# ---- design 1 ----
Fig. 1: design 1, routed clock nets over the placement
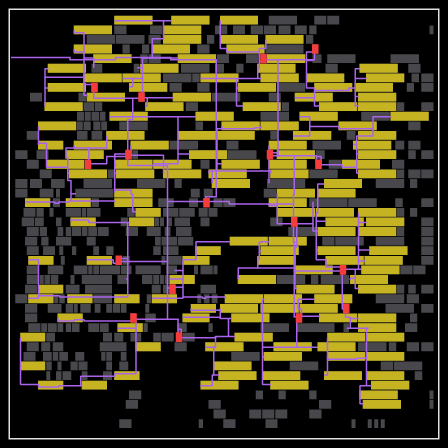

<file path="config.mk">
export PLATFORM = sky130hd
export DESIGN_NAME = mesh_term_src
export DESIGN_NICKNAME = d
export VERILOG_FILES = /design/src/rtl/mesh_term_src.sv
export SDC_FILE = /design/constraint.sdc
export NUM_CORES = 1
export LEC_CHECK = 0
export CAP_MARGIN = 5
export CORE_MARGIN = 1
export CORE_UTILIZATION = 45
export CTS_BUF_LIST = sky130_fd_sc_hd__clkbuf_2
export CTS_CLUSTER_SIZE = 16
export DETAILED_ROUTE_END_ITERATION = 12
export PLACE_DENSITY = 0.69
export SLEW_MARGIN = 10
export SYNTH_ARGS = -nofsm -noshare
export SYNTH_HDL_FRONTEND = slang
export SYNTH_SLANG_ARGS = --single-unit
</file>
<file path="constraint.sdc">
create_clock -name clk -period 5.81 [get_ports clk]
set_input_delay 1.743 -clock clk [delete_from_list [all_inputs] [get_ports clk]]
set_output_delay 1.743 -clock clk [all_outputs]
set_load 0.02 [all_outputs]
</file>
<file path="src/rtl/mesh_term_src.sv">
`default_nettype none
// ============================================================================
// mesh_term_src : mesh terminal source queue. Validates destinations, builds
// packets and presents them first-word-fall-through to the router.  Rev 1.0
// ============================================================================
module mesh_term_src #(
  parameter int ROWS       = 4,
  parameter int COLUMS     = 4,
  parameter int pckg_sz    = 40,
  parameter int fifo_depth = 4,
  parameter int SRC_ROW    = 0,
  parameter int SRC_COL    = 1
) (
  input  logic                               clk,
  input  logic                               reset,
  input  logic                               wr_vld,
  output logic                               wr_rdy,
  input  logic [3:0]                         wr_row,
  input  logic [3:0]                         wr_colum,
  input  logic                               wr_mode,
  input  logic [pckg_sz-18:0]                wr_payload,
  output logic                               pndng_i_in,
  output logic [pckg_sz-1:0]                 data_out_i_in,
  input  logic                               popin,
  output logic [$clog2(fifo_depth+1)-1:0]    count,
  output logic                               bad_dst,
  output logic [15:0]                        drop_cnt
);

  localparam int PTR_W = (fifo_depth > 1) ? $clog2(fifo_depth) : 1;
  localparam int CNT_W = $clog2(fifo_depth+1);
  localparam logic [PTR_W-1:0] PTR_LAST = PTR_W'(fifo_depth-1);
  localparam logic [CNT_W-1:0] CNT_FULL = CNT_W'(fifo_depth);
  localparam logic [3:0] ROW_LAST = 4'(ROWS+1);
  localparam logic [3:0] COL_LAST = 4'(COLUMS+1);
  localparam logic [3:0] ROW_MAX  = 4'(ROWS);
  localparam logic [3:0] COL_MAX  = 4'(COLUMS);
  localparam logic [3:0] SELF_ROW = 4'(SRC_ROW);
  localparam logic [3:0] SELF_COL = 4'(SRC_COL);

  logic [pckg_sz-1:0] mem [fifo_depth];
  logic [PTR_W-1:0]   wr_ptr;
  logic [PTR_W-1:0]   rd_ptr;
  logic               on_ns_edge;
  logic               on_ew_edge;
  logic               is_self;
  logic               dst_ok;
  logic               accept;
  logic               push;
  logic               pop;
  logic [pckg_sz-1:0] packet;

  // Only boundary terminals other than ourselves are legal destinations.
  always_comb begin
    on_ns_edge = (wr_row == 4'd0 || wr_row == ROW_LAST) &&
                 (wr_colum >= 4'd1) && (wr_colum <= COL_MAX);
    on_ew_edge = (wr_colum == 4'd0 || wr_colum == COL_LAST) &&
                 (wr_row >= 4'd1) && (wr_row <= ROW_MAX);
    is_self    = (wr_row == SELF_ROW) && (wr_colum == SELF_COL);
    dst_ok     = (on_ns_edge || on_ew_edge) && !is_self;
  end

  assign packet        = {8'h00, wr_row, wr_colum, wr_mode, wr_payload};
  assign wr_rdy        = (count != CNT_FULL);
  assign accept        = wr_vld && wr_rdy;
  assign push          = accept && dst_ok;
  assign pop           = popin && (count != '0);
  assign pndng_i_in    = (count != '0);
  assign data_out_i_in = pndng_i_in ? mem[rd_ptr] : '0;

  always_ff @(posedge clk) begin
    if (!reset && push) begin
      mem[wr_ptr] <= packet;
    end
  end

  always_ff @(posedge clk) begin
    if (reset) begin
      wr_ptr   <= '0;
      rd_ptr   <= '0;
      count    <= '0;
      bad_dst  <= 1'b0;
      drop_cnt <= 16'd0;
    end else begin
      if (push) begin
        wr_ptr <= (wr_ptr == PTR_LAST) ? '0 : wr_ptr + PTR_W'(1);
      end
      if (pop) begin
        rd_ptr <= (rd_ptr == PTR_LAST) ? '0 : rd_ptr + PTR_W'(1);
      end
      // Push+pop together holds occupancy.
      case ({push, pop})
        2'b10:   count <= count + CNT_W'(1);
        2'b01:   count <= count - CNT_W'(1);
        default: count <= count;
      endcase
      bad_dst <= accept && !dst_ok;
      if (accept && !dst_ok && drop_cnt != 16'hFFFF) begin
        drop_cnt <= drop_cnt + 16'd1;
      end
    end
  end

endmodule
`default_nettype wire

</file>
# ---- design 2 ----
[config.mk]
export PLATFORM = sky130hd
export DESIGN_NAME = mem_arbiter
export DESIGN_NICKNAME = d
export VERILOG_FILES = /design/src/rtl/cpu32_mem_pkg.sv /design/src/rtl/rr_arb2.sv /design/src/rtl/mem_arbiter.sv
export SDC_FILE = /design/constraint.sdc
export NUM_CORES = 1
export LEC_CHECK = 0
export ABC_AREA = 1
export CAP_MARGIN = 20
export CORE_MARGIN = 3
export CORE_UTILIZATION = 38
export DETAILED_ROUTE_END_ITERATION = 10
export GPL_TIMING_DRIVEN = 0
export PLACE_DENSITY = 0.77
export SETUP_SLACK_MARGIN = 0.2
export SYNTH_ARGS = -nofsm -noshare
export SYNTH_HDL_FRONTEND = slang
export SYNTH_SLANG_ARGS = --single-unit
[constraint.sdc]
create_clock -name clk -period 1.54 [get_ports clk]
set_clock_uncertainty 0.2 [all_clocks]
set_input_delay 0.308 -clock clk [delete_from_list [all_inputs] [get_ports clk]]
set_output_delay 0.308 -clock clk [all_outputs]
set_load 0.005 [all_outputs]
[src/rtl/cpu32_mem_pkg.sv]
`default_nettype none
// ============================================================================
// Module  : cpu32_mem_pkg
// Brief   : Shared types and defaults for the CPU32 memory arbiter slice.
// Revision: 1.0 - initial release
// ============================================================================
package cpu32_mem_pkg;

    localparam int c_DEF_ADDR_W = 32;
    localparam int c_DEF_DATA_W = 32;

    typedef enum logic [1:0] {
        ST_IDLE = 2'd0,
        ST_RD   = 2'd1,
        ST_WR   = 2'd2,
        ST_DONE = 2'd3
    } arb_state_t;

    typedef enum logic {
        FETCH = 1'b0,
        DATA  = 1'b1
    } req_id_t;

endpackage
`default_nettype wire

[src/rtl/rr_arb2.sv]
`default_nettype none
// ============================================================================
// Module  : rr_arb2
// Brief   : Two-way round-robin pick with the last-grant history register.
// Revision: 1.0 - initial release
// ============================================================================
module rr_arb2
    import cpu32_mem_pkg::*;
(
    input  logic    clk,
    input  logic    rst,
    input  logic    fetch_req,
    input  logic    data_req,
    input  logic    take,
    output logic    valid,
    output req_id_t pick
);

    req_id_t r_last;

    always_comb begin
        valid = fetch_req | data_req;
        pick  = FETCH;
        if (fetch_req && data_req) begin
            pick = (r_last == FETCH) ? DATA : FETCH;
        end else if (data_req) begin
            pick = DATA;
        end
    end

    // Starting from DATA hands the very first tie to FETCH.
    always_ff @(posedge clk) begin
        if (rst) begin
            r_last <= DATA;
        end else if (take && valid) begin
            r_last <= pick;
        end
    end

endmodule
`default_nettype wire

[src/rtl/mem_arbiter.sv]
`default_nettype none
// ============================================================================
// Module  : mem_arbiter
// Brief   : Shares one single-ported word RAM between fetch and load/store.
// Revision: 1.0 - initial release
// ============================================================================
module mem_arbiter
    import cpu32_mem_pkg::*;
#(
    parameter int ADDR_W  = c_DEF_ADDR_W,
    parameter int DATA_W  = c_DEF_DATA_W,
    parameter int TIMEOUT = 15
) (
    input  logic              clk,
    input  logic              rst,
    input  logic              if_req,
    input  logic [ADDR_W-1:0] if_addr,
    output logic [DATA_W-1:0] if_data,
    output logic              if_ack,
    output logic              if_err,
    input  logic              d_req,
    input  logic              d_we,
    input  logic [ADDR_W-1:0] d_addr,
    input  logic [DATA_W-1:0] d_wdata,
    output logic [DATA_W-1:0] d_rdata,
    output logic              d_ack,
    output logic              d_err,
    output logic [ADDR_W-1:0] m_r_addr,
    output logic [ADDR_W-1:0] m_w_addr,
    output logic [DATA_W-1:0] m_w_line,
    output logic              m_read,
    output logic              m_write,
    input  logic [DATA_W-1:0] m_r_line,
    input  logic              m_rrdy,
    input  logic              m_wrdy,
    input  logic              m_exc
);

    localparam int                 c_CNT_W       = $clog2(TIMEOUT + 1);
    localparam logic [c_CNT_W-1:0] c_TIMEOUT_CNT = c_CNT_W'(TIMEOUT);
    localparam logic [c_CNT_W-1:0] c_CNT_ONE     = c_CNT_W'(1);

    arb_state_t         r_state;
    req_id_t            r_gnt;
    logic [c_CNT_W-1:0] r_cnt;

    logic    w_valid;
    req_id_t w_pick;
    logic    w_take;
    logic    w_resp_ok;
    logic    w_abort;

    assign w_take    = (r_state == ST_IDLE);
    // RAM status is registered one edge after the strobe, so cnt==0 sees stale flags.
    assign w_resp_ok = (r_cnt != '0);
    assign w_abort   = (w_resp_ok && m_exc) || (r_cnt == c_TIMEOUT_CNT);

    rr_arb2 u_rr_arb2 (
        .clk       (clk),
        .rst       (rst),
        .fetch_req (if_req),
        .data_req  (d_req),
        .take      (w_take),
        .valid     (w_valid),
        .pick      (w_pick)
    );

    always_ff @(posedge clk) begin
        if (rst) begin
            r_state  <= ST_IDLE;
            r_gnt    <= FETCH;
            r_cnt    <= '0;
            if_data  <= '0;
            if_ack   <= 1'b0;
            if_err   <= 1'b0;
            d_rdata  <= '0;
            d_ack    <= 1'b0;
            d_err    <= 1'b0;
            m_r_addr <= '0;
            m_w_addr <= '0;
            m_w_line <= '0;
            m_read   <= 1'b0;
            m_write  <= 1'b0;
        end else begin
            if_ack <= 1'b0;
            if_err <= 1'b0;
            d_ack  <= 1'b0;
            d_err  <= 1'b0;
            case (r_state)
                ST_IDLE: begin
                    if (w_valid) begin
                        r_gnt <= w_pick;
                        r_cnt <= '0;
                        if (w_pick == FETCH) begin
                            m_r_addr <= if_addr;
                            m_read   <= 1'b1;
                            r_state  <= ST_RD;
                        end else if (d_we) begin
                            m_w_addr <= d_addr;
                            m_w_line <= d_wdata;
                            m_write  <= 1'b1;
                            r_state  <= ST_WR;
                        end else begin
                            m_r_addr <= d_addr;
                            m_read   <= 1'b1;
                            r_state  <= ST_RD;
                        end
                    end
                end
                ST_RD: begin
                    r_cnt <= r_cnt + c_CNT_ONE;
                    if (w_resp_ok && m_rrdy) begin
                        m_read  <= 1'b0;
                        r_state <= ST_DONE;
                        if (r_gnt == FETCH) begin
                            if_data <= m_r_line;
                            if_ack  <= 1'b1;
                        end else begin
                            d_rdata <= m_r_line;
                            d_ack   <= 1'b1;
                        end
                    end else if (w_abort) begin
                        m_read  <= 1'b0;
                        r_state <= ST_DONE;
                        if (r_gnt == FETCH) begin
                            if_err <= 1'b1;
                        end else begin
                            d_err <= 1'b1;
                        end
                    end
                end
                ST_WR: begin
                    r_cnt <= r_cnt + c_CNT_ONE;
                    if (w_resp_ok && m_wrdy) begin
                        m_write <= 1'b0;
                        d_ack   <= 1'b1;
                        r_state <= ST_DONE;
                    end else if (w_abort) begin
                        m_write <= 1'b0;
                        d_err   <= 1'b1;
                        r_state <= ST_DONE;
                    end
                end
                ST_DONE: begin
                    // Turnaround cycle: RAM drops rrdy/wrdy, requests are not sampled.
                    r_state <= ST_IDLE;
                end
                default: begin
                    r_state <= ST_IDLE;
                end
            endcase
        end
    end

endmodule
`default_nettype wire

Fig. 2: design 2, gate families picked out
Bar = 50 um.
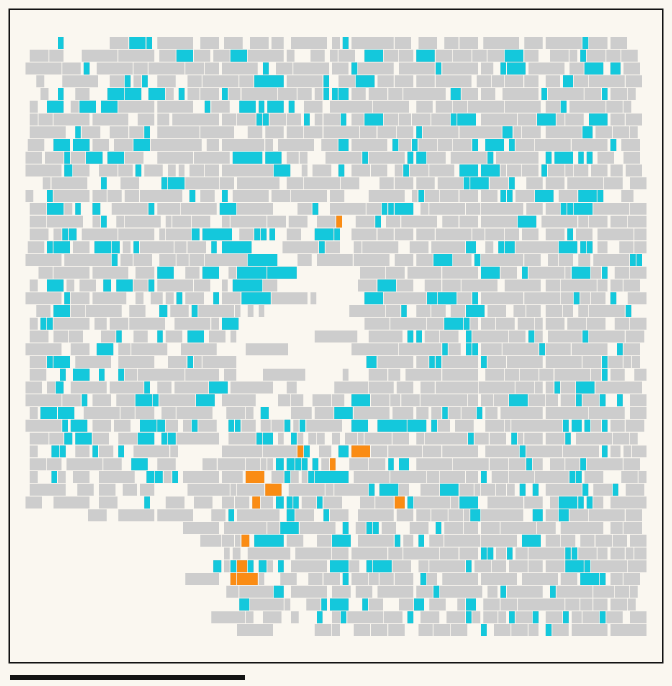
[orange] nor cells | cells: 12 | where: south
[cyan] nand cells | cells: 362 | where: widely spread

Fig. 3: design 2, routed clock nets over the placement
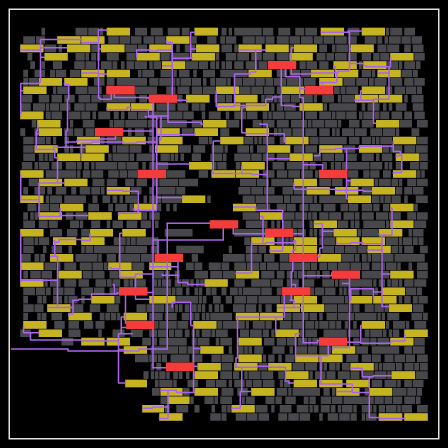
[red] clock-net drivers | count: 17
[purple] clock wires | length: 2200 um
[yellow] flip-flops | count: 174
flops lie: widely spread
routed clock nets: 18

==> qor.yml, design 2 <==
worst_setup_path:
  ff2ff_setup_slack_ns: -0.24
  rr_endpoint: "m_w_addr[1]"
  cp_num_buf_inv: 5
  critPathCapture: "m_w_addr[1]"
  worstSetupStartpointType: "register"
clock_tree:
  clockBufferDepth: 2
  cts_tree: "yes"
  cts.sinks: 174
  ctsResizeCount: 1023
  ctsHoldBuffers: 0
  clk_latency_ns: 0.43
final_layout:
  nFillCells: 934
  final-comb-area_sq_um: 4110
  n_all_buffers: 446
  clock_buffers: 18
  area_share_nonclk_buffers: 0.348
  logic_gates: 589
sta:
  setup_viol: 170
  layout_setup_ws_ns: -0.237
yosys:
  ys_area_sq_um: 6720
  ys_seq_elements: 174
  yosys.stat.seqShare: 0.519
  mux_share: 0
  yosysWarningCount: 0
  synthesis.nets: 991
global_route:
  grt_usage: 0.269
  antenna_found_initial: 0
  grt_start_max_net_pins: 17
outcome:
  violations: "setup timing"
  outcome: "finished with violations"
pwr:
  power_mw: 14.1
## design 2: per-layer routing
metal	GRT usage	up-vias	wire, um
li1	-	3643	-
met1	0.311	3907	11400
met2	0.477	387	16400
met3	0.0828	78	2920
met4	0.0850	0	979
met5	0	-	0
## design 2: power breakdown
group | total (mW) | internal (mW) | switching, mW | leakage, nW
clock network | 4.62 | 2.63 | 1.99 | 0.289
registers | 5.17 | 4.90 | 0.266 | 1.49
logic | 4.30 | 2.26 | 2.04 | 3.65
total | 14.1 | 9.79 | 4.30 | 5.43
Fig. 4: design 1, routing congestion map
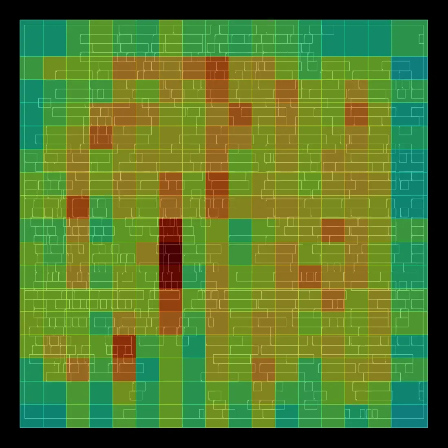
total track usage: 0.173
met2 usage: 0.285
GR Util met3: 0.0399

Fig. 5: design 1, metal layers overlaid
Bar = 20 um.
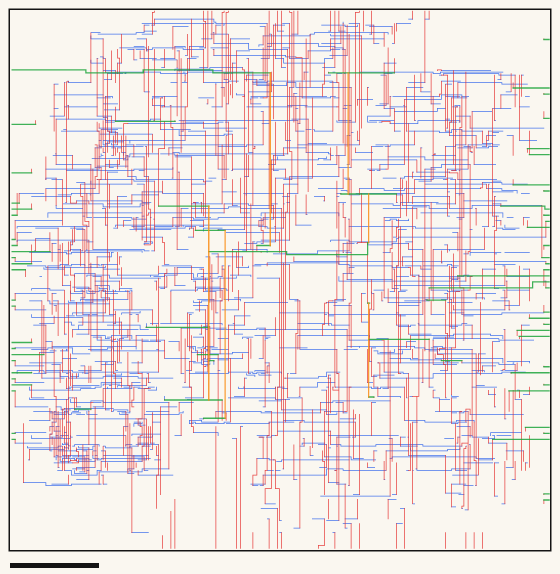
[red] M2 | wire length: 5800 um
[blue] M1 | wire length: 5240 um
[orange] M4 | wire length: 184 um
[green] M3 | wire length: 450 um

About Fig. 1:
[yellow] flip-flops | count: 154
[purple] clock wires | length: 1580 um
[red] clock-net drivers | count: 17
routed clock nets: 18

==> qor.yml, design 1 <==
worst_setup_path:
  r2r_start: "count[0]"
  worstSetupPathDepth: 4
clock_tree:
  cts.sinks: 154
  cts_root_buf: "clkbuf_2"
  numCtsBuffers: 17
  cts_tree: "yes"
  htree_levels: 4
place:
  routabilityCongestion: 0.724
  port_buffers: 89
  dp_hpwl_um: 7490
final_layout:
  comb_area_share: 0.244
  nets: 526
  final-comb-area_sq_um: 1910
  layout-drive-gt1-share: 0.200
  inverters: 9
die:
  io_pins: 98
  floorplan.core_util: 0.461
  rows: 43
routing:
  met1Wirelength_um: 5240
  drtPass1Iterations: 4
  via_per_inst: 5.28
  wl_met3_um: 450
  wl_met2_um: 5800
  drc: 0
sta:
  grt_setup_unrepaired: "no"
  layout_setup_ws_ns: 0.975
  fin_crit_ns: 4.83
  clock.fmax_mhz: 207
global_route:
  use_met1: 0.221
  antenna_found_initial: 0
yosys:
  top_cells_by_area: "edfxtp_1, mux4_2, dfxtp_1"
  ys_sh_aoi: 0.0317
  yosysWarningCount: 0
  netlist_instances: 378
  synth-simple-area-share: 0.109
outcome:
  outcome: "finished, final reports clean"
pwr:
  ir_drop_mv: 0.116
design 1: report_power, final:
part / total [mW] / switching [mW] / leakage [nW] / internal [mW]
sequential: 1.21 / 0.00910 / 1.36 / 1.20
combinational: 0.175 / 0.0870 / 1.00 / 0.0882
clock: 0.696 / 0.370 / 0.170 / 0.326
total: 2.08 / 0.466 / 2.53 / 1.61
design 1: metrics by stage:
step           instance area [sq um]  total power, mW  std cells
2_1_floorplan                   6420             1.33        385
3_3_place_gp                    7520             1.41        643
3_5_place_dp                    7520             1.41        643
4_1_cts                         7830             2.11        675
5_1_grt                         7830             2.16        675
6_report                        7830             2.08        675

==> gallery <==
Cell density map.
shot_01.png
12 x 12 tiles, from dark blue (low) to red (high), 0 to 100% covered.
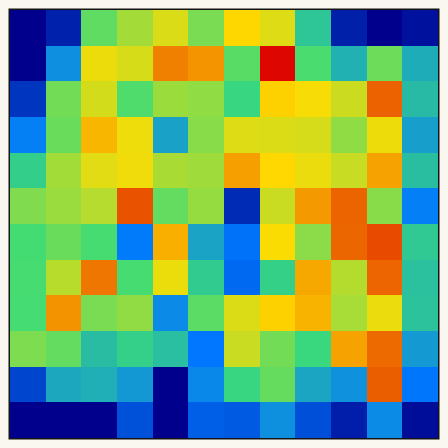
shot_02.png
14 x 14 tiles, from dark blue (low) to red (high), 0 to 100% covered.
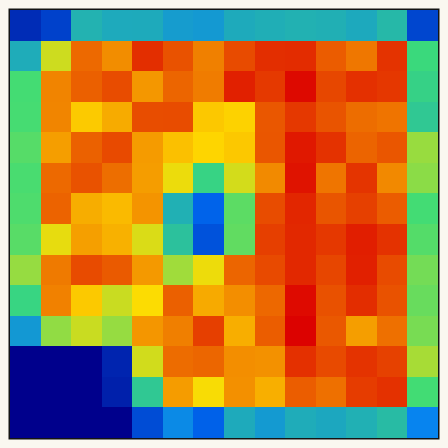
design 2: shot_02.png
design 1: shot_01.png
The one with the highest utilization is shot_02.png.

Key to shot_01.png:
tiles over 75% full: 17%
nearly empty tiles: 5.6%
mean over tiles: 52%


# ---- design 3 ----
Fig. 6: design 3, cell density map
14 x 14 tiles, from dark blue (low) to red (high), 0 to 100% covered.
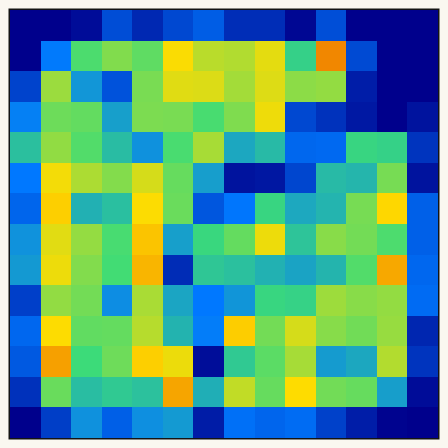

`config.mk`:
```
export PLATFORM = sky130hd
export DESIGN_NAME = load_store_unit
export DESIGN_NICKNAME = d
export VERILOG_FILES = /design/src/rtl/load_store_unit.sv
export SDC_FILE = /design/constraint.sdc
export NUM_CORES = 1
export LEC_CHECK = 0
export CAP_MARGIN = 20
export CORE_MARGIN = 5
export CORE_UTILIZATION = 30
export CTS_CLUSTER_DIAMETER = 50
export DETAILED_ROUTE_END_ITERATION = 6
export PLACE_DENSITY_LB_ADDON = 0.15
export SYNTH_ARGS = -nofsm -noshare
export SYNTH_HDL_FRONTEND = slang
export SYNTH_SLANG_ARGS = --single-unit
export TNS_END_PERCENT = 30
```
`constraint.sdc`:
```
create_clock -name clk_in -period 1.6 [get_ports clk_in]
set_input_delay 0.32 -clock clk_in [delete_from_list [all_inputs] [get_ports clk_in]]
set_output_delay 0.32 -clock clk_in [all_outputs]
set_load 0.005 [all_outputs]
```
`src/rtl/load_store_unit.sv`:
```
// RV32I load/store unit: one data-memory transaction per accepted request, with byte-lane
// alignment on loads and lane replication on stores. Optional REQ timeout via LSU_BUS_TIMEOUT_EN.
module load_store_unit #(
  parameter int unsigned TIMEOUT_CYCLES = 16
) (
  input  logic        clk_in,
  input  logic        rst_in,
  input  logic        ls_valid_in,
  output logic        ls_ready_out,
  input  logic        ls_we_in,
  input  logic [2:0]  ls_funct3_in,
  input  logic [31:0] iadder_in,
  input  logic [31:0] rs2_in,
  output logic        dmem_req_out,
  output logic        dmem_we_out,
  output logic [31:0] dmem_addr_out,
  output logic [31:0] dmem_wdata_out,
  output logic [3:0]  dmem_be_out,
  input  logic        dmem_ack_in,
  input  logic [31:0] dmem_rdata_in,
  output logic [31:0] load_data_out,
  output logic        load_valid_out,
  output logic        store_done_out,
  output logic        misaligned_out,
  output logic        bus_err_out
);

  typedef enum logic [0:0] {StIdle, StReq} state_e;

  state_e state_q, state_d;

  logic [31:0] addr_q, wdata_q, load_data_q;
  logic [3:0]  be_q;
  logic [2:0]  funct3_q;
  logic        we_q;
  logic        load_valid_q, store_done_q, misaligned_q;

  logic        legal, aligned, accept, timeout;
  logic [3:0]  be_next;
  logic [31:0] wdata_next;
  logic [31:0] byte_sh, half_sh, load_ext;

  // Request decode: legality, alignment, lane enables and replicated store data
  always_comb begin
    legal      = 1'b0;
    aligned    = 1'b0;
    be_next    = 4'b1111;
    wdata_next = rs2_in;
    unique case (ls_funct3_in)
      3'b000, 3'b001, 3'b010: legal = 1'b1;
      3'b100, 3'b101:         legal = ~ls_we_in;
      default:                legal = 1'b0;
    endcase
    case (ls_funct3_in[1:0])
      2'b00: begin
        aligned    = 1'b1;
        be_next    = 4'b0001 << iadder_in[1:0];
        wdata_next = {4{rs2_in[7:0]}};
      end
      2'b01: begin
        aligned    = ~iadder_in[0];
        be_next    = 4'b0011 << {iadder_in[1], 1'b0};
        wdata_next = {2{rs2_in[15:0]}};
      end
      2'b10: begin
        aligned    = (iadder_in[1:0] == 2'b00);
        be_next    = 4'b1111;
        wdata_next = rs2_in;
      end
      default: aligned = 1'b0;
    endcase
  end

  assign accept = ls_valid_in & ls_ready_out;

  // Load extraction from the captured address lane
  always_comb begin
    byte_sh  = dmem_rdata_in >> {addr_q[1:0], 3'b000};
    half_sh  = dmem_rdata_in >> {addr_q[1], 4'b0000};
    load_ext = dmem_rdata_in;
    case (funct3_q)
      3'b000:  load_ext = {{24{byte_sh[7]}}, byte_sh[7:0]};
      3'b001:  load_ext = {{16{half_sh[15]}}, half_sh[15:0]};
      3'b100:  load_ext = {24'h0, byte_sh[7:0]};
      3'b101:  load_ext = {16'h0, half_sh[15:0]};
      default: load_ext = dmem_rdata_in;
    endcase
  end

`ifdef LSU_BUS_TIMEOUT_EN
  localparam int unsigned CntW = (TIMEOUT_CYCLES > 1) ? $clog2(TIMEOUT_CYCLES) : 1;

  logic [CntW-1:0] cnt_q;
  logic            bus_err_q;

  // Ack in the last counted cycle takes priority over the timeout
  assign timeout = (state_q == StReq) & ~dmem_ack_in &
                   (cnt_q == CntW'(TIMEOUT_CYCLES - 1));

  always_ff @(posedge clk_in) begin
    if (rst_in) begin
      cnt_q     <= '0;
      bus_err_q <= 1'b0;
    end else begin
      bus_err_q <= timeout;
      cnt_q     <= (state_q == StReq && !timeout) ? cnt_q + 1'b1 : '0;
    end
  end

  assign bus_err_out = bus_err_q;
`else
  assign timeout     = 1'b0;
  assign bus_err_out = 1'b0;
`endif

  always_ff @(posedge clk_in) begin
    if (rst_in) begin
      state_q <= StIdle;
    end else begin
      state_q <= state_d;
    end
  end

  always_comb begin
    state_d = state_q;
    unique case (state_q)
      StIdle: if (accept && legal && aligned) state_d = StReq;
      StReq:  if (dmem_ack_in || timeout)     state_d = StIdle;
      default: state_d = StIdle;
    endcase
  end

  always_comb begin
    ls_ready_out = (state_q == StIdle);
    dmem_req_out = (state_q == StReq);
  end

  always_ff @(posedge clk_in) begin
    if (rst_in) begin
      addr_q       <= '0;
      wdata_q      <= '0;
      be_q         <= '0;
      funct3_q     <= '0;
      we_q         <= 1'b0;
      load_data_q  <= '0;
      load_valid_q <= 1'b0;
      store_done_q <= 1'b0;
      misaligned_q <= 1'b0;
    end else begin
      load_valid_q <= 1'b0;
      store_done_q <= 1'b0;
      misaligned_q <= accept & ~(legal & aligned);
      if (accept && legal && aligned) begin
        addr_q   <= iadder_in;
        wdata_q  <= wdata_next;
        be_q     <= be_next;
        funct3_q <= ls_funct3_in;
        we_q     <= ls_we_in;
      end
      if (state_q == StReq && dmem_ack_in) begin
        if (we_q) begin
          store_done_q <= 1'b1;
        end else begin
          load_valid_q <= 1'b1;
          load_data_q  <= load_ext;
        end
      end
    end
  end

  assign dmem_we_out    = we_q;
  assign dmem_addr_out  = {addr_q[31:2], 2'b00};
  assign dmem_wdata_out = wdata_q;
  assign dmem_be_out    = be_q;
  assign load_data_out  = load_data_q;
  assign load_valid_out = load_valid_q;
  assign store_done_out = store_done_q;
  assign misaligned_out = misaligned_q;

endmodule

```
# ---- design 4 ----
<file path="src/rtl/rf_operand_reader.sv">
// Operand-fetch stage: reads the 4-entry register file, tracks pending writes, presents operand bundles.
// Optional macro RF_WB_BYPASS_EN forwards the writeback value straight into the captured operands.
module rf_operand_reader #(
    parameter int WORD_SIZE  = 16,
    parameter int REG_ADDR_W = 2
) (
    input  logic                  clk,
    input  logic                  reset,
    input  logic                  in_valid,
    output logic                  in_ready,
    input  logic [REG_ADDR_W-1:0] in_rs,
    input  logic [REG_ADDR_W-1:0] in_rt,
    input  logic                  in_use_rs,
    input  logic                  in_use_rt,
    input  logic                  in_wr_en,
    input  logic [REG_ADDR_W-1:0] in_wr_addr,
    output logic [REG_ADDR_W-1:0] rf_addr1,
    output logic [REG_ADDR_W-1:0] rf_addr2,
    input  logic [WORD_SIZE-1:0]  rf_data1,
    input  logic [WORD_SIZE-1:0]  rf_data2,
    input  logic                  wb_valid,
    input  logic [REG_ADDR_W-1:0] wb_addr,
    input  logic [WORD_SIZE-1:0]  wb_data,
    input  logic                  flush,
    output logic                  out_valid,
    input  logic                  out_ready,
    output logic [WORD_SIZE-1:0]  out_op1,
    output logic [WORD_SIZE-1:0]  out_op2,
    output logic                  out_wr_en,
    output logic [REG_ADDR_W-1:0] out_wr_addr
);

    localparam int NUM_REG = 2 ** REG_ADDR_W;

    logic [NUM_REG-1:0] pending;
    logic [NUM_REG-1:0] pending_next;
    logic               hit_rs;
    logic               hit_rt;
    logic               hit_wr;
    logic               raw_rs;
    logic               raw_rt;
    logic               waw;
    logic               accept;

`ifdef RF_WB_BYPASS_EN
    assign hit_rs = wb_valid && (wb_addr == in_rs);
    assign hit_rt = wb_valid && (wb_addr == in_rt);
    assign hit_wr = wb_valid && (wb_addr == in_wr_addr);
`else
    assign hit_rs = 1'b0;
    assign hit_rt = 1'b0;
    assign hit_wr = 1'b0;
`endif

    // A writeback landing this cycle resolves the hazard only when it can be forwarded.
    assign raw_rs = in_use_rs && pending[in_rs] && !hit_rs;
    assign raw_rt = in_use_rt && pending[in_rt] && !hit_rt;
    assign waw    = in_wr_en && pending[in_wr_addr] && !hit_wr;

    assign in_ready = !reset && !flush && !(raw_rs || raw_rt || waw) && (!out_valid || out_ready);
    assign accept   = in_valid && in_ready;

    assign rf_addr1 = in_rs;
    assign rf_addr2 = in_rt;

    always_comb begin
        // NOTE: default assignment first so every path drives pending_next and no latch is inferred.
        pending_next = pending;
        if (wb_valid)
            pending_next[wb_addr] = 1'b0;
        if (accept && in_wr_en)
            pending_next[in_wr_addr] = 1'b1;
    end

    always_ff @(posedge clk) begin
        // NOTE: non-blocking assignments for all state so every register samples pre-edge values.
        if (reset) begin
            out_valid   <= 1'b0;
            out_op1     <= '0;
            out_op2     <= '0;
            out_wr_en   <= 1'b0;
            out_wr_addr <= '0;
            pending     <= '0;
        end else if (flush) begin
            out_valid <= 1'b0;
            pending   <= '0;
        end else begin
            pending <= pending_next;
            if (accept) begin
                out_valid   <= 1'b1;
                out_op1     <= in_use_rs ? (hit_rs ? wb_data : rf_data1) : '0;
                out_op2     <= in_use_rt ? (hit_rt ? wb_data : rf_data2) : '0;
                out_wr_en   <= in_wr_en;
                out_wr_addr <= in_wr_addr;
            end else if (out_ready) begin
                out_valid <= 1'b0;
            end
        end
    end

endmodule

</file>
<file path="config.mk">
export PLATFORM = sky130hd
export DESIGN_NAME = rf_operand_reader
export DESIGN_NICKNAME = d
export VERILOG_FILES = /design/src/rtl/rf_operand_reader.sv
export SDC_FILE = /design/constraint.sdc
export NUM_CORES = 1
export LEC_CHECK = 0
export ABC_AREA = 1
export ABC_CLOCK_PERIOD_IN_PS = 2400
export CORE_MARGIN = 5
export CORE_UTILIZATION = 38
export DETAILED_ROUTE_END_ITERATION = 7
export GPL_TIMING_DRIVEN = 0
export HOLD_SLACK_MARGIN = 0.02
export PLACE_DENSITY = 0.78
export SLEW_MARGIN = 30
export SYNTH_ARGS = -nofsm -noshare
export SYNTH_HDL_FRONTEND = slang
export SYNTH_SLANG_ARGS = --single-unit
</file>
<file path="constraint.sdc">
create_clock -name clk -period 2.4 [get_ports clk]
set_input_delay 0.72 -clock clk [delete_from_list [all_inputs] [get_ports clk]]
set_output_delay 0.72 -clock clk [all_outputs]
set_load 0.005 [all_outputs]
</file>
# ---- design 5 ----
File: src/rtl/uart_rx_frame_ctrl.sv
// rtl/uart_rx_frame_ctrl.sv - UART receive frame sequencer (header/hi/lo), optional RX_CHECKSUM_EN checksum byte
module uart_rx_frame_ctrl #(
  parameter logic [7:0]  HEADER     = 8'hA5,
  parameter logic [15:0] TIMEOUT    = 16'd50000,
  parameter logic [15:0] ERR_CODE_P = 16'hEEE1,
  parameter logic [15:0] ERR_CODE_F = 16'hEEE2,
  parameter logic [15:0] ERR_CODE_T = 16'hEEE3,
  parameter logic [15:0] ERR_CODE_C = 16'hEEEC
) (
  input  logic        clk,
  input  logic        reset,
  input  logic [7:0]  rx_data,
  input  logic        rx_valid,
  input  logic        rx_perror,
  input  logic        rx_ferror,
  output logic [15:0] word_out,
  output logic        word_strobe,
  output logic        frame_err,
  output logic [7:0]  err_cnt,
  output logic        busy
);

  typedef enum logic [1:0] {
    S_IDLE   = 2'd0,
    S_GET_HI = 2'd1,
`ifdef RX_CHECKSUM_EN
    S_GET_LO = 2'd2,
    S_GET_CHK = 2'd3
`else
    S_GET_LO = 2'd2
`endif
  } state_e;

  // Timer value on the last silent cycle still allowed before the frame is dropped
  localparam logic [15:0] TIMER_LAST = TIMEOUT - 16'd1;

  state_e      state_q, state_d;
  logic [7:0]  hi_q, hi_d;
`ifdef RX_CHECKSUM_EN
  logic [7:0]  lo_q, lo_d;
`endif
  logic [15:0] timer_q, timer_d;
  logic [15:0] word_q, word_d;
  logic        strobe_q, strobe_d;
  logic        ferr_q, ferr_d;
  logic [7:0]  cnt_q, cnt_d;

  logic        err_ev;
  logic        byte_ev;
  logic        in_frame;
  logic        timeout_ev;
  logic [15:0] err_code;
  logic        abort;
  logic [15:0] abort_code;
  logic        commit;
  logic [15:0] commit_word;

  // Decode this cycle's events; errors outrank bytes, bytes outrank the timeout
  always_comb begin
    err_ev     = rx_perror | rx_ferror;
    byte_ev    = rx_valid & ~err_ev;
    in_frame   = (state_q != S_IDLE);
    timeout_ev = in_frame & ~err_ev & ~byte_ev & (timer_q == TIMER_LAST);
    err_code   = rx_ferror ? ERR_CODE_F : ERR_CODE_P;
  end

  // Next-state, timer and commit decisions
  always_comb begin
    state_d     = state_q;
    hi_d        = hi_q;
`ifdef RX_CHECKSUM_EN
    lo_d        = lo_q;
`endif
    timer_d     = timer_q;
    word_d      = word_q;
    strobe_d    = 1'b0;
    ferr_d      = ferr_q;
    cnt_d       = cnt_q;
    abort       = 1'b0;
    abort_code  = ERR_CODE_P;
    commit      = 1'b0;
    commit_word = 16'h0000;

    if (!in_frame) begin
      // Stray bytes and error flags outside a frame are ignored
      timer_d = 16'h0000;
      if (byte_ev && (rx_data == HEADER)) begin
        state_d = S_GET_HI;
      end
    end else if (err_ev) begin
      abort      = 1'b1;
      abort_code = err_code;
    end else if (byte_ev) begin
      timer_d = 16'h0000;
      case (state_q)
        S_GET_HI: begin
          hi_d    = rx_data;
          state_d = S_GET_LO;
        end
`ifdef RX_CHECKSUM_EN
        S_GET_LO: begin
          lo_d    = rx_data;
          state_d = S_GET_CHK;
        end
        S_GET_CHK: begin
          if (rx_data == (HEADER ^ hi_q ^ lo_q)) begin
            commit      = 1'b1;
            commit_word = {hi_q, lo_q};
          end else begin
            abort      = 1'b1;
            abort_code = ERR_CODE_C;
          end
        end
`else
        S_GET_LO: begin
          commit      = 1'b1;
          commit_word = {hi_q, rx_data};
        end
`endif
        default: state_d = S_IDLE;
      endcase
    end else if (timeout_ev) begin
      abort      = 1'b1;
      abort_code = ERR_CODE_T;
    end else begin
      timer_d = timer_q + 16'd1;
    end

    if (commit) begin
      word_d   = commit_word;
      strobe_d = 1'b1;
      ferr_d   = 1'b0;
      state_d  = S_IDLE;
      timer_d  = 16'h0000;
    end

    if (abort) begin
      word_d   = abort_code;
      strobe_d = 1'b1;
      ferr_d   = 1'b1;
      cnt_d    = (cnt_q == 8'hFF) ? 8'hFF : cnt_q + 8'd1;
      state_d  = S_IDLE;
      timer_d  = 16'h0000;
    end
  end

  // State and output registers, cleared immediately by reset even mid-frame
  always_ff @(posedge clk or negedge reset) begin
    if (!reset) begin
      state_q  <= S_IDLE;
      hi_q     <= 8'h00;
`ifdef RX_CHECKSUM_EN
      lo_q     <= 8'h00;
`endif
      timer_q  <= 16'h0000;
      word_q   <= 16'h0000;
      strobe_q <= 1'b0;
      ferr_q   <= 1'b0;
      cnt_q    <= 8'h00;
    end else begin
      state_q  <= state_d;
      hi_q     <= hi_d;
`ifdef RX_CHECKSUM_EN
      lo_q     <= lo_d;
`endif
      timer_q  <= timer_d;
      word_q   <= word_d;
      strobe_q <= strobe_d;
      ferr_q   <= ferr_d;
      cnt_q    <= cnt_d;
    end
  end

  assign word_out    = word_q;
  assign word_strobe = strobe_q;
  assign frame_err   = ferr_q;
  assign err_cnt     = cnt_q;
  assign busy        = (state_q != S_IDLE);

endmodule

File: config.mk
export PLATFORM = sky130hd
export DESIGN_NAME = uart_rx_frame_ctrl
export DESIGN_NICKNAME = d
export VERILOG_FILES = /design/src/rtl/uart_rx_frame_ctrl.sv
export SDC_FILE = /design/constraint.sdc
export NUM_CORES = 1
export LEC_CHECK = 0
export CAP_MARGIN = 30
export CORE_MARGIN = 5
export CORE_UTILIZATION = 47
export CTS_BUF_LIST = sky130_fd_sc_hd__clkbuf_4 sky130_fd_sc_hd__clkbuf_8 sky130_fd_sc_hd__clkbuf_16
export DETAILED_ROUTE_END_ITERATION = 10
export MAX_ROUTING_LAYER = met4
export PLACE_DENSITY = 0.72
export REMOVE_ABC_BUFFERS = 1
export SLEW_MARGIN = 20
export SYNTH_ARGS = -nofsm -noshare
export SYNTH_HDL_FRONTEND = slang
export SYNTH_SLANG_ARGS = --single-unit
File: constraint.sdc
create_clock -name clk -period 2.72 [get_ports clk]
set_input_delay 0.544 -clock clk [delete_from_list [all_inputs] [get_ports clk]]
set_output_delay 0.544 -clock clk [all_outputs]
set_load 0.02 [all_outputs]
# ---- design 6 ----
File: config.mk
export PLATFORM = sky130hd
export DESIGN_NAME = load_store_unit
export DESIGN_NICKNAME = d
export VERILOG_FILES = /design/src/rtl/load_store_unit_pkg.sv /design/src/rtl/lsu_align.sv /design/src/rtl/load_store_unit.sv
export SDC_FILE = /design/constraint.sdc
export NUM_CORES = 1
export LEC_CHECK = 0
export ABC_AREA = 0
export CAP_MARGIN = 40
export CORE_ASPECT_RATIO = 0.75
export CORE_MARGIN = 4
export CORE_UTILIZATION = 40
export DETAILED_ROUTE_END_ITERATION = 10
export PLACE_DENSITY = 0.74
export SYNTH_ARGS = -nofsm -noshare
export SYNTH_HDL_FRONTEND = slang
export SYNTH_SLANG_ARGS = --single-unit
File: constraint.sdc
create_clock -name i_clk -period 1.7 [get_ports i_clk]
set_input_delay 0.17 -clock i_clk [delete_from_list [all_inputs] [get_ports i_clk]]
set_output_delay 0.17 -clock i_clk [all_outputs]
set_load 0.02 [all_outputs]
File: src/rtl/load_store_unit_pkg.sv
// Shared funct3 codes, FSM state encodings and request-decode helpers for the load/store unit.
package load_store_unit_pkg;

  localparam int WORD_SIZE = 32;

  localparam logic [2:0] LSU_F3_B  = 3'b000;
  localparam logic [2:0] LSU_F3_H  = 3'b001;
  localparam logic [2:0] LSU_F3_W  = 3'b010;
  localparam logic [2:0] LSU_F3_BU = 3'b100;
  localparam logic [2:0] LSU_F3_HU = 3'b101;

  localparam logic [2:0] ST_IDLE   = 3'd0;
  localparam logic [2:0] ST_LOAD   = 3'd1;
  localparam logic [2:0] ST_STORE  = 3'd2;
  localparam logic [2:0] ST_RMW_RD = 3'd3;
  localparam logic [2:0] ST_RMW_WR = 3'd4;
  localparam logic [2:0] ST_DONE   = 3'd5;

  // Illegal codes (011, 11x, unsigned stores) collapse to a word access.
  function automatic logic [2:0] lsu_norm_f3(input logic we, input logic [2:0] f3);
    logic [2:0] r;
    case (f3)
      LSU_F3_B, LSU_F3_H:   r = f3;
      LSU_F3_BU, LSU_F3_HU: r = we ? LSU_F3_W : f3;
      default:              r = LSU_F3_W;
    endcase
    return r;
  endfunction

  function automatic logic lsu_is_misaligned(input logic [2:0] f3, input logic [1:0] lo);
    logic r;
    case (f3)
      LSU_F3_H, LSU_F3_HU: r = lo[0];
      LSU_F3_W:            r = (lo != 2'b00);
      default:             r = 1'b0;
    endcase
    return r;
  endfunction

  function automatic logic [1:0] lsu_align_lo(input logic [2:0] f3, input logic [1:0] lo);
    logic [1:0] r;
    case (f3)
      LSU_F3_H, LSU_F3_HU: r = {lo[1], 1'b0};
      LSU_F3_W:            r = 2'b00;
      default:             r = lo;
    endcase
    return r;
  endfunction

endpackage

File: src/rtl/lsu_align.sv
// Combinational lane logic: load extract/extend and sub-word store merge.
module lsu_align
  import load_store_unit_pkg::*;
#(
  parameter int DATA_W = WORD_SIZE
) (
  input  logic [DATA_W-1:0] rd_word,
  input  logic [DATA_W-1:0] cap_word,
  input  logic [DATA_W-1:0] wdata,
  input  logic [1:0]        addr_lo,
  input  logic [2:0]        funct3,
  output logic [DATA_W-1:0] load_ext,
  output logic [DATA_W-1:0] merged
);

  localparam int LANES = DATA_W / 8;

  logic [7:0]  byte_sel;
  logic [15:0] half_sel;

  assign byte_sel = rd_word[{addr_lo, 3'b000} +: 8];
  assign half_sel = addr_lo[1] ? rd_word[31:16] : rd_word[15:0];

  always_comb begin
    case (funct3)
      LSU_F3_B:  load_ext = {{(DATA_W-8){byte_sel[7]}}, byte_sel};
      LSU_F3_BU: load_ext = {{(DATA_W-8){1'b0}}, byte_sel};
      LSU_F3_H:  load_ext = {{(DATA_W-16){half_sel[15]}}, half_sel};
      LSU_F3_HU: load_ext = {{(DATA_W-16){1'b0}}, half_sel};
      default:   load_ext = rd_word;
    endcase
  end

  // Each lane either keeps the captured byte or takes the matching store byte.
  genvar gi;
  generate
    for (gi = 0; gi < LANES; gi++) begin : g_lane
      logic       hit;
      logic [7:0] src;
      assign hit = ((funct3 == LSU_F3_B) && (addr_lo == 2'(gi))) ||
                   ((funct3 == LSU_F3_H) && (addr_lo[1] == 1'(gi / 2))) ||
                   (funct3 == LSU_F3_W);
      assign src = (funct3 == LSU_F3_B) ? wdata[7:0] :
                   (funct3 == LSU_F3_H) ? wdata[8*(gi%2) +: 8] : wdata[8*gi +: 8];
      assign merged[8*gi +: 8] = hit ? src : cap_word[8*gi +: 8];
    end
  endgenerate

endmodule

File: src/rtl/load_store_unit.sv
// Load/store FSM between execute and a word-wide data memory.
// Optional feature macro: LSU_MISALIGN_TRAP_EN (trap misaligned H/W instead of aligning them).
module load_store_unit
  import load_store_unit_pkg::*;
#(
  parameter int DATA_W = WORD_SIZE,
  parameter int ADDR_W = 32
) (
  input  logic              i_clk,
  input  logic              i_rst,
  input  logic              i_valid,
  output logic              o_ready,
  input  logic              i_we,
  input  logic [2:0]        i_funct3,
  input  logic [ADDR_W-1:0] i_addr,
  input  logic [DATA_W-1:0] i_wdata,
  output logic              o_done,
  output logic [DATA_W-1:0] o_rdata,
  output logic [ADDR_W-1:0] o_dm_addr,
  output logic [DATA_W-1:0] o_dm_wd,
  output logic              o_dm_wen,
  output logic              o_dm_ren,
  input  logic [DATA_W-1:0] i_dm_rd
`ifdef LSU_MISALIGN_TRAP_EN
  ,
  output logic              o_misaligned
`endif
);

  logic [2:0]        state_reg, state_next;
  logic [ADDR_W-1:0] addr_reg;
  logic [2:0]        f3_reg;
  logic [DATA_W-1:0] wdata_reg, merge_reg, rdata_reg;
  logic              accept, req_mis, dm_active;
  logic [2:0]        req_f3;
  logic [ADDR_W-1:0] req_addr;
  logic [DATA_W-1:0] load_ext, merged;

  assign accept = i_valid & o_ready;
  assign req_f3 = lsu_norm_f3(i_we, i_funct3);

`ifdef LSU_MISALIGN_TRAP_EN
  logic mis_reg;
  assign req_addr     = i_addr;
  assign req_mis      = lsu_is_misaligned(req_f3, i_addr[1:0]);
  assign o_misaligned = (state_reg == ST_DONE) & mis_reg;
`else
  assign req_addr = {i_addr[ADDR_W-1:2], lsu_align_lo(req_f3, i_addr[1:0])};
  assign req_mis  = 1'b0;
`endif

  always_comb begin
    state_next = state_reg;
    case (state_reg)
      ST_IDLE: begin
        if (accept) begin
          if (req_mis)                 state_next = ST_DONE;
          else if (!i_we)              state_next = ST_LOAD;
          else if (req_f3 == LSU_F3_W) state_next = ST_STORE;
          else                         state_next = ST_RMW_RD;
        end
      end
      ST_LOAD, ST_STORE, ST_RMW_WR: state_next = ST_DONE;
      ST_RMW_RD:                    state_next = ST_RMW_WR;
      default:                      state_next = ST_IDLE;
    endcase
  end

  always_ff @(posedge i_clk) begin
    if (i_rst) begin
      state_reg <= ST_IDLE;
      addr_reg  <= '0;
      f3_reg    <= LSU_F3_B;
      wdata_reg <= '0;
      merge_reg <= '0;
      rdata_reg <= '0;
`ifdef LSU_MISALIGN_TRAP_EN
      mis_reg   <= 1'b0;
`endif
    end else begin
      state_reg <= state_next;
      if (accept) begin
        addr_reg  <= req_addr;
        f3_reg    <= req_f3;
        wdata_reg <= i_wdata;
`ifdef LSU_MISALIGN_TRAP_EN
        mis_reg   <= req_mis;
`endif
      end
      if (state_reg == ST_LOAD)   rdata_reg <= load_ext;
      if (state_reg == ST_RMW_RD) merge_reg <= i_dm_rd;
    end
  end

  lsu_align #(.DATA_W(DATA_W)) u_align (
    .rd_word  (i_dm_rd),
    .cap_word (merge_reg),
    .wdata    (wdata_reg),
    .addr_lo  (addr_reg[1:0]),
    .funct3   (f3_reg),
    .load_ext (load_ext),
    .merged   (merged)
  );

  // Memory-side outputs are decoded from state so IDLE/DONE stay quiet.
  assign o_ready   = (state_reg == ST_IDLE);
  assign o_done    = (state_reg == ST_DONE);
  assign o_rdata   = rdata_reg;
  assign o_dm_ren  = (state_reg == ST_LOAD) || (state_reg == ST_RMW_RD);
  assign o_dm_wen  = (state_reg == ST_STORE) || (state_reg == ST_RMW_WR);
  assign dm_active = o_dm_ren | o_dm_wen;
  assign o_dm_addr = dm_active ? {addr_reg[ADDR_W-1:2], 2'b00} : '0;
  assign o_dm_wd   = (state_reg == ST_STORE)  ? wdata_reg :
                     (state_reg == ST_RMW_WR) ? merged    : '0;

endmodule
Fig. 7: design 4, metal layers overlaid
Bar = 20 um.
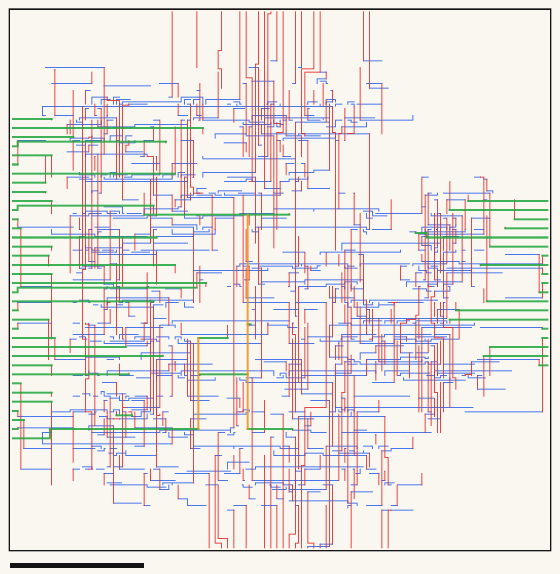
[green] M3 | wire length: 575 um
[orange] M4 | wire length: 45.6 um
[red] M2 | wire length: 2490 um
[blue] M1 | wire length: 2230 um

==> qor.yml, design 4 <==
clock_tree:
  cts.clk_slew.worst_paths_ns: 0.07
  post_cts_buffers: 2
  ctsHoldBuffers: 0
yosys:
  most_common_cell: "nor2_1"
  ys_sh_aoi: 0.114
  ys_cells: 295
  synthArstFlopShare: 0
  synth-simple-area-share: 0.315
worst_setup_path:
  cp-startpoint: "out_ready"
sta:
  finalCritPeriodShare: 0.974
global_route:
  grt_pass1_wl_um: 8590
outcome:
  outcome: "finished, final reports clean"
final_layout:
  final-comb-area_sq_um: 822
pwr:
  switching_share: 0.252
  leakage_nw: 1.40
routing:
  met1Wirelength_um: 2230
-- design 4: flip-flops by register name (all words and copies together), names as in the netlist --
register     count
out_valid        1
out_wr_en        1
out_op1         16
out_wr_addr      2
out_op2         16
pending          4
-- design 4: placed cells by master (no fill, tap or decap), types with 5 or more instances in the layout --
cell | netlist | routed
a21oi_1 | 11 | 11
clkbuf_1 | 11 | 10
dlygate4sd2_1 | 0 | 5
clkbuf_8 | 0 | 6
clkdlybuf4s50_1 | 0 | 77
nand2_1 | 65 | 64
dfxtp_1 | 40 | 40
o21ai_0 | 32 | 32
inv_1 | 44 | 43
buf_4 | 4 | 6
nor2_1 | 69 | 68
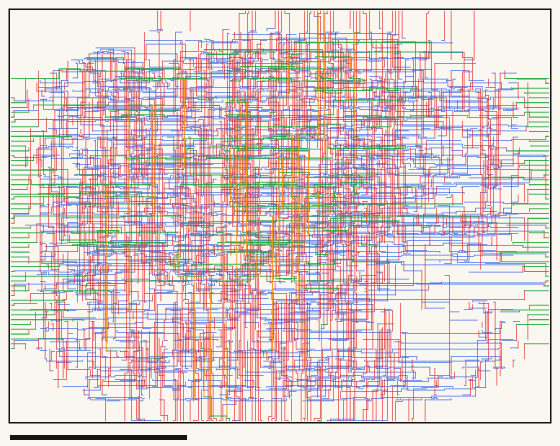
Fig. 8. Metal layers overlaid (design 6).
Bar = 50 um.
[red] M2 | wire length: 13200 um
[green] M3 | wire length: 2930 um
[orange] M4 | wire length: 988 um
[blue] M1 | wire length: 12200 um
via count: 7620
WL per Instance: 22.0 um
Post-Route WL: 29200 um

==> qor.yml, design 6 <==
final_layout:
  comb_area_share: 0.374
  antennaDiodeCount: 0
  area_share_nonclk_buffers: 0.322
  seqCellArea_sq_um: 2700
  inverters: 2
  lay_top_cells: "nand2_1, clkdlybuf4s50_1, dfxtp_1, buf_4, buf_6"
  nFillCells: 978
sta:
  setup_viol: 165
  clock.fmax_mhz: 429
  tightest_slew_ns: 0.502
  hold_ws_ns: 0.208
  layout_setup_ws_ns: -0.631
  finalCritPeriodShare: 1.37
outcome:
  outcome: "finished with violations"
  violations: "setup timing"
place:
  dpl_cell_area_sq_um: 8990
routing:
  highest_layer: "met4"
  met1Wirelength_um: 12100
  wl_met2_um: 13200
worst_setup_path:
  worstSetupPathDepth: 7
  rr_endpoint: "addr_reg[0]"
  cp-startpoint: "state_reg[1]"
  crit_required_ns: 1.53
  cp_max_fo: 8
yosys:
  synth_area_per_cell_sq_um: 7.66
  yosysTopAreaCell: "dfxtp_1"
  xor_share: 0
  yosysWarningCount: 0
  mux_share: 0.0465
  ys_seq_elements: 134
  ys_cells: 816
  ys_area_sq_um: 6250
pwr:
  netSwitchingPower_mw: 3.63
  comb-power_mw: 3.99
  power.density_nw_per_um2: 986
  p_seq_frac: 0.322
global_route:
  grt_start_max_net_pins: 52
  grt_pass1_vias: 6870
clock_tree:
  clockBufferDepth: 2
die:
  chipWidth_um: 152
  floorplan.core_util: 0.409
  tap_cells: 205
-- design 6: cells by family (layout without fill, tap and decap cells) --
logic type / count (synthesis) / count (layout)
buffers and inverters: 71 / 376
and+or+nand+nor: 379 / 379
DFF: 134 / 134
other: 1 / 2
muxes: 27 / 27
AOI/OAI and AO/OA: 204 / 204
-- design 6: per-stage QoR --
stage,setup slack (ns),util,std cells
global placement,-0.546,0.589,1233
detailed placement,-0.600,0.589,1233
floorplan,-0.00251,-,817
finish,-0.631,0.764,1327
global route,-0.674,0.764,1327
CTS,-0.620,0.682,1302
Fig. 9: design 5, cell density map
8 x 8 tiles, from dark blue (low) to red (high), 0 to 100% covered.
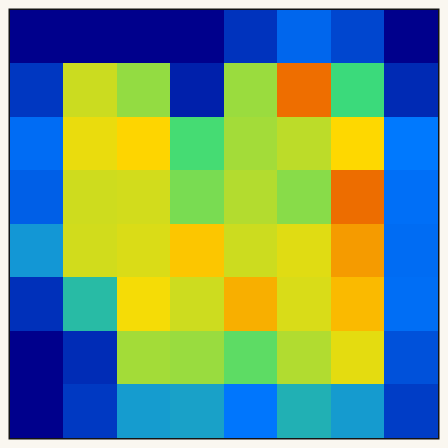
densest ninth of the die: centre
tiles over 75% full: 13%
mean over tiles: 43%
nearly empty tiles: 11%
fullest tile: 88%

==> qor.yml, design 5 <==
die:
  chipWidth_um: 82.3
  die_h_um: 82.3
  rows: 26
clock_tree:
  cts.clk_slew.worst_paths_ns: 0.09
  cts_root_buf: "clkbuf_8"
  post_cts_buffers: 0
sta:
  tightest_slew_ns: 0.649
  slew_violations: 0
  setup_viol: 0
  finalCritPeriodShare: 0.921
pwr:
  clkPwrFrac: 0.348
  p_int_mw: 1.03
  combPwrFrac: 0.061
  p_seq_frac: 0.592
worst_setup_path:
  ff2ff_path_depth: 4
  crit_slowest_cell: "clkdlybuf4s50_1"
  cpPeakStageDelay_ns: 0.60
global_route:
  use_met1: 0.224
  grt_usage: 0.172
  busiest_layer: "met2"
yosys:
  ys_area_sq_um: 2460
  synthArstFlopShare: 1.00
outcome:
  outcome: "finished, final reports clean"
routing:
  final_antenna_net_count: 0
  wl_met3_um: 191
final_layout:
  layout_top_cell: "dfrtp_1"
  utilization: 0.593
-- design 5: area by class of cell --
class / instances / area [sq um] / area share
clock buffer: 7 / 90.1 / 0.0297
clock inverter: 1 / 7.51 / 0.00248
inverter: 4 / 15.0 / 0.00496
multi-input combinational: 177 / 1100 / 0.362
sequential: 52 / 1300 / 0.430
tap: 70 / 87.6 / 0.0289
timing repair buffer: 45 / 430 / 0.142
-- design 5: flip-flops by register name, summed over array words and instances (netlist names) --
register,count
err_cnt,8
state_q,2
word_out,16
word_strobe,1
frame_err,1
hi_q,8
timer_q,16
Fig. 10: design 3, routed clock nets over the placement
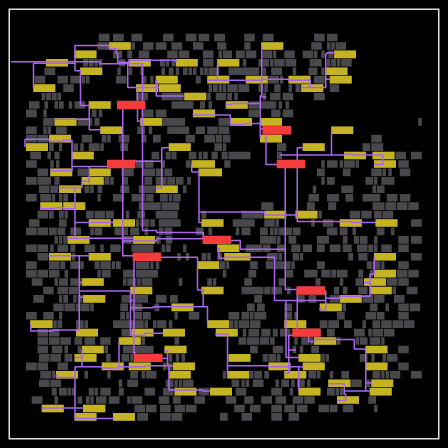
[purple] clock wires | length: 1500 um
[yellow] flip-flops | count: 108
[red] clock-net drivers | count: 9
flops lie: widely spread
Clock Latency Late Sink: 0.35 ns
clock share of power: 0.330

About Fig. 6:
tiles over 75% full: 5.1%
nearly empty tiles: 7.7%
mean over tiles: 40%
fullest tile: 85%
emptiest ninth of the die: north-east
Init Core Util: 0.308
Final Util: 0.494
CORE AREA: 16000 sq um

==> qor.yml, design 3 <==
outcome:
  outcome: "finished with violations"
  violations: "setup timing"
yosys:
  yosys-top-cells-count: "nand2_1, dfxtp_1, a21oi_1"
  netlist_instances: 605
  edf_count: 0
  mux_share: 0.0717
  yosysTopAreaCell: "dfxtp_1"
clock_tree:
  cts_root_buf: "clkbuf_16"
  cts.clk_slew.worst_paths_ns: 0.07
  htree_levels: 3
sta:
  tightest_slew_ns: 0.601
  relSlewSlack: 0.599
  setup-tns-final_ns: -0.256
  layout_setup_ws_ns: -0.0483
  finalCritPeriodShare: 1.03
  grt_setup_unrepaired: "yes"
  setup_viol: 8
  hold_ws_ns: 0.358
routing:
  wl_met3_um: 1460
  drtPass1Iterations: 5
pwr:
  ir_drop_mv: 0.445
global_route:
  grt_pass1_wl_um: 27300
  grt-ovfl-total: 0
  grt_pass1_vias: 5150
worst_setup_path:
  critPathCapture: "load_data_out[13]"
  crit_chain: "mux2_4 > mux2_4 > a211oi_4 > buf_6 > a2111oi_1"
  cp_max_fo: 6
  cpMostUsedCell: "mux2_4"
min_path:
  whs_endpoint: "funct3_q[2]"
  min_from: "ls_funct3_in[2]"
die:
  tap_cells: 216
  chip_area_sq_um: 19100
final_layout:
  seq_share: 0.274
  logic_gates: 411
  seqCellArea_sq_um: 2170
  clkCellAreaFrac: 0.0327
  area_share_nonclk_buffers: 0.356
  n_all_buffers: 274
  clock_buffers: 12
  fin_area_sq_um: 7910
flow_run:
  warnings: 29
  max_cap_violations: 0
place:
  dpl_cell_area_sq_um: 7350
-- design 3: placed cells by master (no fill, tap or decap), types with 12 or more instances in the layout --
| master | instances |
|---|---|
| buf_4 | 47 |
| nand2_1 | 135 |
| nor2_1 | 57 |
| a211oi_1 | 34 |
| mux2i_1 | 24 |
| dfxtp_1 | 105 |
| clkdlybuf4s50_1 | 188 |
| buf_12 | 12 |
| a21oi_1 | 61 |
-- design 3: power by group --
group	internal (mW)	total [mW]	switching, mW
Clock	1.08	2.07	0.984
Sequential	2.82	2.89	0.0740
Combinational	0.770	1.31	0.535
Total	4.67	6.26	1.59

==> gallery <==
Routing congestion map.
Plate I
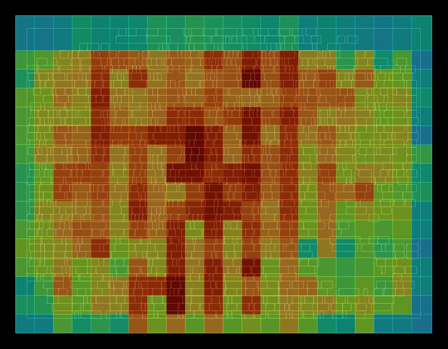
Plate II
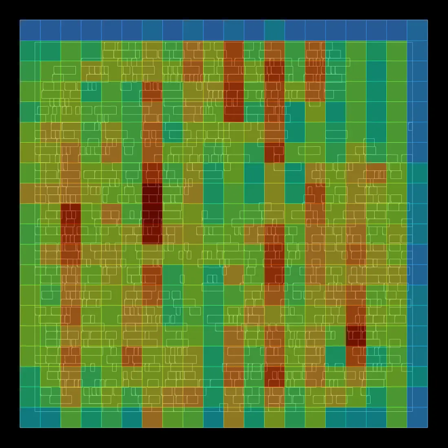
Plate III
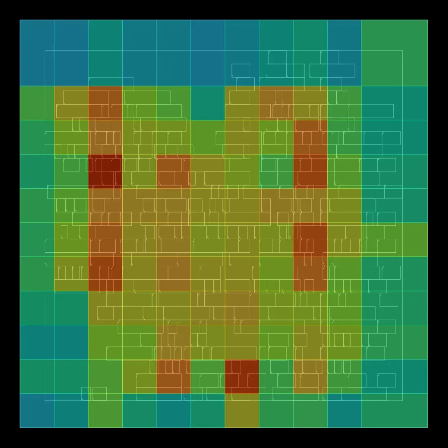
Plate IV
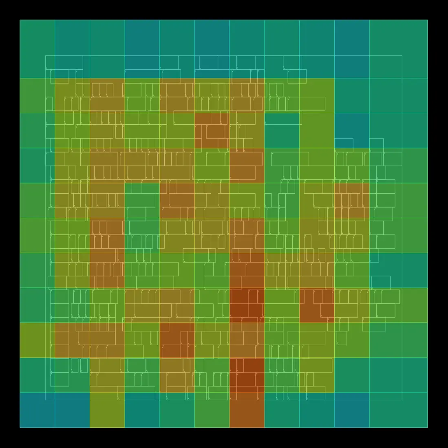
Plate IV -> design 4
Plate III -> design 5
Plate I -> design 6
Plate II -> design 3
Of these, lowest utilization: Plate II
Of these, least wire per cell: Plate IV


# ---- design 7 ----
Fig. 11: design 7, routed clock nets over the placement
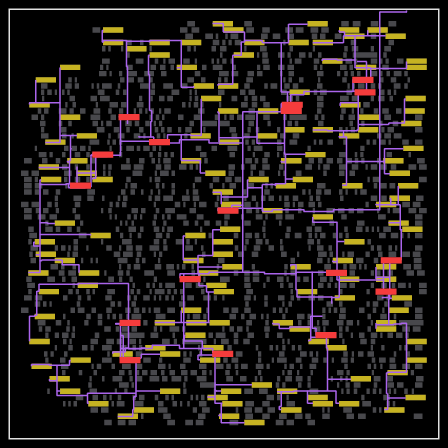

--- src/rtl/rv32_e_div_sequencer.sv ---
// rv32_e_div_sequencer
// Execute-stage sequencer for the RV32M divide group (DIV/DIVU/REM/REMU).
// Radix-2 restoring division, one quotient bit per cycle. The pipeline is
// stalled while the op iterates, and one result is presented with a
// single-cycle valid_o pulse. Divide-by-zero and signed overflow are
// resolved in one cycle without iterating.
module rv32_e_div_sequencer #(
  parameter int XLEN = 32,
  localparam int CNT_W = $clog2(XLEN) + 1
) (
  input  logic            clk_i,
  input  logic            rst_ni,
  input  logic            start_i,
  input  logic            flush_i,
  input  logic [2:0]      funct3_i,
  input  logic [XLEN-1:0] op_a_i,
  input  logic [XLEN-1:0] op_b_i,
  output logic            stall_o,
  output logic            busy_o,
  output logic            valid_o,
  output logic [XLEN-1:0] result_o
);

  typedef enum logic [2:0] {
    IDLE = 3'd0,
    PREP = 3'd1,
    CALC = 3'd2,
    FIX  = 3'd3,
    DONE = 3'd4
  } state_t;

  localparam logic [XLEN-1:0] INT_MIN  = {1'b1, {(XLEN-1){1'b0}}};
  localparam logic [XLEN-1:0] ALL_ONES = {XLEN{1'b1}};

  state_t            state;
  logic [1:0]        funct3;     // bit1 = remainder select, bit0 = unsigned
  logic [XLEN-1:0]   dvd;        // dividend, shifted into quotient bit by bit
  logic [XLEN-1:0]   divisor;
  logic [XLEN-1:0]   rem;
  logic [CNT_W-1:0]  cnt;
  logic              sign_q;
  logic              sign_r;

  // funct3[2] is always 1 for this unit; the pipeline only starts divide ops
  logic              unused_funct3;
  assign unused_funct3 = funct3_i[2];

  // Accept decision and special-case detection on the raw inputs
  logic              accept;
  logic              in_signed;
  logic              div_zero;
  logic              overflow;
  logic [XLEN-1:0]   special_q;
  logic [XLEN-1:0]   special_r;
  logic [XLEN-1:0]   special_res;

  assign accept      = start_i & ~flush_i;
  assign in_signed   = ~funct3_i[0];
  assign div_zero    = (op_b_i == '0);
  assign overflow    = in_signed & (op_a_i == INT_MIN) & (op_b_i == ALL_ONES);
  assign special_q   = div_zero ? ALL_ONES : INT_MIN;
  assign special_r   = div_zero ? op_a_i : '0;
  assign special_res = funct3_i[1] ? special_r : special_q;

  // One restoring step: XLEN+1-bit trial subtraction, MSB is the borrow
  logic [XLEN:0]     trial;
  assign trial = {rem, dvd[XLEN-1]} - {1'b0, divisor};

  // Sign handling for the PREP and FIX stages
  logic              op_signed;
  logic [XLEN-1:0]   quot_fixed;
  logic [XLEN-1:0]   rem_fixed;
  assign op_signed  = ~funct3[0];
  assign quot_fixed = sign_q ? (~dvd + 1'b1) : dvd;
  assign rem_fixed  = sign_r ? (~rem + 1'b1) : rem;

  // Stall request: combinational, held low while in reset
  always_comb begin
    stall_o = 1'b0;
    unique case (state)
      IDLE:            stall_o = accept;
      PREP, CALC, FIX: stall_o = 1'b1;
      default:         stall_o = 1'b0;
    endcase
    stall_o = stall_o & rst_ni;
  end

  assign busy_o = (state != IDLE);

  // Sequencer FSM and datapath registers
  always_ff @(posedge clk_i or negedge rst_ni) begin
    if (!rst_ni) begin
      state    <= IDLE;
      funct3   <= '0;
      dvd      <= '0;
      divisor  <= '0;
      rem      <= '0;
      cnt      <= '0;
      sign_q   <= 1'b0;
      sign_r   <= 1'b0;
      valid_o  <= 1'b0;
      result_o <= '0;
    end else if (flush_i) begin
      // A flush in DONE is harmless: valid_o was already presented
      state   <= IDLE;
      valid_o <= 1'b0;
    end else begin
      valid_o <= 1'b0;
      unique case (state)
        IDLE: begin
          if (start_i) begin
            funct3  <= funct3_i[1:0];
            dvd     <= op_a_i;
            divisor <= op_b_i;
            if (div_zero || overflow) begin
              result_o <= special_res;
              valid_o  <= 1'b1;
              state    <= DONE;
            end else begin
              state <= PREP;
            end
          end
        end
        PREP: begin
          // Iterate on magnitudes; signs are reapplied in FIX
          sign_q <= op_signed & (dvd[XLEN-1] ^ divisor[XLEN-1]);
          sign_r <= op_signed & dvd[XLEN-1];
          if (op_signed && dvd[XLEN-1]) dvd <= ~dvd + 1'b1;
          if (op_signed && divisor[XLEN-1]) divisor <= ~divisor + 1'b1;
          rem   <= '0;
          cnt   <= CNT_W'(XLEN);
          state <= CALC;
        end
        CALC: begin
          if (!trial[XLEN]) begin
            rem <= trial[XLEN-1:0];
            dvd <= {dvd[XLEN-2:0], 1'b1};
          end else begin
            rem <= {rem[XLEN-2:0], dvd[XLEN-1]};
            dvd <= {dvd[XLEN-2:0], 1'b0};
          end
          cnt <= cnt - 1'b1;
          if (cnt == CNT_W'(1)) state <= FIX;
        end
        FIX: begin
          result_o <= funct3[1] ? rem_fixed : quot_fixed;
          valid_o  <= 1'b1;
          state    <= DONE;
        end
        DONE: begin
          state <= IDLE;
        end
        default: state <= IDLE;
      endcase
    end
  end

endmodule

--- config.mk ---
export PLATFORM = sky130hd
export DESIGN_NAME = rv32_e_div_sequencer
export DESIGN_NICKNAME = d
export VERILOG_FILES = /design/src/rtl/rv32_e_div_sequencer.sv
export SDC_FILE = /design/constraint.sdc
export NUM_CORES = 1
export LEC_CHECK = 0
export CELL_PAD_IN_SITES_DETAIL_PLACEMENT = 1
export CELL_PAD_IN_SITES_GLOBAL_PLACEMENT = 2
export CORE_MARGIN = 4
export CORE_UTILIZATION = 35
export DETAILED_ROUTE_END_ITERATION = 8
export PLACE_DENSITY_LB_ADDON = 0.1
export SLEW_MARGIN = 10
export SYNTH_ARGS = -nofsm -noshare
export SYNTH_HDL_FRONTEND = slang
export SYNTH_SLANG_ARGS = --single-unit
export TNS_END_PERCENT = 20
--- constraint.sdc ---
create_clock -name clk_i -period 4.8 [get_ports clk_i]
set_input_delay 0.96 -clock clk_i [delete_from_list [all_inputs] [get_ports clk_i]]
set_output_delay 0.96 -clock clk_i [all_outputs]
set_load 0.005 [all_outputs]
# ---- design 8 ----
===== config.mk =====
export PLATFORM = sky130hd
export DESIGN_NAME = complex_dot_accumulator
export DESIGN_NICKNAME = d
export VERILOG_FILES = /design/src/rtl/complex_pkg.sv /design/src/rtl/adder_subtractor.sv /design/src/rtl/cdot_partial_bank.sv /design/src/rtl/complex_dot_accumulator.sv
export SDC_FILE = /design/constraint.sdc
export NUM_CORES = 2
export LEC_CHECK = 0
export CORE_MARGIN = 2
export CORE_UTILIZATION = 50
export DETAILED_ROUTE_END_ITERATION = 6
export GPL_TIMING_DRIVEN = 1
export HOLD_SLACK_MARGIN = 0.1
export PLACE_DENSITY = 0.67
export SYNTH_ARGS = -nofsm -noshare
export SYNTH_HDL_FRONTEND = slang
export SYNTH_SLANG_ARGS = --single-unit

===== constraint.sdc =====
create_clock -name clk -period 27.8 [get_ports clk]
set_input_delay 8.34 -clock clk [delete_from_list [all_inputs] [get_ports clk]]
set_output_delay 8.34 -clock clk [all_outputs]
set_load 0.02 [all_outputs]

===== src/rtl/complex_pkg.sv =====
// Shared definitions for the complex dot-product accumulator.
// Holds the FP32/complex widths, the FP32 exponent field position, helpers
// that split a packed complex word into its real and imaginary halves, and
// the accumulator FSM state encoding.
package complex_pkg;

  localparam int FP32_W       = 32;
  localparam int CPLX_W       = 64;
  localparam int FP32_EXP_MSB = 30;
  localparam int FP32_EXP_LSB = 23;
  localparam logic [FP32_W-1:0] FP32_ZERO = 32'h0000_0000;

  typedef enum logic [2:0] {
    ST_IDLE,
    ST_ACCUM,
    ST_DRAIN,
    ST_REDUCE,
    ST_HOLD
  } cdotState_t;

  // Complex words are packed {real, imag}.
  function automatic logic [FP32_W-1:0] re(input logic [CPLX_W-1:0] c);
    return c[CPLX_W-1:FP32_W];
  endfunction

  function automatic logic [FP32_W-1:0] im(input logic [CPLX_W-1:0] c);
    return c[FP32_W-1:0];
  endfunction

  // All-ones exponent marks NaN or infinity.
  function automatic logic isNanInf(input logic [FP32_W-1:0] x);
    return x[FP32_EXP_MSB:FP32_EXP_LSB] == 8'hFF;
  endfunction

endpackage


===== src/rtl/adder_subtractor.sv =====
// Pipelined IEEE-754 single-precision adder/subtractor.
// Ports:
//   clk, rst   rising-edge clock, asynchronous active-high reset
//   i_ce       clock enable; low freezes the whole pipeline
//   i_sub      1 = compute a - b, 0 = a + b
//   i_a, i_b   FP32 operands
//   o_result   FP32 result, LATENCY enabled cycles after the operands
// Round-to-nearest-even; subnormal inputs and results are flushed to zero.
module adder_subtractor #(
  parameter int LATENCY = 4
) (
  input  logic        clk,
  input  logic        rst,
  input  logic        i_ce,
  input  logic        i_sub,
  input  logic [31:0] i_a,
  input  logic [31:0] i_b,
  output logic [31:0] o_result
);

  localparam logic [31:0] QNAN = 32'h7FC0_0000;

  function automatic logic [31:0] fpAdd(input logic [31:0] a, input logic [31:0] b);
    logic        sL, sS;
    logic [7:0]  eL, d;
    logic [26:0] mL, mS, mSh;
    logic [27:0] sum;
    logic [24:0] mant;
    logic        sticky, roundUp;
    int          eRes, lead, shift;
    if (a[30:23] == 8'hFF || b[30:23] == 8'hFF) begin
      if ((a[30:23] == 8'hFF && a[22:0] != 23'd0) || (b[30:23] == 8'hFF && b[22:0] != 23'd0))
        return QNAN;
      if (a[30:23] == 8'hFF && b[30:23] == 8'hFF && a[31] != b[31])
        return QNAN;
      return (a[30:23] == 8'hFF) ? a : b;
    end
    if (a[30:23] == 8'd0 && b[30:23] == 8'd0) return {a[31] & b[31], 31'd0};
    if (a[30:23] == 8'd0) return b;
    if (b[30:23] == 8'd0) return a;
    // Order operands so the larger magnitude sets sign and exponent.
    if (a[30:0] >= b[30:0]) begin
      sL = a[31]; eL = a[30:23]; mL = {1'b1, a[22:0], 3'b000};
      sS = b[31]; mS = {1'b1, b[22:0], 3'b000}; d = a[30:23] - b[30:23];
    end else begin
      sL = b[31]; eL = b[30:23]; mL = {1'b1, b[22:0], 3'b000};
      sS = a[31]; mS = {1'b1, a[22:0], 3'b000}; d = b[30:23] - a[30:23];
    end
    // Align the smaller operand, folding shifted-out bits into a sticky bit.
    if (d >= 8'd27) begin
      mSh = 27'd1;
    end else begin
      mSh    = mS >> d;
      sticky = |(mS & ((27'd1 << d) - 27'd1));
      mSh[0] = mSh[0] | sticky;
    end
    eRes = int'(eL);
    if (sL == sS) begin
      sum = {1'b0, mL} + {1'b0, mSh};
      if (sum[27]) begin
        sum  = {1'b0, sum[27:2], sum[1] | sum[0]};
        eRes = eRes + 1;
      end
    end else begin
      sum = {1'b0, mL} - {1'b0, mSh};
      if (sum == 28'd0) return 32'd0;
      lead = 0;
      for (int i = 0; i < 27; i++) if (sum[i]) lead = i;
      shift = 26 - lead;
      sum   = sum << shift;
      eRes  = eRes - shift;
    end
    roundUp = sum[2] & (sum[1] | sum[0] | sum[3]);
    mant    = {1'b0, sum[26:3]} + {24'd0, roundUp};
    if (mant[24]) begin
      mant = mant >> 1;
      eRes = eRes + 1;
    end
    if (eRes >= 255) return {sL, 8'hFF, 23'd0};
    if (eRes <= 0) return {sL, 31'd0};
    return {sL, eRes[7:0], mant[22:0]};
  endfunction

  logic [31:0] w_bEff;
  logic [31:0] r_pipe [LATENCY];

  assign w_bEff   = i_sub ? {~i_b[31], i_b[30:0]} : i_b;
  assign o_result = r_pipe[LATENCY-1];

  // The full sum is formed in the first stage; later stages only delay it so
  // that the result appears exactly LATENCY enabled cycles after issue.
  always_ff @(posedge clk or posedge rst) begin
    if (rst) begin
      for (int i = 0; i < LATENCY; i++) r_pipe[i] <= '0;
    end else if (i_ce) begin
      r_pipe[0] <= fpAdd(i_a, w_bEff);
      for (int i = 1; i < LATENCY; i++) r_pipe[i] <= r_pipe[i-1];
    end
  end

endmodule


===== src/rtl/cdot_partial_bank.sv =====
// Round-robin partial-sum register file for the complex dot accumulator.
// Ports:
//   clk, rst       rising-edge clock, asynchronous active-high reset
//   i_ce           clock enable; low freezes slots and delay line
//   i_clear        zero every slot and drop any pending write-back
//   i_issueValid   an accumulate add is issued this cycle into slot i_issueIdx
//   i_issueIdx     slot the issued add will write back to
//   i_wbData       adder output, aligned with the end of the delay line
//   i_rdIdx        slot to read
//   o_rdData       slot contents, bypassed with a same-cycle write-back
//   o_slot0        slot 0 contents
module cdot_partial_bank
  import complex_pkg::*;
#(
  parameter  int DEPTH = 4,
  localparam int IDX_W = (DEPTH > 1) ? $clog2(DEPTH) : 1
) (
  input  logic              clk,
  input  logic              rst,
  input  logic              i_ce,
  input  logic              i_clear,
  input  logic              i_issueValid,
  input  logic [IDX_W-1:0]  i_issueIdx,
  input  logic [IDX_W-1:0]  i_rdIdx,
  input  logic [CPLX_W-1:0] i_wbData,
  output logic [CPLX_W-1:0] o_rdData,
  output logic [CPLX_W-1:0] o_slot0
);

  logic [CPLX_W-1:0] r_slot     [DEPTH];
  logic              r_dlyValid [DEPTH];
  logic [IDX_W-1:0]  r_dlyIdx   [DEPTH];
  logic              w_wbValid;
  logic [IDX_W-1:0]  w_wbIdx;

  assign w_wbValid = r_dlyValid[DEPTH-1];
  assign w_wbIdx   = r_dlyIdx[DEPTH-1];

  // A back-to-back reuse of a slot reads it in the very cycle its previous
  // sum emerges from the adder, so the write-back value is forwarded.
  assign o_rdData = (w_wbValid && w_wbIdx == i_rdIdx) ? i_wbData : r_slot[i_rdIdx];
  assign o_slot0  = r_slot[0];

  // The slot-index delay line runs in lockstep with the adder pipeline so
  // each result lands in the slot that produced its operand.
  always_ff @(posedge clk or posedge rst) begin
    if (rst) begin
      for (int i = 0; i < DEPTH; i++) begin
        r_slot[i]     <= {FP32_ZERO, FP32_ZERO};
        r_dlyValid[i] <= 1'b0;
        r_dlyIdx[i]   <= '0;
      end
    end else if (i_ce) begin
      if (i_clear) begin
        for (int i = 0; i < DEPTH; i++) begin
          r_slot[i]     <= {FP32_ZERO, FP32_ZERO};
          r_dlyValid[i] <= 1'b0;
        end
      end else begin
        r_dlyValid[0] <= i_issueValid;
        r_dlyIdx[0]   <= i_issueIdx;
        for (int i = 1; i < DEPTH; i++) begin
          r_dlyValid[i] <= r_dlyValid[i-1];
          r_dlyIdx[i]   <= r_dlyIdx[i-1];
        end
        if (w_wbValid) r_slot[w_wbIdx] <= i_wbData;
      end
    end
  end

endmodule


===== src/rtl/complex_dot_accumulator.sv =====
// Complex FP32 inner-product accumulator.
// Sums VEC_LEN complex products into ADD_LAT round-robin partial sums through
// shared pipelined adders, reduces the partials serially, and presents the
// result on a valid/ready output.
// Ports:
//   clk, rst             rising-edge clock, asynchronous active-high reset
//   ce                   global clock enable; low freezes the block
//   in_valid/in_ready    input handshake, in_data = {real, imag} FP32
//   out_valid/out_ready  output handshake, out_data = {real, imag} FP32
//   busy                 high from first accept until the output is taken
//   nan_flag             present only when CDOT_NAN_FLAG_EN is defined:
//                        sticky NaN/Inf seen in any accepted field
module complex_dot_accumulator
  import complex_pkg::*;
#(
  parameter  int VEC_LEN = 16,
  parameter  int ADD_LAT = 4,
  localparam int CNT_W   = $clog2(VEC_LEN + 1)
) (
  input  logic              clk,
  input  logic              rst,
  input  logic              ce,
  input  logic              in_valid,
  output logic              in_ready,
  input  logic [CPLX_W-1:0] in_data,
  output logic              out_valid,
  input  logic              out_ready,
  output logic [CPLX_W-1:0] out_data,
  output logic              busy
`ifdef CDOT_NAN_FLAG_EN
  ,
  output logic              nan_flag
`endif
);

  localparam int IDX_W = (ADD_LAT > 1) ? $clog2(ADD_LAT) : 1;
  localparam int RED_W = $clog2(ADD_LAT + 1);

  cdotState_t        r_state;
  logic              r_inReady, r_outValid, r_busy;
  logic [CPLX_W-1:0] r_outData;
  logic [CNT_W-1:0]  r_count;
  logic [IDX_W-1:0]  r_slot, r_wait;
  logic [RED_W-1:0]  r_redSlot;

  logic              w_accept, w_take, w_inReduce;
  logic [IDX_W-1:0]  w_rdIdx, w_slotNext;
  logic [CPLX_W-1:0] w_rdData, w_slot0, w_sum, w_redAcc, w_opA, w_opB;

  assign w_accept   = in_valid & r_inReady & ce;
  assign w_take     = r_outValid & out_ready & ce;
  assign w_inReduce = (r_state == ST_REDUCE);
  assign w_slotNext = (r_slot == IDX_W'(ADD_LAT - 1)) ? '0 : r_slot + IDX_W'(1);

  // During REDUCE the running total starts as slot 0 and afterwards is the
  // adder output of the previous step; the same value is the final result.
  assign w_rdIdx  = w_inReduce ? r_redSlot[IDX_W-1:0] : r_slot;
  assign w_redAcc = (r_redSlot == RED_W'(1)) ? w_slot0 : w_sum;
  assign w_opA    = w_inReduce ? w_redAcc : w_rdData;
  assign w_opB    = w_inReduce ? w_rdData : in_data;

  assign in_ready  = r_inReady;
  assign out_valid = r_outValid;
  assign out_data  = r_outData;
  assign busy      = r_busy;

  cdot_partial_bank #(.DEPTH(ADD_LAT)) u_bank (
    .clk          (clk),
    .rst          (rst),
    .i_ce         (ce),
    .i_clear      (w_take),
    .i_issueValid (w_accept),
    .i_issueIdx   (r_slot),
    .i_rdIdx      (w_rdIdx),
    .i_wbData     (w_sum),
    .o_rdData     (w_rdData),
    .o_slot0      (w_slot0)
  );

  adder_subtractor #(.LATENCY(ADD_LAT)) u_addRe (
    .clk      (clk),
    .rst      (rst),
    .i_ce     (ce),
    .i_sub    (1'b0),
    .i_a      (re(w_opA)),
    .i_b      (re(w_opB)),
    .o_result (w_sum[CPLX_W-1:FP32_W])
  );

  adder_subtractor #(.LATENCY(ADD_LAT)) u_addIm (
    .clk      (clk),
    .rst      (rst),
    .i_ce     (ce),
    .i_sub    (1'b0),
    .i_a      (im(w_opA)),
    .i_b      (im(w_opB)),
    .o_result (w_sum[FP32_W-1:0])
  );

  // Control FSM. r_wait counts the DRAIN cycles and then the per-add wait
  // inside REDUCE; r_redSlot is the next partial to fold in, and reaching
  // ADD_LAT means the last reduction add has emerged from the adder.
  always_ff @(posedge clk or posedge rst) begin
    if (rst) begin
      r_state    <= ST_IDLE;
      r_inReady  <= 1'b0;
      r_outValid <= 1'b0;
      r_busy     <= 1'b0;
      r_outData  <= '0;
      r_count    <= '0;
      r_slot     <= '0;
      r_wait     <= '0;
      r_redSlot  <= '0;
    end else if (ce) begin
      case (r_state)
        ST_IDLE: begin
          r_inReady <= 1'b1;
          if (w_accept) begin
            r_busy  <= 1'b1;
            r_count <= CNT_W'(1);
            r_slot  <= w_slotNext;
            r_wait  <= '0;
            if (VEC_LEN == 1) begin
              r_inReady <= 1'b0;
              r_state   <= ST_DRAIN;
            end else begin
              r_state <= ST_ACCUM;
            end
          end
        end
        ST_ACCUM: begin
          if (w_accept) begin
            r_count <= r_count + CNT_W'(1);
            r_slot  <= w_slotNext;
            if (r_count == CNT_W'(VEC_LEN - 1)) begin
              r_inReady <= 1'b0;
              r_wait    <= '0;
              r_state   <= ST_DRAIN;
            end
          end
        end
        ST_DRAIN: begin
          if (r_wait == IDX_W'(ADD_LAT - 1)) begin
            r_wait    <= '0;
            r_redSlot <= RED_W'(1);
            r_state   <= ST_REDUCE;
          end else begin
            r_wait <= r_wait + IDX_W'(1);
          end
        end
        ST_REDUCE: begin
          if (r_redSlot == RED_W'(ADD_LAT)) begin
            r_outData  <= w_redAcc;
            r_outValid <= 1'b1;
            r_state    <= ST_HOLD;
          end else if (r_wait == IDX_W'(ADD_LAT - 1)) begin
            r_wait    <= '0;
            r_redSlot <= r_redSlot + RED_W'(1);
          end else begin
            r_wait <= r_wait + IDX_W'(1);
          end
        end
        ST_HOLD: begin
          if (w_take) begin
            r_outValid <= 1'b0;
            r_busy     <= 1'b0;
            r_inReady  <= 1'b1;
            r_count    <= '0;
            r_slot     <= '0;
            r_state    <= ST_IDLE;
          end
        end
        default: r_state <= ST_IDLE;
      endcase
    end
  end

`ifdef CDOT_NAN_FLAG_EN
  logic r_nanFlag;
  assign nan_flag = r_nanFlag;

  // Sticky for the whole vector; cleared when the result is taken.
  always_ff @(posedge clk or posedge rst) begin
    if (rst) begin
      r_nanFlag <= 1'b0;
    end else if (ce) begin
      if (w_take) r_nanFlag <= 1'b0;
      else if (w_accept && (isNanInf(re(in_data)) || isNanInf(im(in_data)))) r_nanFlag <= 1'b1;
    end
  end
`endif

endmodule


# ---- design 9 ----
`src/rtl/flit_injector.sv`:
```
// flit_injector: local-PE injection FIFO that XY-routes each head flit into the first free
// deflection channel (N, S, E, W) and registers all four channels through one stage.
module flit_injector #(
  parameter int         FIFO_DEPTH   = 4,
  parameter logic [2:0] NODE_ROW     = 3'd4,
  parameter logic [2:0] NODE_COL     = 3'd4,
  parameter int         STARVE_LIMIT = 8
) (
  input  logic        clk,
  input  logic        rst_n,
  input  logic [10:0] loc_flit,
  input  logic        loc_valid,
  output logic        loc_ready,
  input  logic [10:0] northad,
  input  logic [10:0] southad,
  input  logic [10:0] eastad,
  input  logic [10:0] westad,
  input  logic        nvalid_i,
  input  logic        svalid_i,
  input  logic        evalid_i,
  input  logic        wvalid_i,
  output logic [10:0] nad,
  output logic [10:0] sad,
  output logic [10:0] ead,
  output logic [10:0] wad,
  output logic        nvalid_o,
  output logic        svalid_o,
  output logic        evalid_o,
  output logic        wvalid_o,
  output logic        starve,
  output logic        inj_fire
);
  localparam int AW = $clog2(FIFO_DEPTH);
  localparam int CW = $clog2(FIFO_DEPTH + 1);
  localparam int BW = $clog2(STARVE_LIMIT + 1);
  typedef enum logic [1:0] {IDLE, ACTIVE, STARVED} state_t;
  state_t state_q, state_d;
  logic [7:0] mem_q [FIFO_DEPTH];
  logic [AW-1:0] wr_q, rd_q;
  logic [CW-1:0] count_q, count_d;
  logic [BW-1:0] blocked_q, blocked_d;
  logic [3:0][10:0] ch_in, ch_q, ch_d;
  logic [3:0] v_in, v_q, v_d, free, sel;
  logic [7:0] head;
  logic [10:0] inj_flit;
  logic [2:0] row, col, dir;
  logic push, pop, fire_q, unused_dir;
  assign unused_dir = ^loc_flit[8:6];
  assign ch_in = {westad, eastad, southad, northad};
  assign v_in = {wvalid_i, evalid_i, svalid_i, nvalid_i};
  assign loc_ready = count_q != CW'(FIFO_DEPTH);
  assign push = loc_valid && loc_ready;
  assign free = ~v_in;
  // lowest set bit of free gives the fixed N, S, E, W priority
  assign sel = free & (~free + 4'd1);
  assign pop = (count_q != '0) && (free != '0);
  assign head = mem_q[rd_q];
  assign row = head[5:3];
  assign col = head[2:0];
  assign dir = col > NODE_COL ? 3'b000 :
               col < NODE_COL ? 3'b001 :
               row > NODE_ROW ? 3'b010 :
               row < NODE_ROW ? 3'b011 : 3'b100;
  assign inj_flit = {head[7:6], dir, head[5:0]};
  assign count_d = count_q + CW'(push) - CW'(pop);
  assign blocked_d = (pop || count_q == '0) ? '0 :
                     (blocked_q == BW'(STARVE_LIMIT)) ? blocked_q : blocked_q + 1'b1;
  always_comb begin
    for (int i = 0; i < 4; i++) begin
      ch_d[i] = (pop && sel[i]) ? inj_flit : (v_in[i] ? ch_in[i] : 11'b0);
    end
    v_d = v_in | (pop ? sel : 4'b0);
  end
  always_comb begin
    state_d = state_q;
    case (state_q)
      IDLE:    state_d = (count_d != '0) ? ACTIVE : IDLE;
      ACTIVE:  state_d = (count_d == '0) ? IDLE :
                         (!pop && blocked_q == BW'(STARVE_LIMIT)) ? STARVED : ACTIVE;
      STARVED: state_d = (count_d == '0) ? IDLE : pop ? ACTIVE : STARVED;
      default: state_d = IDLE;
    endcase
  end
  always_ff @(posedge clk) begin
    if (!rst_n) begin
      state_q   <= IDLE;
      wr_q      <= '0;
      rd_q      <= '0;
      count_q   <= '0;
      blocked_q <= '0;
      ch_q      <= '0;
      v_q       <= '0;
      fire_q    <= 1'b0;
    end else begin
      state_q   <= state_d;
      wr_q      <= wr_q + AW'(push);
      rd_q      <= rd_q + AW'(pop);
      count_q   <= count_d;
      blocked_q <= blocked_d;
      ch_q      <= ch_d;
      v_q       <= v_d;
      fire_q    <= pop;
    end
  end
  always_ff @(posedge clk) begin
    if (rst_n && push) mem_q[wr_q] <= {loc_flit[10:9], loc_flit[5:0]};
  end
  assign nad = ch_q[0];
  assign sad = ch_q[1];
  assign ead = ch_q[2];
  assign wad = ch_q[3];
  assign {wvalid_o, evalid_o, svalid_o, nvalid_o} = v_q;
  assign starve = state_q == STARVED;
  assign inj_fire = fire_q;
endmodule

```
`config.mk`:
```
export PLATFORM = sky130hd
export DESIGN_NAME = flit_injector
export DESIGN_NICKNAME = d
export VERILOG_FILES = /design/src/rtl/flit_injector.sv
export SDC_FILE = /design/constraint.sdc
export NUM_CORES = 1
export LEC_CHECK = 0
export CAP_MARGIN = 20
export CORE_ASPECT_RATIO = 1.4
export CORE_MARGIN = 10
export CORE_UTILIZATION = 30
export DETAILED_ROUTE_END_ITERATION = 12
export SETUP_SLACK_MARGIN = 0.02
export SLEW_MARGIN = 20
export SYNTH_ARGS = -nofsm -noshare
export SYNTH_HDL_FRONTEND = slang
export SYNTH_SLANG_ARGS = --single-unit
```
`constraint.sdc`:
```
create_clock -name clk -period 3.55 [get_ports clk]
set_input_delay 0.355 -clock clk [delete_from_list [all_inputs] [get_ports clk]]
set_output_delay 0.355 -clock clk [all_outputs]
set_load 0.05 [all_outputs]
```
# ---- design 10 ----
[src/rtl/id_stage_pipe.sv]
// Decode stage: register file with write-through bypass, registered ID/EX slot
// with valid/ready handshake, and a load-use scoreboard that stalls fetch.
module id_stage_pipe #(
  parameter int DATA_W  = 32,
  parameter int NREGS   = 32,
  parameter int ADDR_W  = 5,
  parameter bit R0_ZERO = 1'b1
) (
  input  logic              clk,
  input  logic              rst,
  input  logic              in_valid,
  output logic              in_ready,
  input  logic [31:0]       ins,
  input  logic [DATA_W-1:0] npc_i,
  input  logic              wb_we,
  input  logic [ADDR_W-1:0] wb_addr,
  input  logic [DATA_W-1:0] wb_data,
  input  logic              flush,
  output logic              out_valid,
  input  logic              out_ready,
  output logic [5:0]        op,
  output logic [5:0]        func,
  output logic [25:0]       jpc,
  output logic [DATA_W-1:0] data_a,
  output logic [DATA_W-1:0] data_b,
  output logic [DATA_W-1:0] simm,
  output logic [DATA_W-1:0] zimm,
  output logic [ADDR_W-1:0] dst_reg,
  output logic              reg_write,
  output logic              mem_read,
  output logic              mem_write,
  output logic [DATA_W-1:0] npc_o
);

  logic [DATA_W-1:0] rf_q [NREGS];
  logic [NREGS-1:0]  sb_q, sb_d;
  logic [ADDR_W-1:0] rs, rt, rd;
  logic [DATA_W-1:0] rdata_a, rdata_b;
  logic [ADDR_W-1:0] dec_dst;
  logic              dec_wr, dec_mr, dec_mw;
  logic              slot_load_hit, hazard, accept, fire;

  logic              out_valid_q;
  logic [5:0]        op_q, func_q;
  logic [25:0]       jpc_q;
  logic [DATA_W-1:0] data_a_q, data_b_q, simm_q, zimm_q, npc_q;
  logic [ADDR_W-1:0] dst_q;
  logic              wr_q, mr_q, mw_q;

  assign rs = ins[21 +: ADDR_W];
  assign rt = ins[16 +: ADDR_W];
  assign rd = ins[11 +: ADDR_W];

  // Bypass first, then the r0 override so a write to r0 never leaks through.
  always_comb begin
    rdata_a = rf_q[rs];
    rdata_b = rf_q[rt];
    if (wb_we && wb_addr == rs) rdata_a = wb_data;
    if (wb_we && wb_addr == rt) rdata_b = wb_data;
    if (R0_ZERO && rs == '0) rdata_a = '0;
    if (R0_ZERO && rt == '0) rdata_b = '0;
  end

  always_comb begin
    dec_dst = '0;
    dec_wr  = 1'b0;
    dec_mr  = 1'b0;
    dec_mw  = 1'b0;
    casez (ins[31:26])
      6'b000000:           begin dec_dst = rd; dec_wr = 1'b1; end
      6'b010000, 6'b001???: begin dec_dst = rt; dec_wr = 1'b1; end
      6'b100000, 6'b100001, 6'b100011, 6'b100100, 6'b100101: begin
        dec_dst = rt;
        dec_wr  = 1'b1;
        dec_mr  = 1'b1;
      end
      6'b101000, 6'b101001, 6'b101011: dec_mw = 1'b1;
      6'b000011, 6'b000001: begin dec_dst = '1; dec_wr = 1'b1; end
      default: ;
    endcase
  end

  // A load still in the slot has not reached the scoreboard yet.
  assign slot_load_hit = out_valid_q && mr_q && (dst_q != '0) && ((dst_q == rs) || (dst_q == rt));
  assign hazard        = in_valid && (sb_q[rs] || sb_q[rt] || slot_load_hit);
  assign in_ready      = !flush && !hazard && (!out_valid_q || out_ready);
  assign accept        = in_valid && in_ready;
  assign fire          = out_valid_q && out_ready && !flush;

  always_comb begin
    sb_d = sb_q;
    if (wb_we) sb_d[wb_addr] = 1'b0;
    if (fire && mr_q) sb_d[dst_q] = 1'b1;
    if (R0_ZERO) sb_d[0] = 1'b0;
  end

  always_ff @(posedge clk or negedge rst) begin
    if (!rst) begin
      for (int unsigned i = 0; i < NREGS; i++) rf_q[ADDR_W'(i)] <= '0;
    end else if (wb_we && !(R0_ZERO && wb_addr == '0)) begin
      rf_q[wb_addr] <= wb_data;
    end
  end

  always_ff @(posedge clk or negedge rst) begin
    if (!rst) begin
      sb_q        <= '0;
      out_valid_q <= 1'b0;
      op_q        <= '0;
      func_q      <= '0;
      jpc_q       <= '0;
      data_a_q    <= '0;
      data_b_q    <= '0;
      simm_q      <= '0;
      zimm_q      <= '0;
      npc_q       <= '0;
      dst_q       <= '0;
      wr_q        <= 1'b0;
      mr_q        <= 1'b0;
      mw_q        <= 1'b0;
    end else begin
      sb_q <= sb_d;
      if (flush) begin
        out_valid_q <= 1'b0;
      end else if (accept) begin
        out_valid_q <= 1'b1;
        op_q        <= ins[31:26];
        func_q      <= ins[5:0];
        jpc_q       <= ins[25:0];
        data_a_q    <= rdata_a;
        data_b_q    <= rdata_b;
        simm_q      <= {{(DATA_W-16){ins[15]}}, ins[15:0]};
        zimm_q      <= {{(DATA_W-16){1'b0}}, ins[15:0]};
        npc_q       <= npc_i;
        dst_q       <= dec_dst;
        wr_q        <= dec_wr;
        mr_q        <= dec_mr;
        mw_q        <= dec_mw;
      end else if (fire) begin
        out_valid_q <= 1'b0;
      end
    end
  end

  assign out_valid = out_valid_q;
  assign op        = op_q;
  assign func      = func_q;
  assign jpc       = jpc_q;
  assign data_a    = data_a_q;
  assign data_b    = data_b_q;
  assign simm      = simm_q;
  assign zimm      = zimm_q;
  assign npc_o     = npc_q;
  assign dst_reg   = dst_q;
  assign reg_write = wr_q;
  assign mem_read  = mr_q;
  assign mem_write = mw_q;

endmodule

[config.mk]
export PLATFORM = sky130hd
export DESIGN_NAME = id_stage_pipe
export DESIGN_NICKNAME = d
export VERILOG_FILES = /design/src/rtl/id_stage_pipe.sv
export SDC_FILE = /design/constraint.sdc
export NUM_CORES = 2
export LEC_CHECK = 0
export CAP_MARGIN = 20
export CELL_PAD_IN_SITES_DETAIL_PLACEMENT = 1
export CELL_PAD_IN_SITES_GLOBAL_PLACEMENT = 2
export CORE_MARGIN = 5
export CORE_UTILIZATION = 45
export CTS_CLUSTER_DIAMETER = 80
export DETAILED_ROUTE_END_ITERATION = 6
export PLACE_DENSITY = 0.78
export SLEW_MARGIN = 20
export SYNTH_ARGS = -nofsm -noshare
export SYNTH_HDL_FRONTEND = slang
export SYNTH_SLANG_ARGS = --single-unit
[constraint.sdc]
create_clock -name clk -period 2.9 [get_ports clk]
set_clock_uncertainty 0.05 [all_clocks]
set_input_delay 0.725 -clock clk [delete_from_list [all_inputs] [get_ports clk]]
set_output_delay 0.725 -clock clk [all_outputs]
set_load 0.01 [all_outputs]

## Gallery

Routed clock nets over the placement.
picture 1
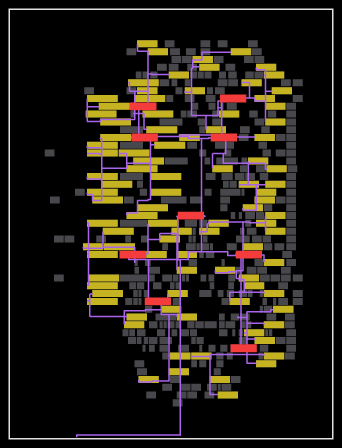
picture 2
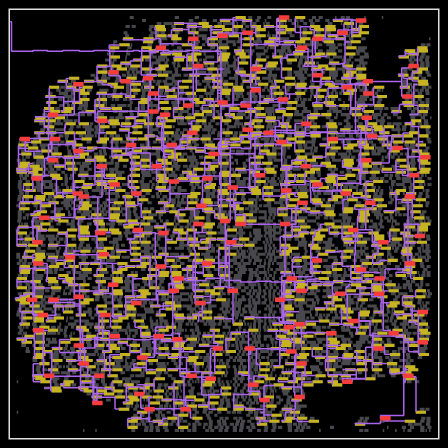
picture 3
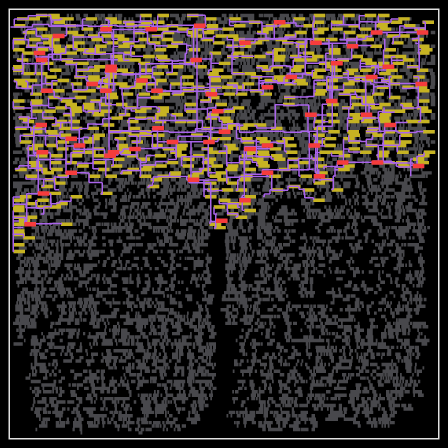
| picture | from |
|---|---|
| picture 3 | design 8 |
| picture 2 | design 10 |
| picture 1 | design 9 |
The one with the most sequential cells is picture 2.
The one with the fewest sequential cells is picture 1.

Key to picture 2:
[red] clock-net drivers | count: 140
[yellow] flip-flops | count: 1192
[purple] clock wires | length: 16800 um
routed clock nets: 141
flops lie: widely spread

Fig. 12: design 8, metal layers overlaid
Bar = 100 um.
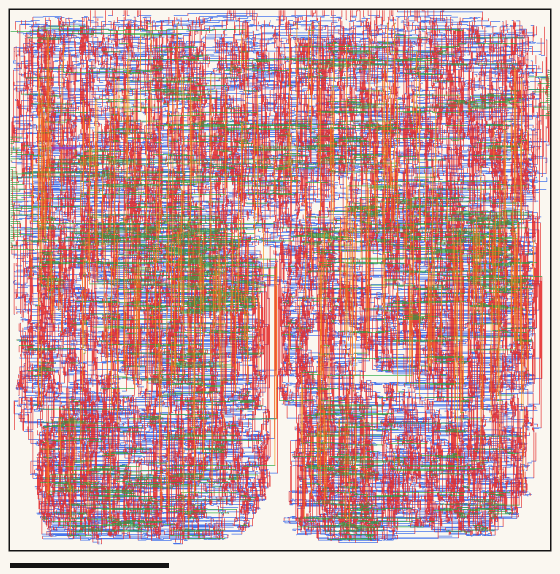
[purple] M5 | wire length: 13.8 um
[red] M2 | wire length: 107 mm
[orange] M4 | wire length: 16100 um
[green] M3 | wire length: 21.4 mm
[blue] M1 | wire length: 92.4 mm

==> qor.yml, design 8 <==
outcome:
  outcome: "finished with violations"
  violations: "DRC"
clock_tree:
  clockBufferDepth: 3
yosys:
  top_cells_by_area: "dfrtp_1, nand2_1, a21oi_1"
  flop_cell: "dfrtp_1"
  xor_share: 0.0253
  ys_sh_aoi: 0.247
global_route:
  grt-ovfl-total: 0
  grt_pass1_vias: 54400
final_layout:
  finalNonFillerCells: 8535
  syn_to_final_growth_pct: 7.98
worst_setup_path:
  ff2ff_path_depth: 64
  cp_num_buf_inv: 7
  cpMostUsedCell: "nor2_1"
routing:
  drc: 1
sta:
  setup-tns-final_ns: 0
[design 8: area by class of cell]
| cell class | instances | area share |
|---|---|---|
| Inverter | 282 | 0.0175 |
| Antenna cell | 1 | 0.0000410 |
| Timing Repair Buffer | 298 | 0.0427 |
| Clock buffer | 78 | 0.0265 |
| Sequential cell | 606 | 0.248 |
| Multi-Input combinational cell | 5740 | 0.627 |
| Clock inverter | 30 | 0.00756 |
| Tap cell | 1500 | 0.0307 |
[design 8: metal layers]
metal	GRT usage	up-vias
met5	0	-
met2	0.622	3384
met3	0.0630	725
met4	0.222	2
li1	-	25700
met1	0.514	28400
Fig. 13: design 7, routing congestion map
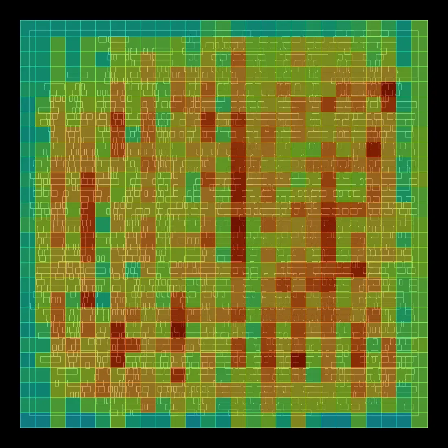
grt met1 use: 0.362
met2 usage: 0.390
WL per Instance: 23.8 um
GR Util met3: 0.0435
GRT Max-Usage Layer: met2

Notes on Fig. 11 above:
[purple] clock wires | length: 2610 um
[red] clock-net drivers | count: 17
[yellow] flip-flops | count: 142
routed clock nets: 18

==> qor.yml, design 7 <==
flow_run:
  max_cap_violations: 0
yosys:
  yosys-top-cells-count: "o21ai_0, nand2_1, dfrtp_1"
  netlist.area_leader.share: 0.317
  ys_cells: 1374
  ys_area_sq_um: 11200
  most_common_cell: "o21ai_0"
final_layout:
  n_all_buffers: 135
  utilization: 0.419
  nFillCells: 3746
  syn_to_final_growth_pct: 18.1
  final-comb-area_sq_um: 7050
worst_setup_path:
  crit_slowest_cell: "dfrtp_1"
  crit_chain: "inv_1 > ha_1 > inv_1 > fa_1 > a211oi_1 > o21ai_0 > o311ai_0 > buf_4 > a21oi_1 > o21a_1 > o211ai_1 > buf_4 > buf_12 > mux2i_1 > o22ai_1"
  rr_endpoint: "rem[1]"
  path_class: "register to register"
clock_tree:
  numCtsBuffers: 17
  ctsResizeCount: 0
routing:
  met1Wirelength_um: 21300
  wl_met2_um: 19900
  wl_met3_um: 1960
die:
  rows: 65
  io_pins: 106
global_route:
  grt_pass1_vias: 11300
  grt_pass1_wl_um: 69600
  antenna_found_initial: 0
place:
  routabilityCongestion: 0.867
  port_buffers: 104
outcome:
  outcome: "finished, final reports clean"
design 7: how the worst max path moves through the flow:
stage	cells past startpoint	endpoint
2_1_floorplan	13	rem[10]
5_1_grt	15	rem[7]
3_5_place_dp	9	result_o[29]
6_report	15	rem[1]
3_3_place_gp	9	result_o[29]
4_1_cts	15	rem[1]
design 7: kinds of logic after synthesis:
logic type / share of synthesized area
xor+xnor: 0.0696
fa+ha+maj: 0.0431
mux: 0.0314
simple gates: 0.211
buf+inv: 0.0563
flops: 0.317
compound gates: 0.271
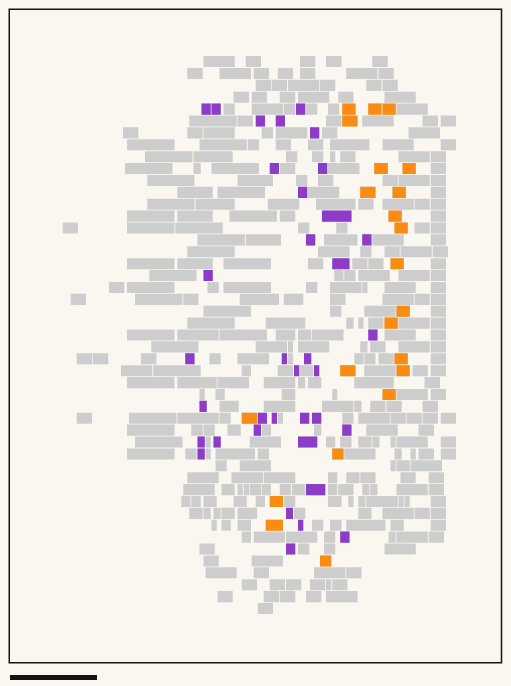
Fig. 14. Gate families picked out (design 9).
Bar = 20 um.
[purple] nor cells | cells: 36
[orange] non-inverting ao/oa cells | cells: 22

Fig. 15: design 9, routing congestion map
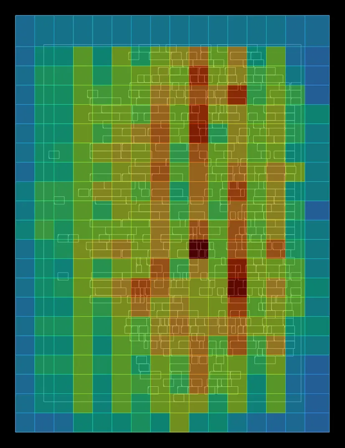
met2 usage: 0.206
GR Util met3: 0.0386

==> qor.yml, design 9 <==
worst_setup_path:
  worstSetupStartpointType: "register"
  crit_slowest_cell: "nor3_1"
  cpPeakStageDelay_ns: 0.40
routing:
  wirelength_um: 9620
global_route:
  antenna_found_initial: 0
  use_met1: 0.123
  grt_pass1_vias: 2765
yosys:
  ys_sh_aoi: 0.125
  ys_sh_adder: 0.0196
  ys_types: 50
  netlist_instances: 270
die:
  die_h_um: 149
  tap_cells: 147
  fp.coreArea_sq_um: 11800
min_path:
  holdPathStages: 1
  whs_endpoint: "state_q[0]"
place:
  dpl_cell_area_sq_um: 4840
  dp_slack_ns: 0.712
final_layout:
  largest_reg_flops: 32
  n_all_buffers: 117
  flops: 94
  antennaDiodeCount: 0
  nFillCells: 1102
clock_tree:
  cts_root_buf: "clkbuf_16"
  ctsResizeCount: 0
  ctsHoldBuffers: 0
flow_run:
  max_cap_violations: 0
  warnings: 30
outcome:
  outcome: "finished, final reports clean"
sta:
  fin_crit_ns: 2.50
-- design 9: worst max path at each step --
stage,start,endpoint,slack [ns],depth (start not counted)
after floorplan,count_q[2],state_q[1],0.95,9
after global placement,nvalid_i,state_q[1],0.77,10
after detailed placement,nvalid_i,state_q[0],0.71,10
after CTS,count_q[1],state_q[0],1.04,10
after global routing,count_q[1],state_q[0],0.90,10
final,count_q[1],state_q[0],1.05,10
Fig. 16: design 10, routing congestion map
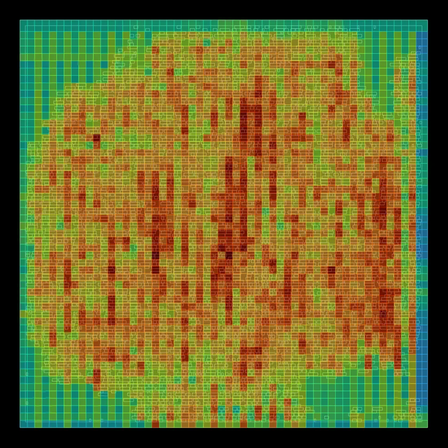
met2 usage: 0.479
WL per Instance: 32.2 um
GR Util met3: 0.0477
GRT Max-Usage Layer: met2
grt met1 use: 0.398

==> qor.yml, design 10 <==
clock_tree:
  cts.clk_slew.worst_paths_ns: 0.06
  ctsResizeCount: 8
outcome:
  violations: "setup timing"
  outcome: "finished with violations"
final_layout:
  syn_to_final_growth_pct: 20.2
  inverters: 84
  utilization: 0.543
  largest_cell_class: "multi-input combinational cells"
  clock_buffers: 207
routing:
  drc: 0
sta:
  setup_viol: 1
  layout_setup_ws_ns: -0.442
  finalCritPeriodShare: 1.15
die:
  io_pins: 315
-- design 10: per-stage QoR --
step                TNS [ns]  hold WS (ns)
CTS                   -0.478         0.256
global route          -0.481         0.311
global placement     -163.36         0.337
floorplan                  0         0.379
finish                -0.442         0.322
detailed placement   -176.71         0.338
-- design 10: cell usage in the layout, fill, tap and decap left out, drive strengths merged, types with 64 or more instances in the layout --
cell	n
a22oi	74
buf	446
clkbuf	209
clkdlybuf4s50	288
dfrtp	1192
inv	97
mux2	1100
mux2i	327
mux4	457
nand2	70
o2111ai	64
o211ai	69
o21ai	83

# ---- design 11 ----
Fig. 17: design 11, metal layers overlaid
Bar = 20 um.
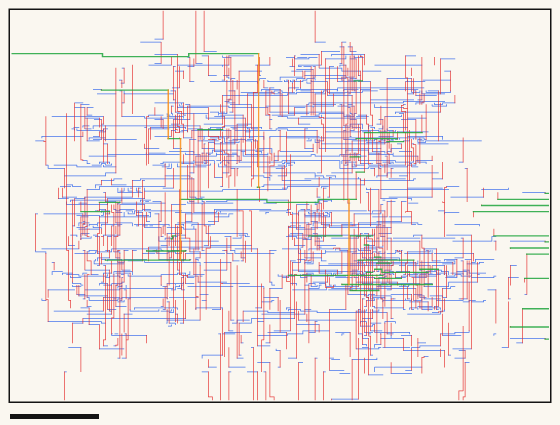
Fig. 18: design 11, routed clock nets over the placement
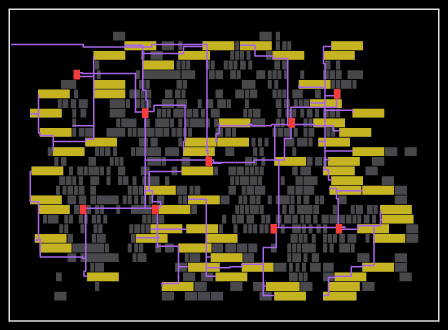
Fig. 19: design 11, cell density map
12 x 9 tiles, from dark blue (low) to red (high), 0 to 100% covered.
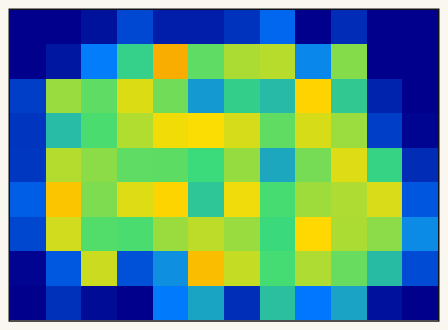
$ cat config.mk
export PLATFORM = sky130hd
export DESIGN_NAME = tmds_decoder
export DESIGN_NICKNAME = d
export VERILOG_FILES = /design/src/rtl/tmds_pkg.sv /design/src/rtl/tmds_symbol_decode.sv /design/src/rtl/tmds_decoder.sv
export SDC_FILE = /design/constraint.sdc
export NUM_CORES = 1
export LEC_CHECK = 0
export ABC_AREA = 1
export CAP_MARGIN = 40
export CORE_ASPECT_RATIO = 0.7
export CORE_MARGIN = 5
export CORE_UTILIZATION = 40
export CTS_BUF_LIST = sky130_fd_sc_hd__clkbuf_2
export CTS_CLUSTER_SIZE = 30
export DETAILED_ROUTE_END_ITERATION = 16
export HOLD_SLACK_MARGIN = 0.02
export SETUP_SLACK_MARGIN = 0.05
export SLEW_MARGIN = 20
export SYNTH_ARGS = -nofsm -noshare
export SYNTH_HDL_FRONTEND = slang
export SYNTH_SLANG_ARGS = --single-unit
$ cat constraint.sdc
create_clock -name clk -period 1.9 [get_ports clk]
set_input_delay 0.19 -clock clk [delete_from_list [all_inputs] [get_ports clk]]
set_output_delay 0.19 -clock clk [all_outputs]
set_load 0.01 [all_outputs]
$ cat src/rtl/tmds_pkg.sv
// ============================================================
// Package : tmds_pkg -- TMDS token constants, TERC4 table, FSM states
// Revision: 1.0
// ============================================================
`default_nettype none

package tmds_pkg;

    localparam logic [9:0] C_CTRL_00 = 10'h354;
    localparam logic [9:0] C_CTRL_01 = 10'h0AB;
    localparam logic [9:0] C_CTRL_10 = 10'h154;
    localparam logic [9:0] C_CTRL_11 = 10'h2AB;

    localparam logic [9:0] C_GUARD_A = 10'h2CC;
    localparam logic [9:0] C_GUARD_B = 10'h133;

    // Index is the 4-bit TERC4 value, entry is the 10-bit word (bit 0 sent first).
    localparam logic [9:0] C_TERC4_TABLE [16] = '{
        10'h29C, 10'h263, 10'h2E4, 10'h2E2,
        10'h171, 10'h11E, 10'h18E, 10'h13C,
        10'h2CC, 10'h139, 10'h19C, 10'h2C6,
        10'h28E, 10'h271, 10'h163, 10'h2C3
    };

    typedef enum logic [1:0] {
        ST_SEARCH = 2'd0,
        ST_SLIP   = 2'd1,
        ST_SETTLE = 2'd2,
        ST_LOCKED = 2'd3
    } state_t;

endpackage

`default_nettype wire

$ cat src/rtl/tmds_symbol_decode.sv
// ============================================================
// Module : tmds_symbol_decode -- combinational decode of one TMDS word
// Revision: 1.0
// ============================================================
`default_nettype none

module tmds_symbol_decode
    import tmds_pkg::*;
(
    input  logic [9:0] i_sym,
    output logic [7:0] o_data,
    output logic [1:0] o_ctrl,
    output logic       o_is_ctrl,
    output logic [3:0] o_terc4,
    output logic       o_is_terc4,
    output logic       o_is_guard
);

    logic [7:0] w_q;
    logic [7:0] w_data;

    always_comb begin
        w_q       = i_sym[9] ? ~i_sym[7:0] : i_sym[7:0];
        w_data    = 8'h00;
        w_data[0] = w_q[0];
        for (int i = 1; i < 8; i++) begin
            w_data[i] = i_sym[8] ? (w_q[i] ^ w_q[i-1]) : ~(w_q[i] ^ w_q[i-1]);
        end
    end

    assign o_data = w_data;

    always_comb begin
        o_ctrl    = 2'b00;
        o_is_ctrl = 1'b0;
        case (i_sym)
            C_CTRL_00: begin o_ctrl = 2'b00; o_is_ctrl = 1'b1; end
            C_CTRL_01: begin o_ctrl = 2'b01; o_is_ctrl = 1'b1; end
            C_CTRL_10: begin o_ctrl = 2'b10; o_is_ctrl = 1'b1; end
            C_CTRL_11: begin o_ctrl = 2'b11; o_is_ctrl = 1'b1; end
            default:   begin o_ctrl = 2'b00; o_is_ctrl = 1'b0; end
        endcase
    end

    always_comb begin
        o_terc4    = 4'h0;
        o_is_terc4 = 1'b0;
        for (int k = 0; k < 16; k++) begin
            if (i_sym == C_TERC4_TABLE[k]) begin
                o_terc4    = 4'(k);
                o_is_terc4 = 1'b1;
            end
        end
    end

    assign o_is_guard = (i_sym == C_GUARD_A) || (i_sym == C_GUARD_B);

endmodule

`default_nettype wire

$ cat src/rtl/tmds_decoder.sv
// ============================================================
// Module : tmds_decoder -- TMDS word aligner (bitslip search) and decoder
// Revision: 1.0
// ============================================================
`default_nettype none

module tmds_decoder
    import tmds_pkg::*;
#(
    parameter int CTRL_LOCK_RUN = 8,
    parameter int SEARCH_WINDOW = 1024,
    parameter int SLIP_SETTLE   = 4,
    parameter int LOSS_TIMEOUT  = 4096
) (
    input  logic       clk,
    input  logic       rst_n,
    input  logic [9:0] tmds_in,
    output logic       bitslip,
    output logic       aligned,
    output logic       valid,
    output logic [7:0] data,
    output logic [1:0] ctrl,
    output logic       is_ctrl,
    output logic [3:0] terc4,
    output logic       is_terc4,
    output logic       is_guard
);

    localparam int RUN_W  = $clog2(CTRL_LOCK_RUN + 1);
    localparam int WIN_W  = $clog2(SEARCH_WINDOW + 1);
    localparam int SET_W  = $clog2(SLIP_SETTLE + 1);
    localparam int LOSS_W = $clog2(LOSS_TIMEOUT + 1);

    logic [9:0]  tmds_q;
    state_t      state_q,   state_d;
    logic [RUN_W-1:0]  run_q,    run_d;
    logic [WIN_W-1:0]  win_q,    win_d;
    logic [SET_W-1:0]  settle_q, settle_d;
    logic [LOSS_W-1:0] loss_q,   loss_d;
    logic        bitslip_q, bitslip_d;
    logic        aligned_q, aligned_d;
    logic        valid_q;
    logic [7:0]  data_q;
    logic [1:0]  ctrl_q;
    logic        is_ctrl_q;
    logic [3:0]  terc4_q;
    logic        is_terc4_q;
    logic        is_guard_q;

    logic [7:0]  w_data;
    logic [1:0]  w_ctrl;
    logic        w_is_ctrl;
    logic [3:0]  w_terc4;
    logic        w_is_terc4;
    logic        w_is_guard;

    tmds_symbol_decode u_sym_dec (
        .i_sym      (tmds_q),
        .o_data     (w_data),
        .o_ctrl     (w_ctrl),
        .o_is_ctrl  (w_is_ctrl),
        .o_terc4    (w_terc4),
        .o_is_terc4 (w_is_terc4),
        .o_is_guard (w_is_guard)
    );

    always_comb begin
        state_d  = state_q;
        run_d    = run_q;
        win_d    = win_q;
        settle_d = settle_q;
        loss_d   = loss_q;
        case (state_q)
            ST_SEARCH: begin
                run_d = w_is_ctrl ? run_q + RUN_W'(1) : '0;
                win_d = win_q + WIN_W'(1);
                // A lock on the last window word wins over slipping.
                if (w_is_ctrl && (run_q == RUN_W'(CTRL_LOCK_RUN - 1))) begin
                    state_d = ST_LOCKED;
                    run_d   = '0;
                    win_d   = '0;
                    loss_d  = '0;
                end else if (win_q == WIN_W'(SEARCH_WINDOW - 1)) begin
                    state_d = ST_SLIP;
                    run_d   = '0;
                    win_d   = '0;
                end
            end
            ST_SLIP: begin
                state_d  = ST_SETTLE;
                settle_d = '0;
            end
            ST_SETTLE: begin
                run_d = '0;
                win_d = '0;
                if (settle_q == SET_W'(SLIP_SETTLE - 1)) begin
                    state_d  = ST_SEARCH;
                    settle_d = '0;
                end else begin
                    settle_d = settle_q + SET_W'(1);
                end
            end
            ST_LOCKED: begin
                if (w_is_ctrl) begin
                    loss_d = '0;
                end else if (loss_q == LOSS_W'(LOSS_TIMEOUT - 1)) begin
                    state_d = ST_SEARCH;
                    loss_d  = '0;
                    run_d   = '0;
                    win_d   = '0;
                end else begin
                    loss_d = loss_q + LOSS_W'(1);
                end
            end
            default: begin
                state_d = ST_SEARCH;
            end
        endcase
        bitslip_d = (state_d == ST_SLIP);
        aligned_d = (state_d == ST_LOCKED);
    end

    always_ff @(posedge clk or negedge rst_n) begin
        if (!rst_n) begin
            tmds_q     <= '0;
            state_q    <= ST_SEARCH;
            run_q      <= '0;
            win_q      <= '0;
            settle_q   <= '0;
            loss_q     <= '0;
            bitslip_q  <= 1'b0;
            aligned_q  <= 1'b0;
            valid_q    <= 1'b0;
            data_q     <= '0;
            ctrl_q     <= '0;
            is_ctrl_q  <= 1'b0;
            terc4_q    <= '0;
            is_terc4_q <= 1'b0;
            is_guard_q <= 1'b0;
        end else begin
            tmds_q     <= tmds_in;
            state_q    <= state_d;
            run_q      <= run_d;
            win_q      <= win_d;
            settle_q   <= settle_d;
            loss_q     <= loss_d;
            bitslip_q  <= bitslip_d;
            aligned_q  <= aligned_d;
            valid_q    <= aligned_q;
            data_q     <= w_data;
            ctrl_q     <= w_ctrl;
            is_ctrl_q  <= w_is_ctrl;
            terc4_q    <= w_terc4;
            is_terc4_q <= w_is_terc4;
            is_guard_q <= w_is_guard;
        end
    end

    assign bitslip  = bitslip_q;
    assign aligned  = aligned_q;
    assign valid    = valid_q;
    assign data     = data_q;
    assign ctrl     = ctrl_q;
    assign is_ctrl  = is_ctrl_q;
    assign terc4    = terc4_q;
    assign is_terc4 = is_terc4_q;
    assign is_guard = is_guard_q;

endmodule

`default_nettype wire

==> qor.yml <==
die:
  fp.coreArea_sq_um: 8410
  chipWidth_um: 121
  chip_area_sq_um: 10600
pwr:
  power.density_nw_per_um2: 590
  leakage_nw: 2.17
  power_mw: 2.52
  combPwrFrac: 0.086
worst_setup_path:
  crit_chain: "ha_4 > nand3_4 > nor3_4 > nand3_2 > nand2_2 > nand2_2 > nor2_4 > buf_6 > nand2_1 > o21ai_1 > inv_1"
  worst_setup_path_end_kind: "register"
  cp_data_arrival_time_ns: 2.14
  worstSetupPathDepth: 11
sta:
  clock.fmax_mhz: 579
  hold_ws_ns: 0.0966
  setup-tns-final_ns: 0
  grt_setup_unrepaired: "yes"
  finalHoldViolCount: 0
yosys:
  logic_family: "simple AND/OR/NAND/NOR gates"
  synth_area_per_cell_sq_um: 7.69
  edf_count: 0
  yosysWarningCount: 0
global_route:
  antenna_found_initial: 0
  met2_usage: 0.254
  busiest_layer: "met2"
routing:
  drt-initial-drc-count: 206
  highest_layer: "met4"
  wire_per_inst_um: 12.5
  wl_met2_um: 3480
  drc: 0
final_layout:
  nets: 531
  fin_area_sq_um: 4270
clock_tree:
  numCtsBuffers: 9
  cts_root_buf: "clkbuf_2"
place:
  dp_slack_ns: -0.0243
outcome:
  outcome: "finished, final reports clean"
## Picture notes: Fig. 17
[red] M2 | wire length: 3480 um
[blue] M1 | wire length: 3820 um
[orange] M4 | wire length: 87.0 um
[green] M3 | wire length: 385 um

## Picture notes: Fig. 18
[yellow] flip-flops | count: 63
[red] clock-net drivers | count: 9
[purple] clock wires | length: 883 um
routed clock nets: 10

## Picture notes: Fig. 19
tiles over 75% full: 5.6%
densest ninth of the die: centre
mean over tiles: 39%
Init Core Util: 0.410
Final Util: 0.508

==> power by group through the flow <==
stage                     logic (mW)  registers (mW)  clock network (mW)
after floorplan               0.0666            1.43                   0
after global placement         0.203            1.42                   0
after detailed placement       0.205            1.43                   0
after CTS                      0.208            1.40               0.955
after global routing           0.239            1.41                1.02
final                          0.216            1.40               0.905
==> cell type report <==
class / count / area, sq um
clock buffer: 10 / 50.0
multi-input combinational: 312 / 1640
tap: 105 / 131
fill: 808 / 4140
inverter: 67 / 251
clock inverter: 5 / 73.8
sequential: 63 / 1580
timing repair buffer: 58 / 541


==> gallery <==
Gate families picked out.
(a)
Bar = 20 um.
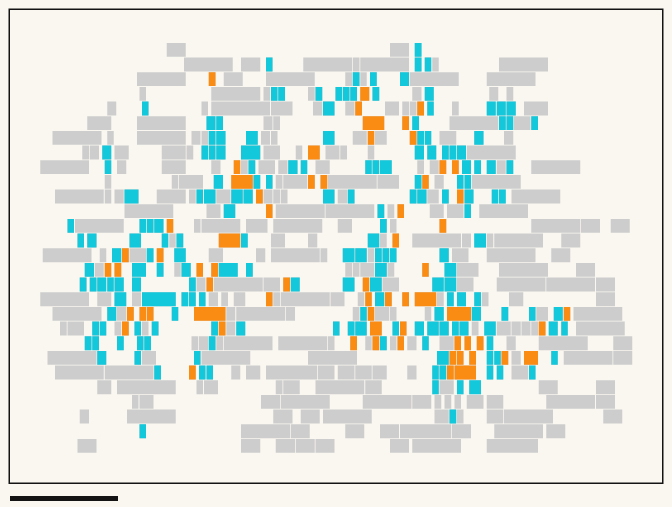
(b)
Bar = 20 um.
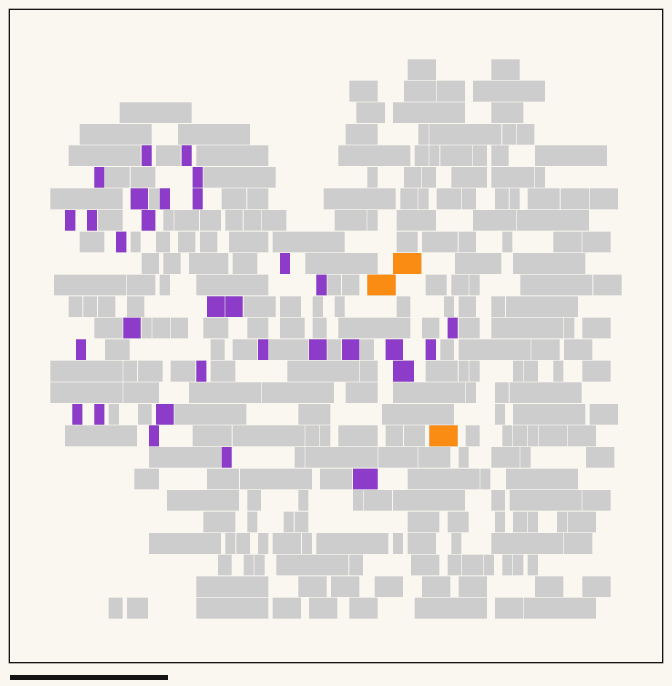
(c)
Bar = 50 um.
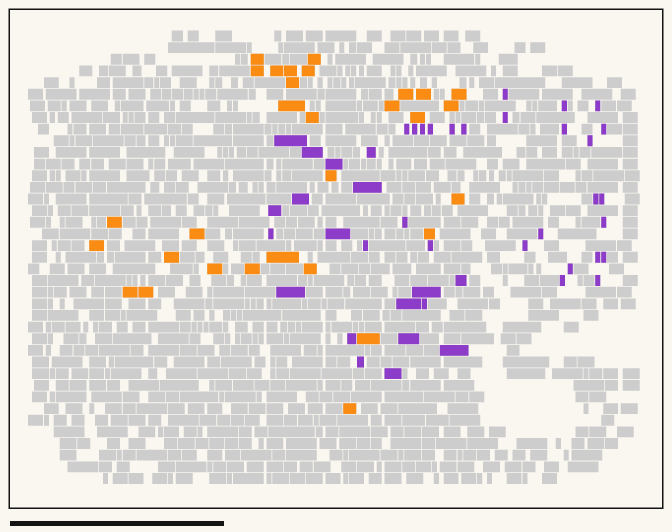
(d)
Bar = 50 um.
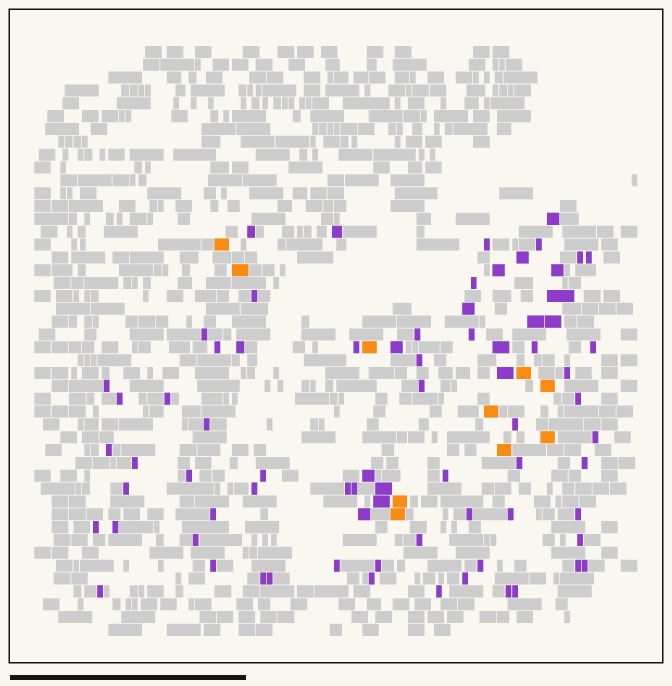
(e)
Bar = 20 um.
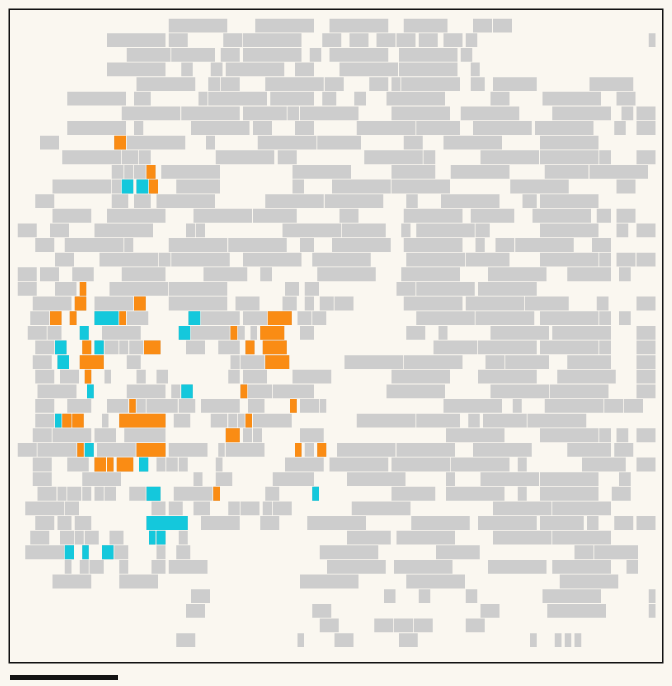
(f)
Bar = 20 um.
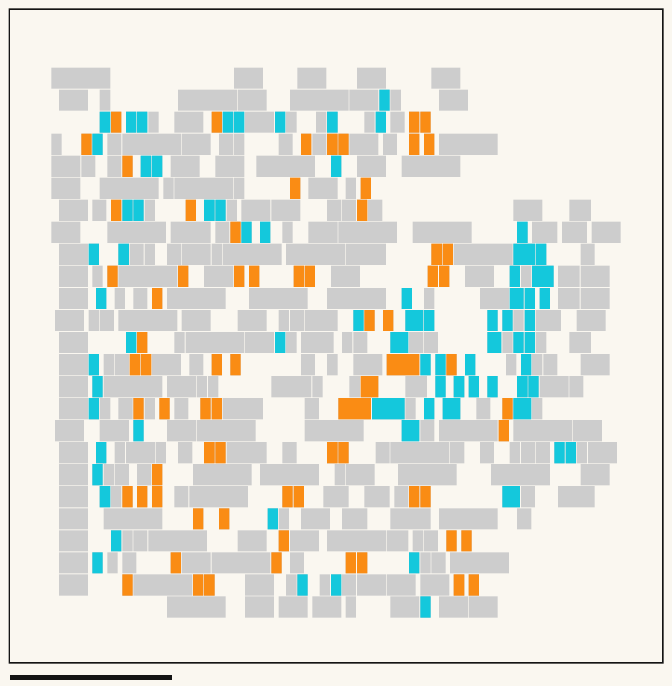
The one with the fewest cells is (b).
The one with the most cells is (c).
- (f) = design 4
- (b) = design 5
- (e) = design 1
- (c) = design 6
- (d) = design 3
- (a) = design 11

Key to (e):
[cyan] nand cells | cells: 22
[orange] nor cells | cells: 35 | where: west


==> layout pictures side by side <==
Cell density map.
image #1
38 x 38 tiles, from dark blue (low) to red (high), 0 to 100% covered.
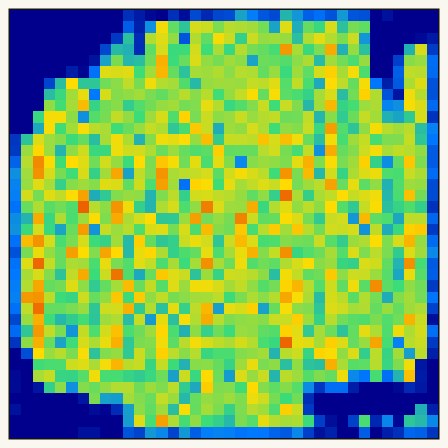
image #2
34 x 34 tiles, from dark blue (low) to red (high), 0 to 100% covered.
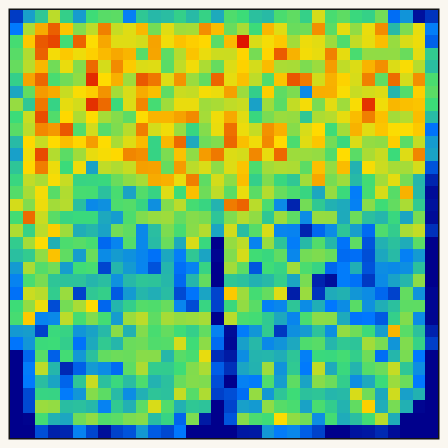
image #3
11 x 15 tiles, from dark blue (low) to red (high), 0 to 100% covered.
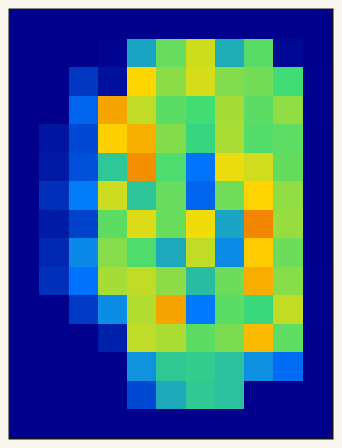
image #4
19 x 19 tiles, from dark blue (low) to red (high), 0 to 100% covered.
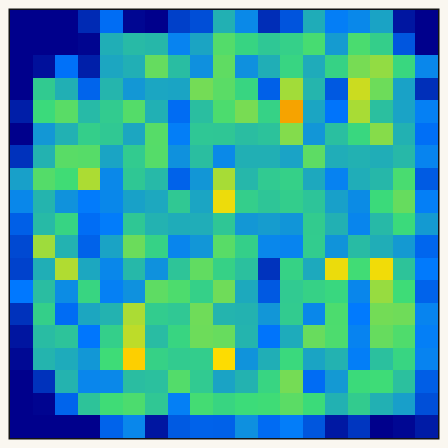
image #5
15 x 12 tiles, from dark blue (low) to red (high), 0 to 100% covered.
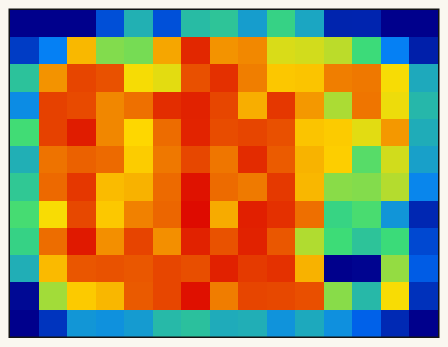
image #6
8 x 8 tiles, from dark blue (low) to red (high), 0 to 100% covered.
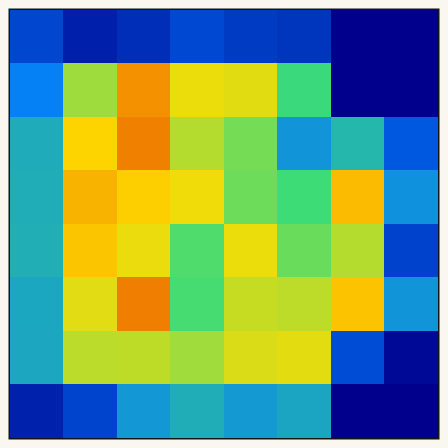
image #6 -> design 4
image #1 -> design 10
image #4 -> design 7
image #2 -> design 8
image #5 -> design 6
image #3 -> design 9

Power figures rest on the tool's default switching activity, not on a simulated workload.
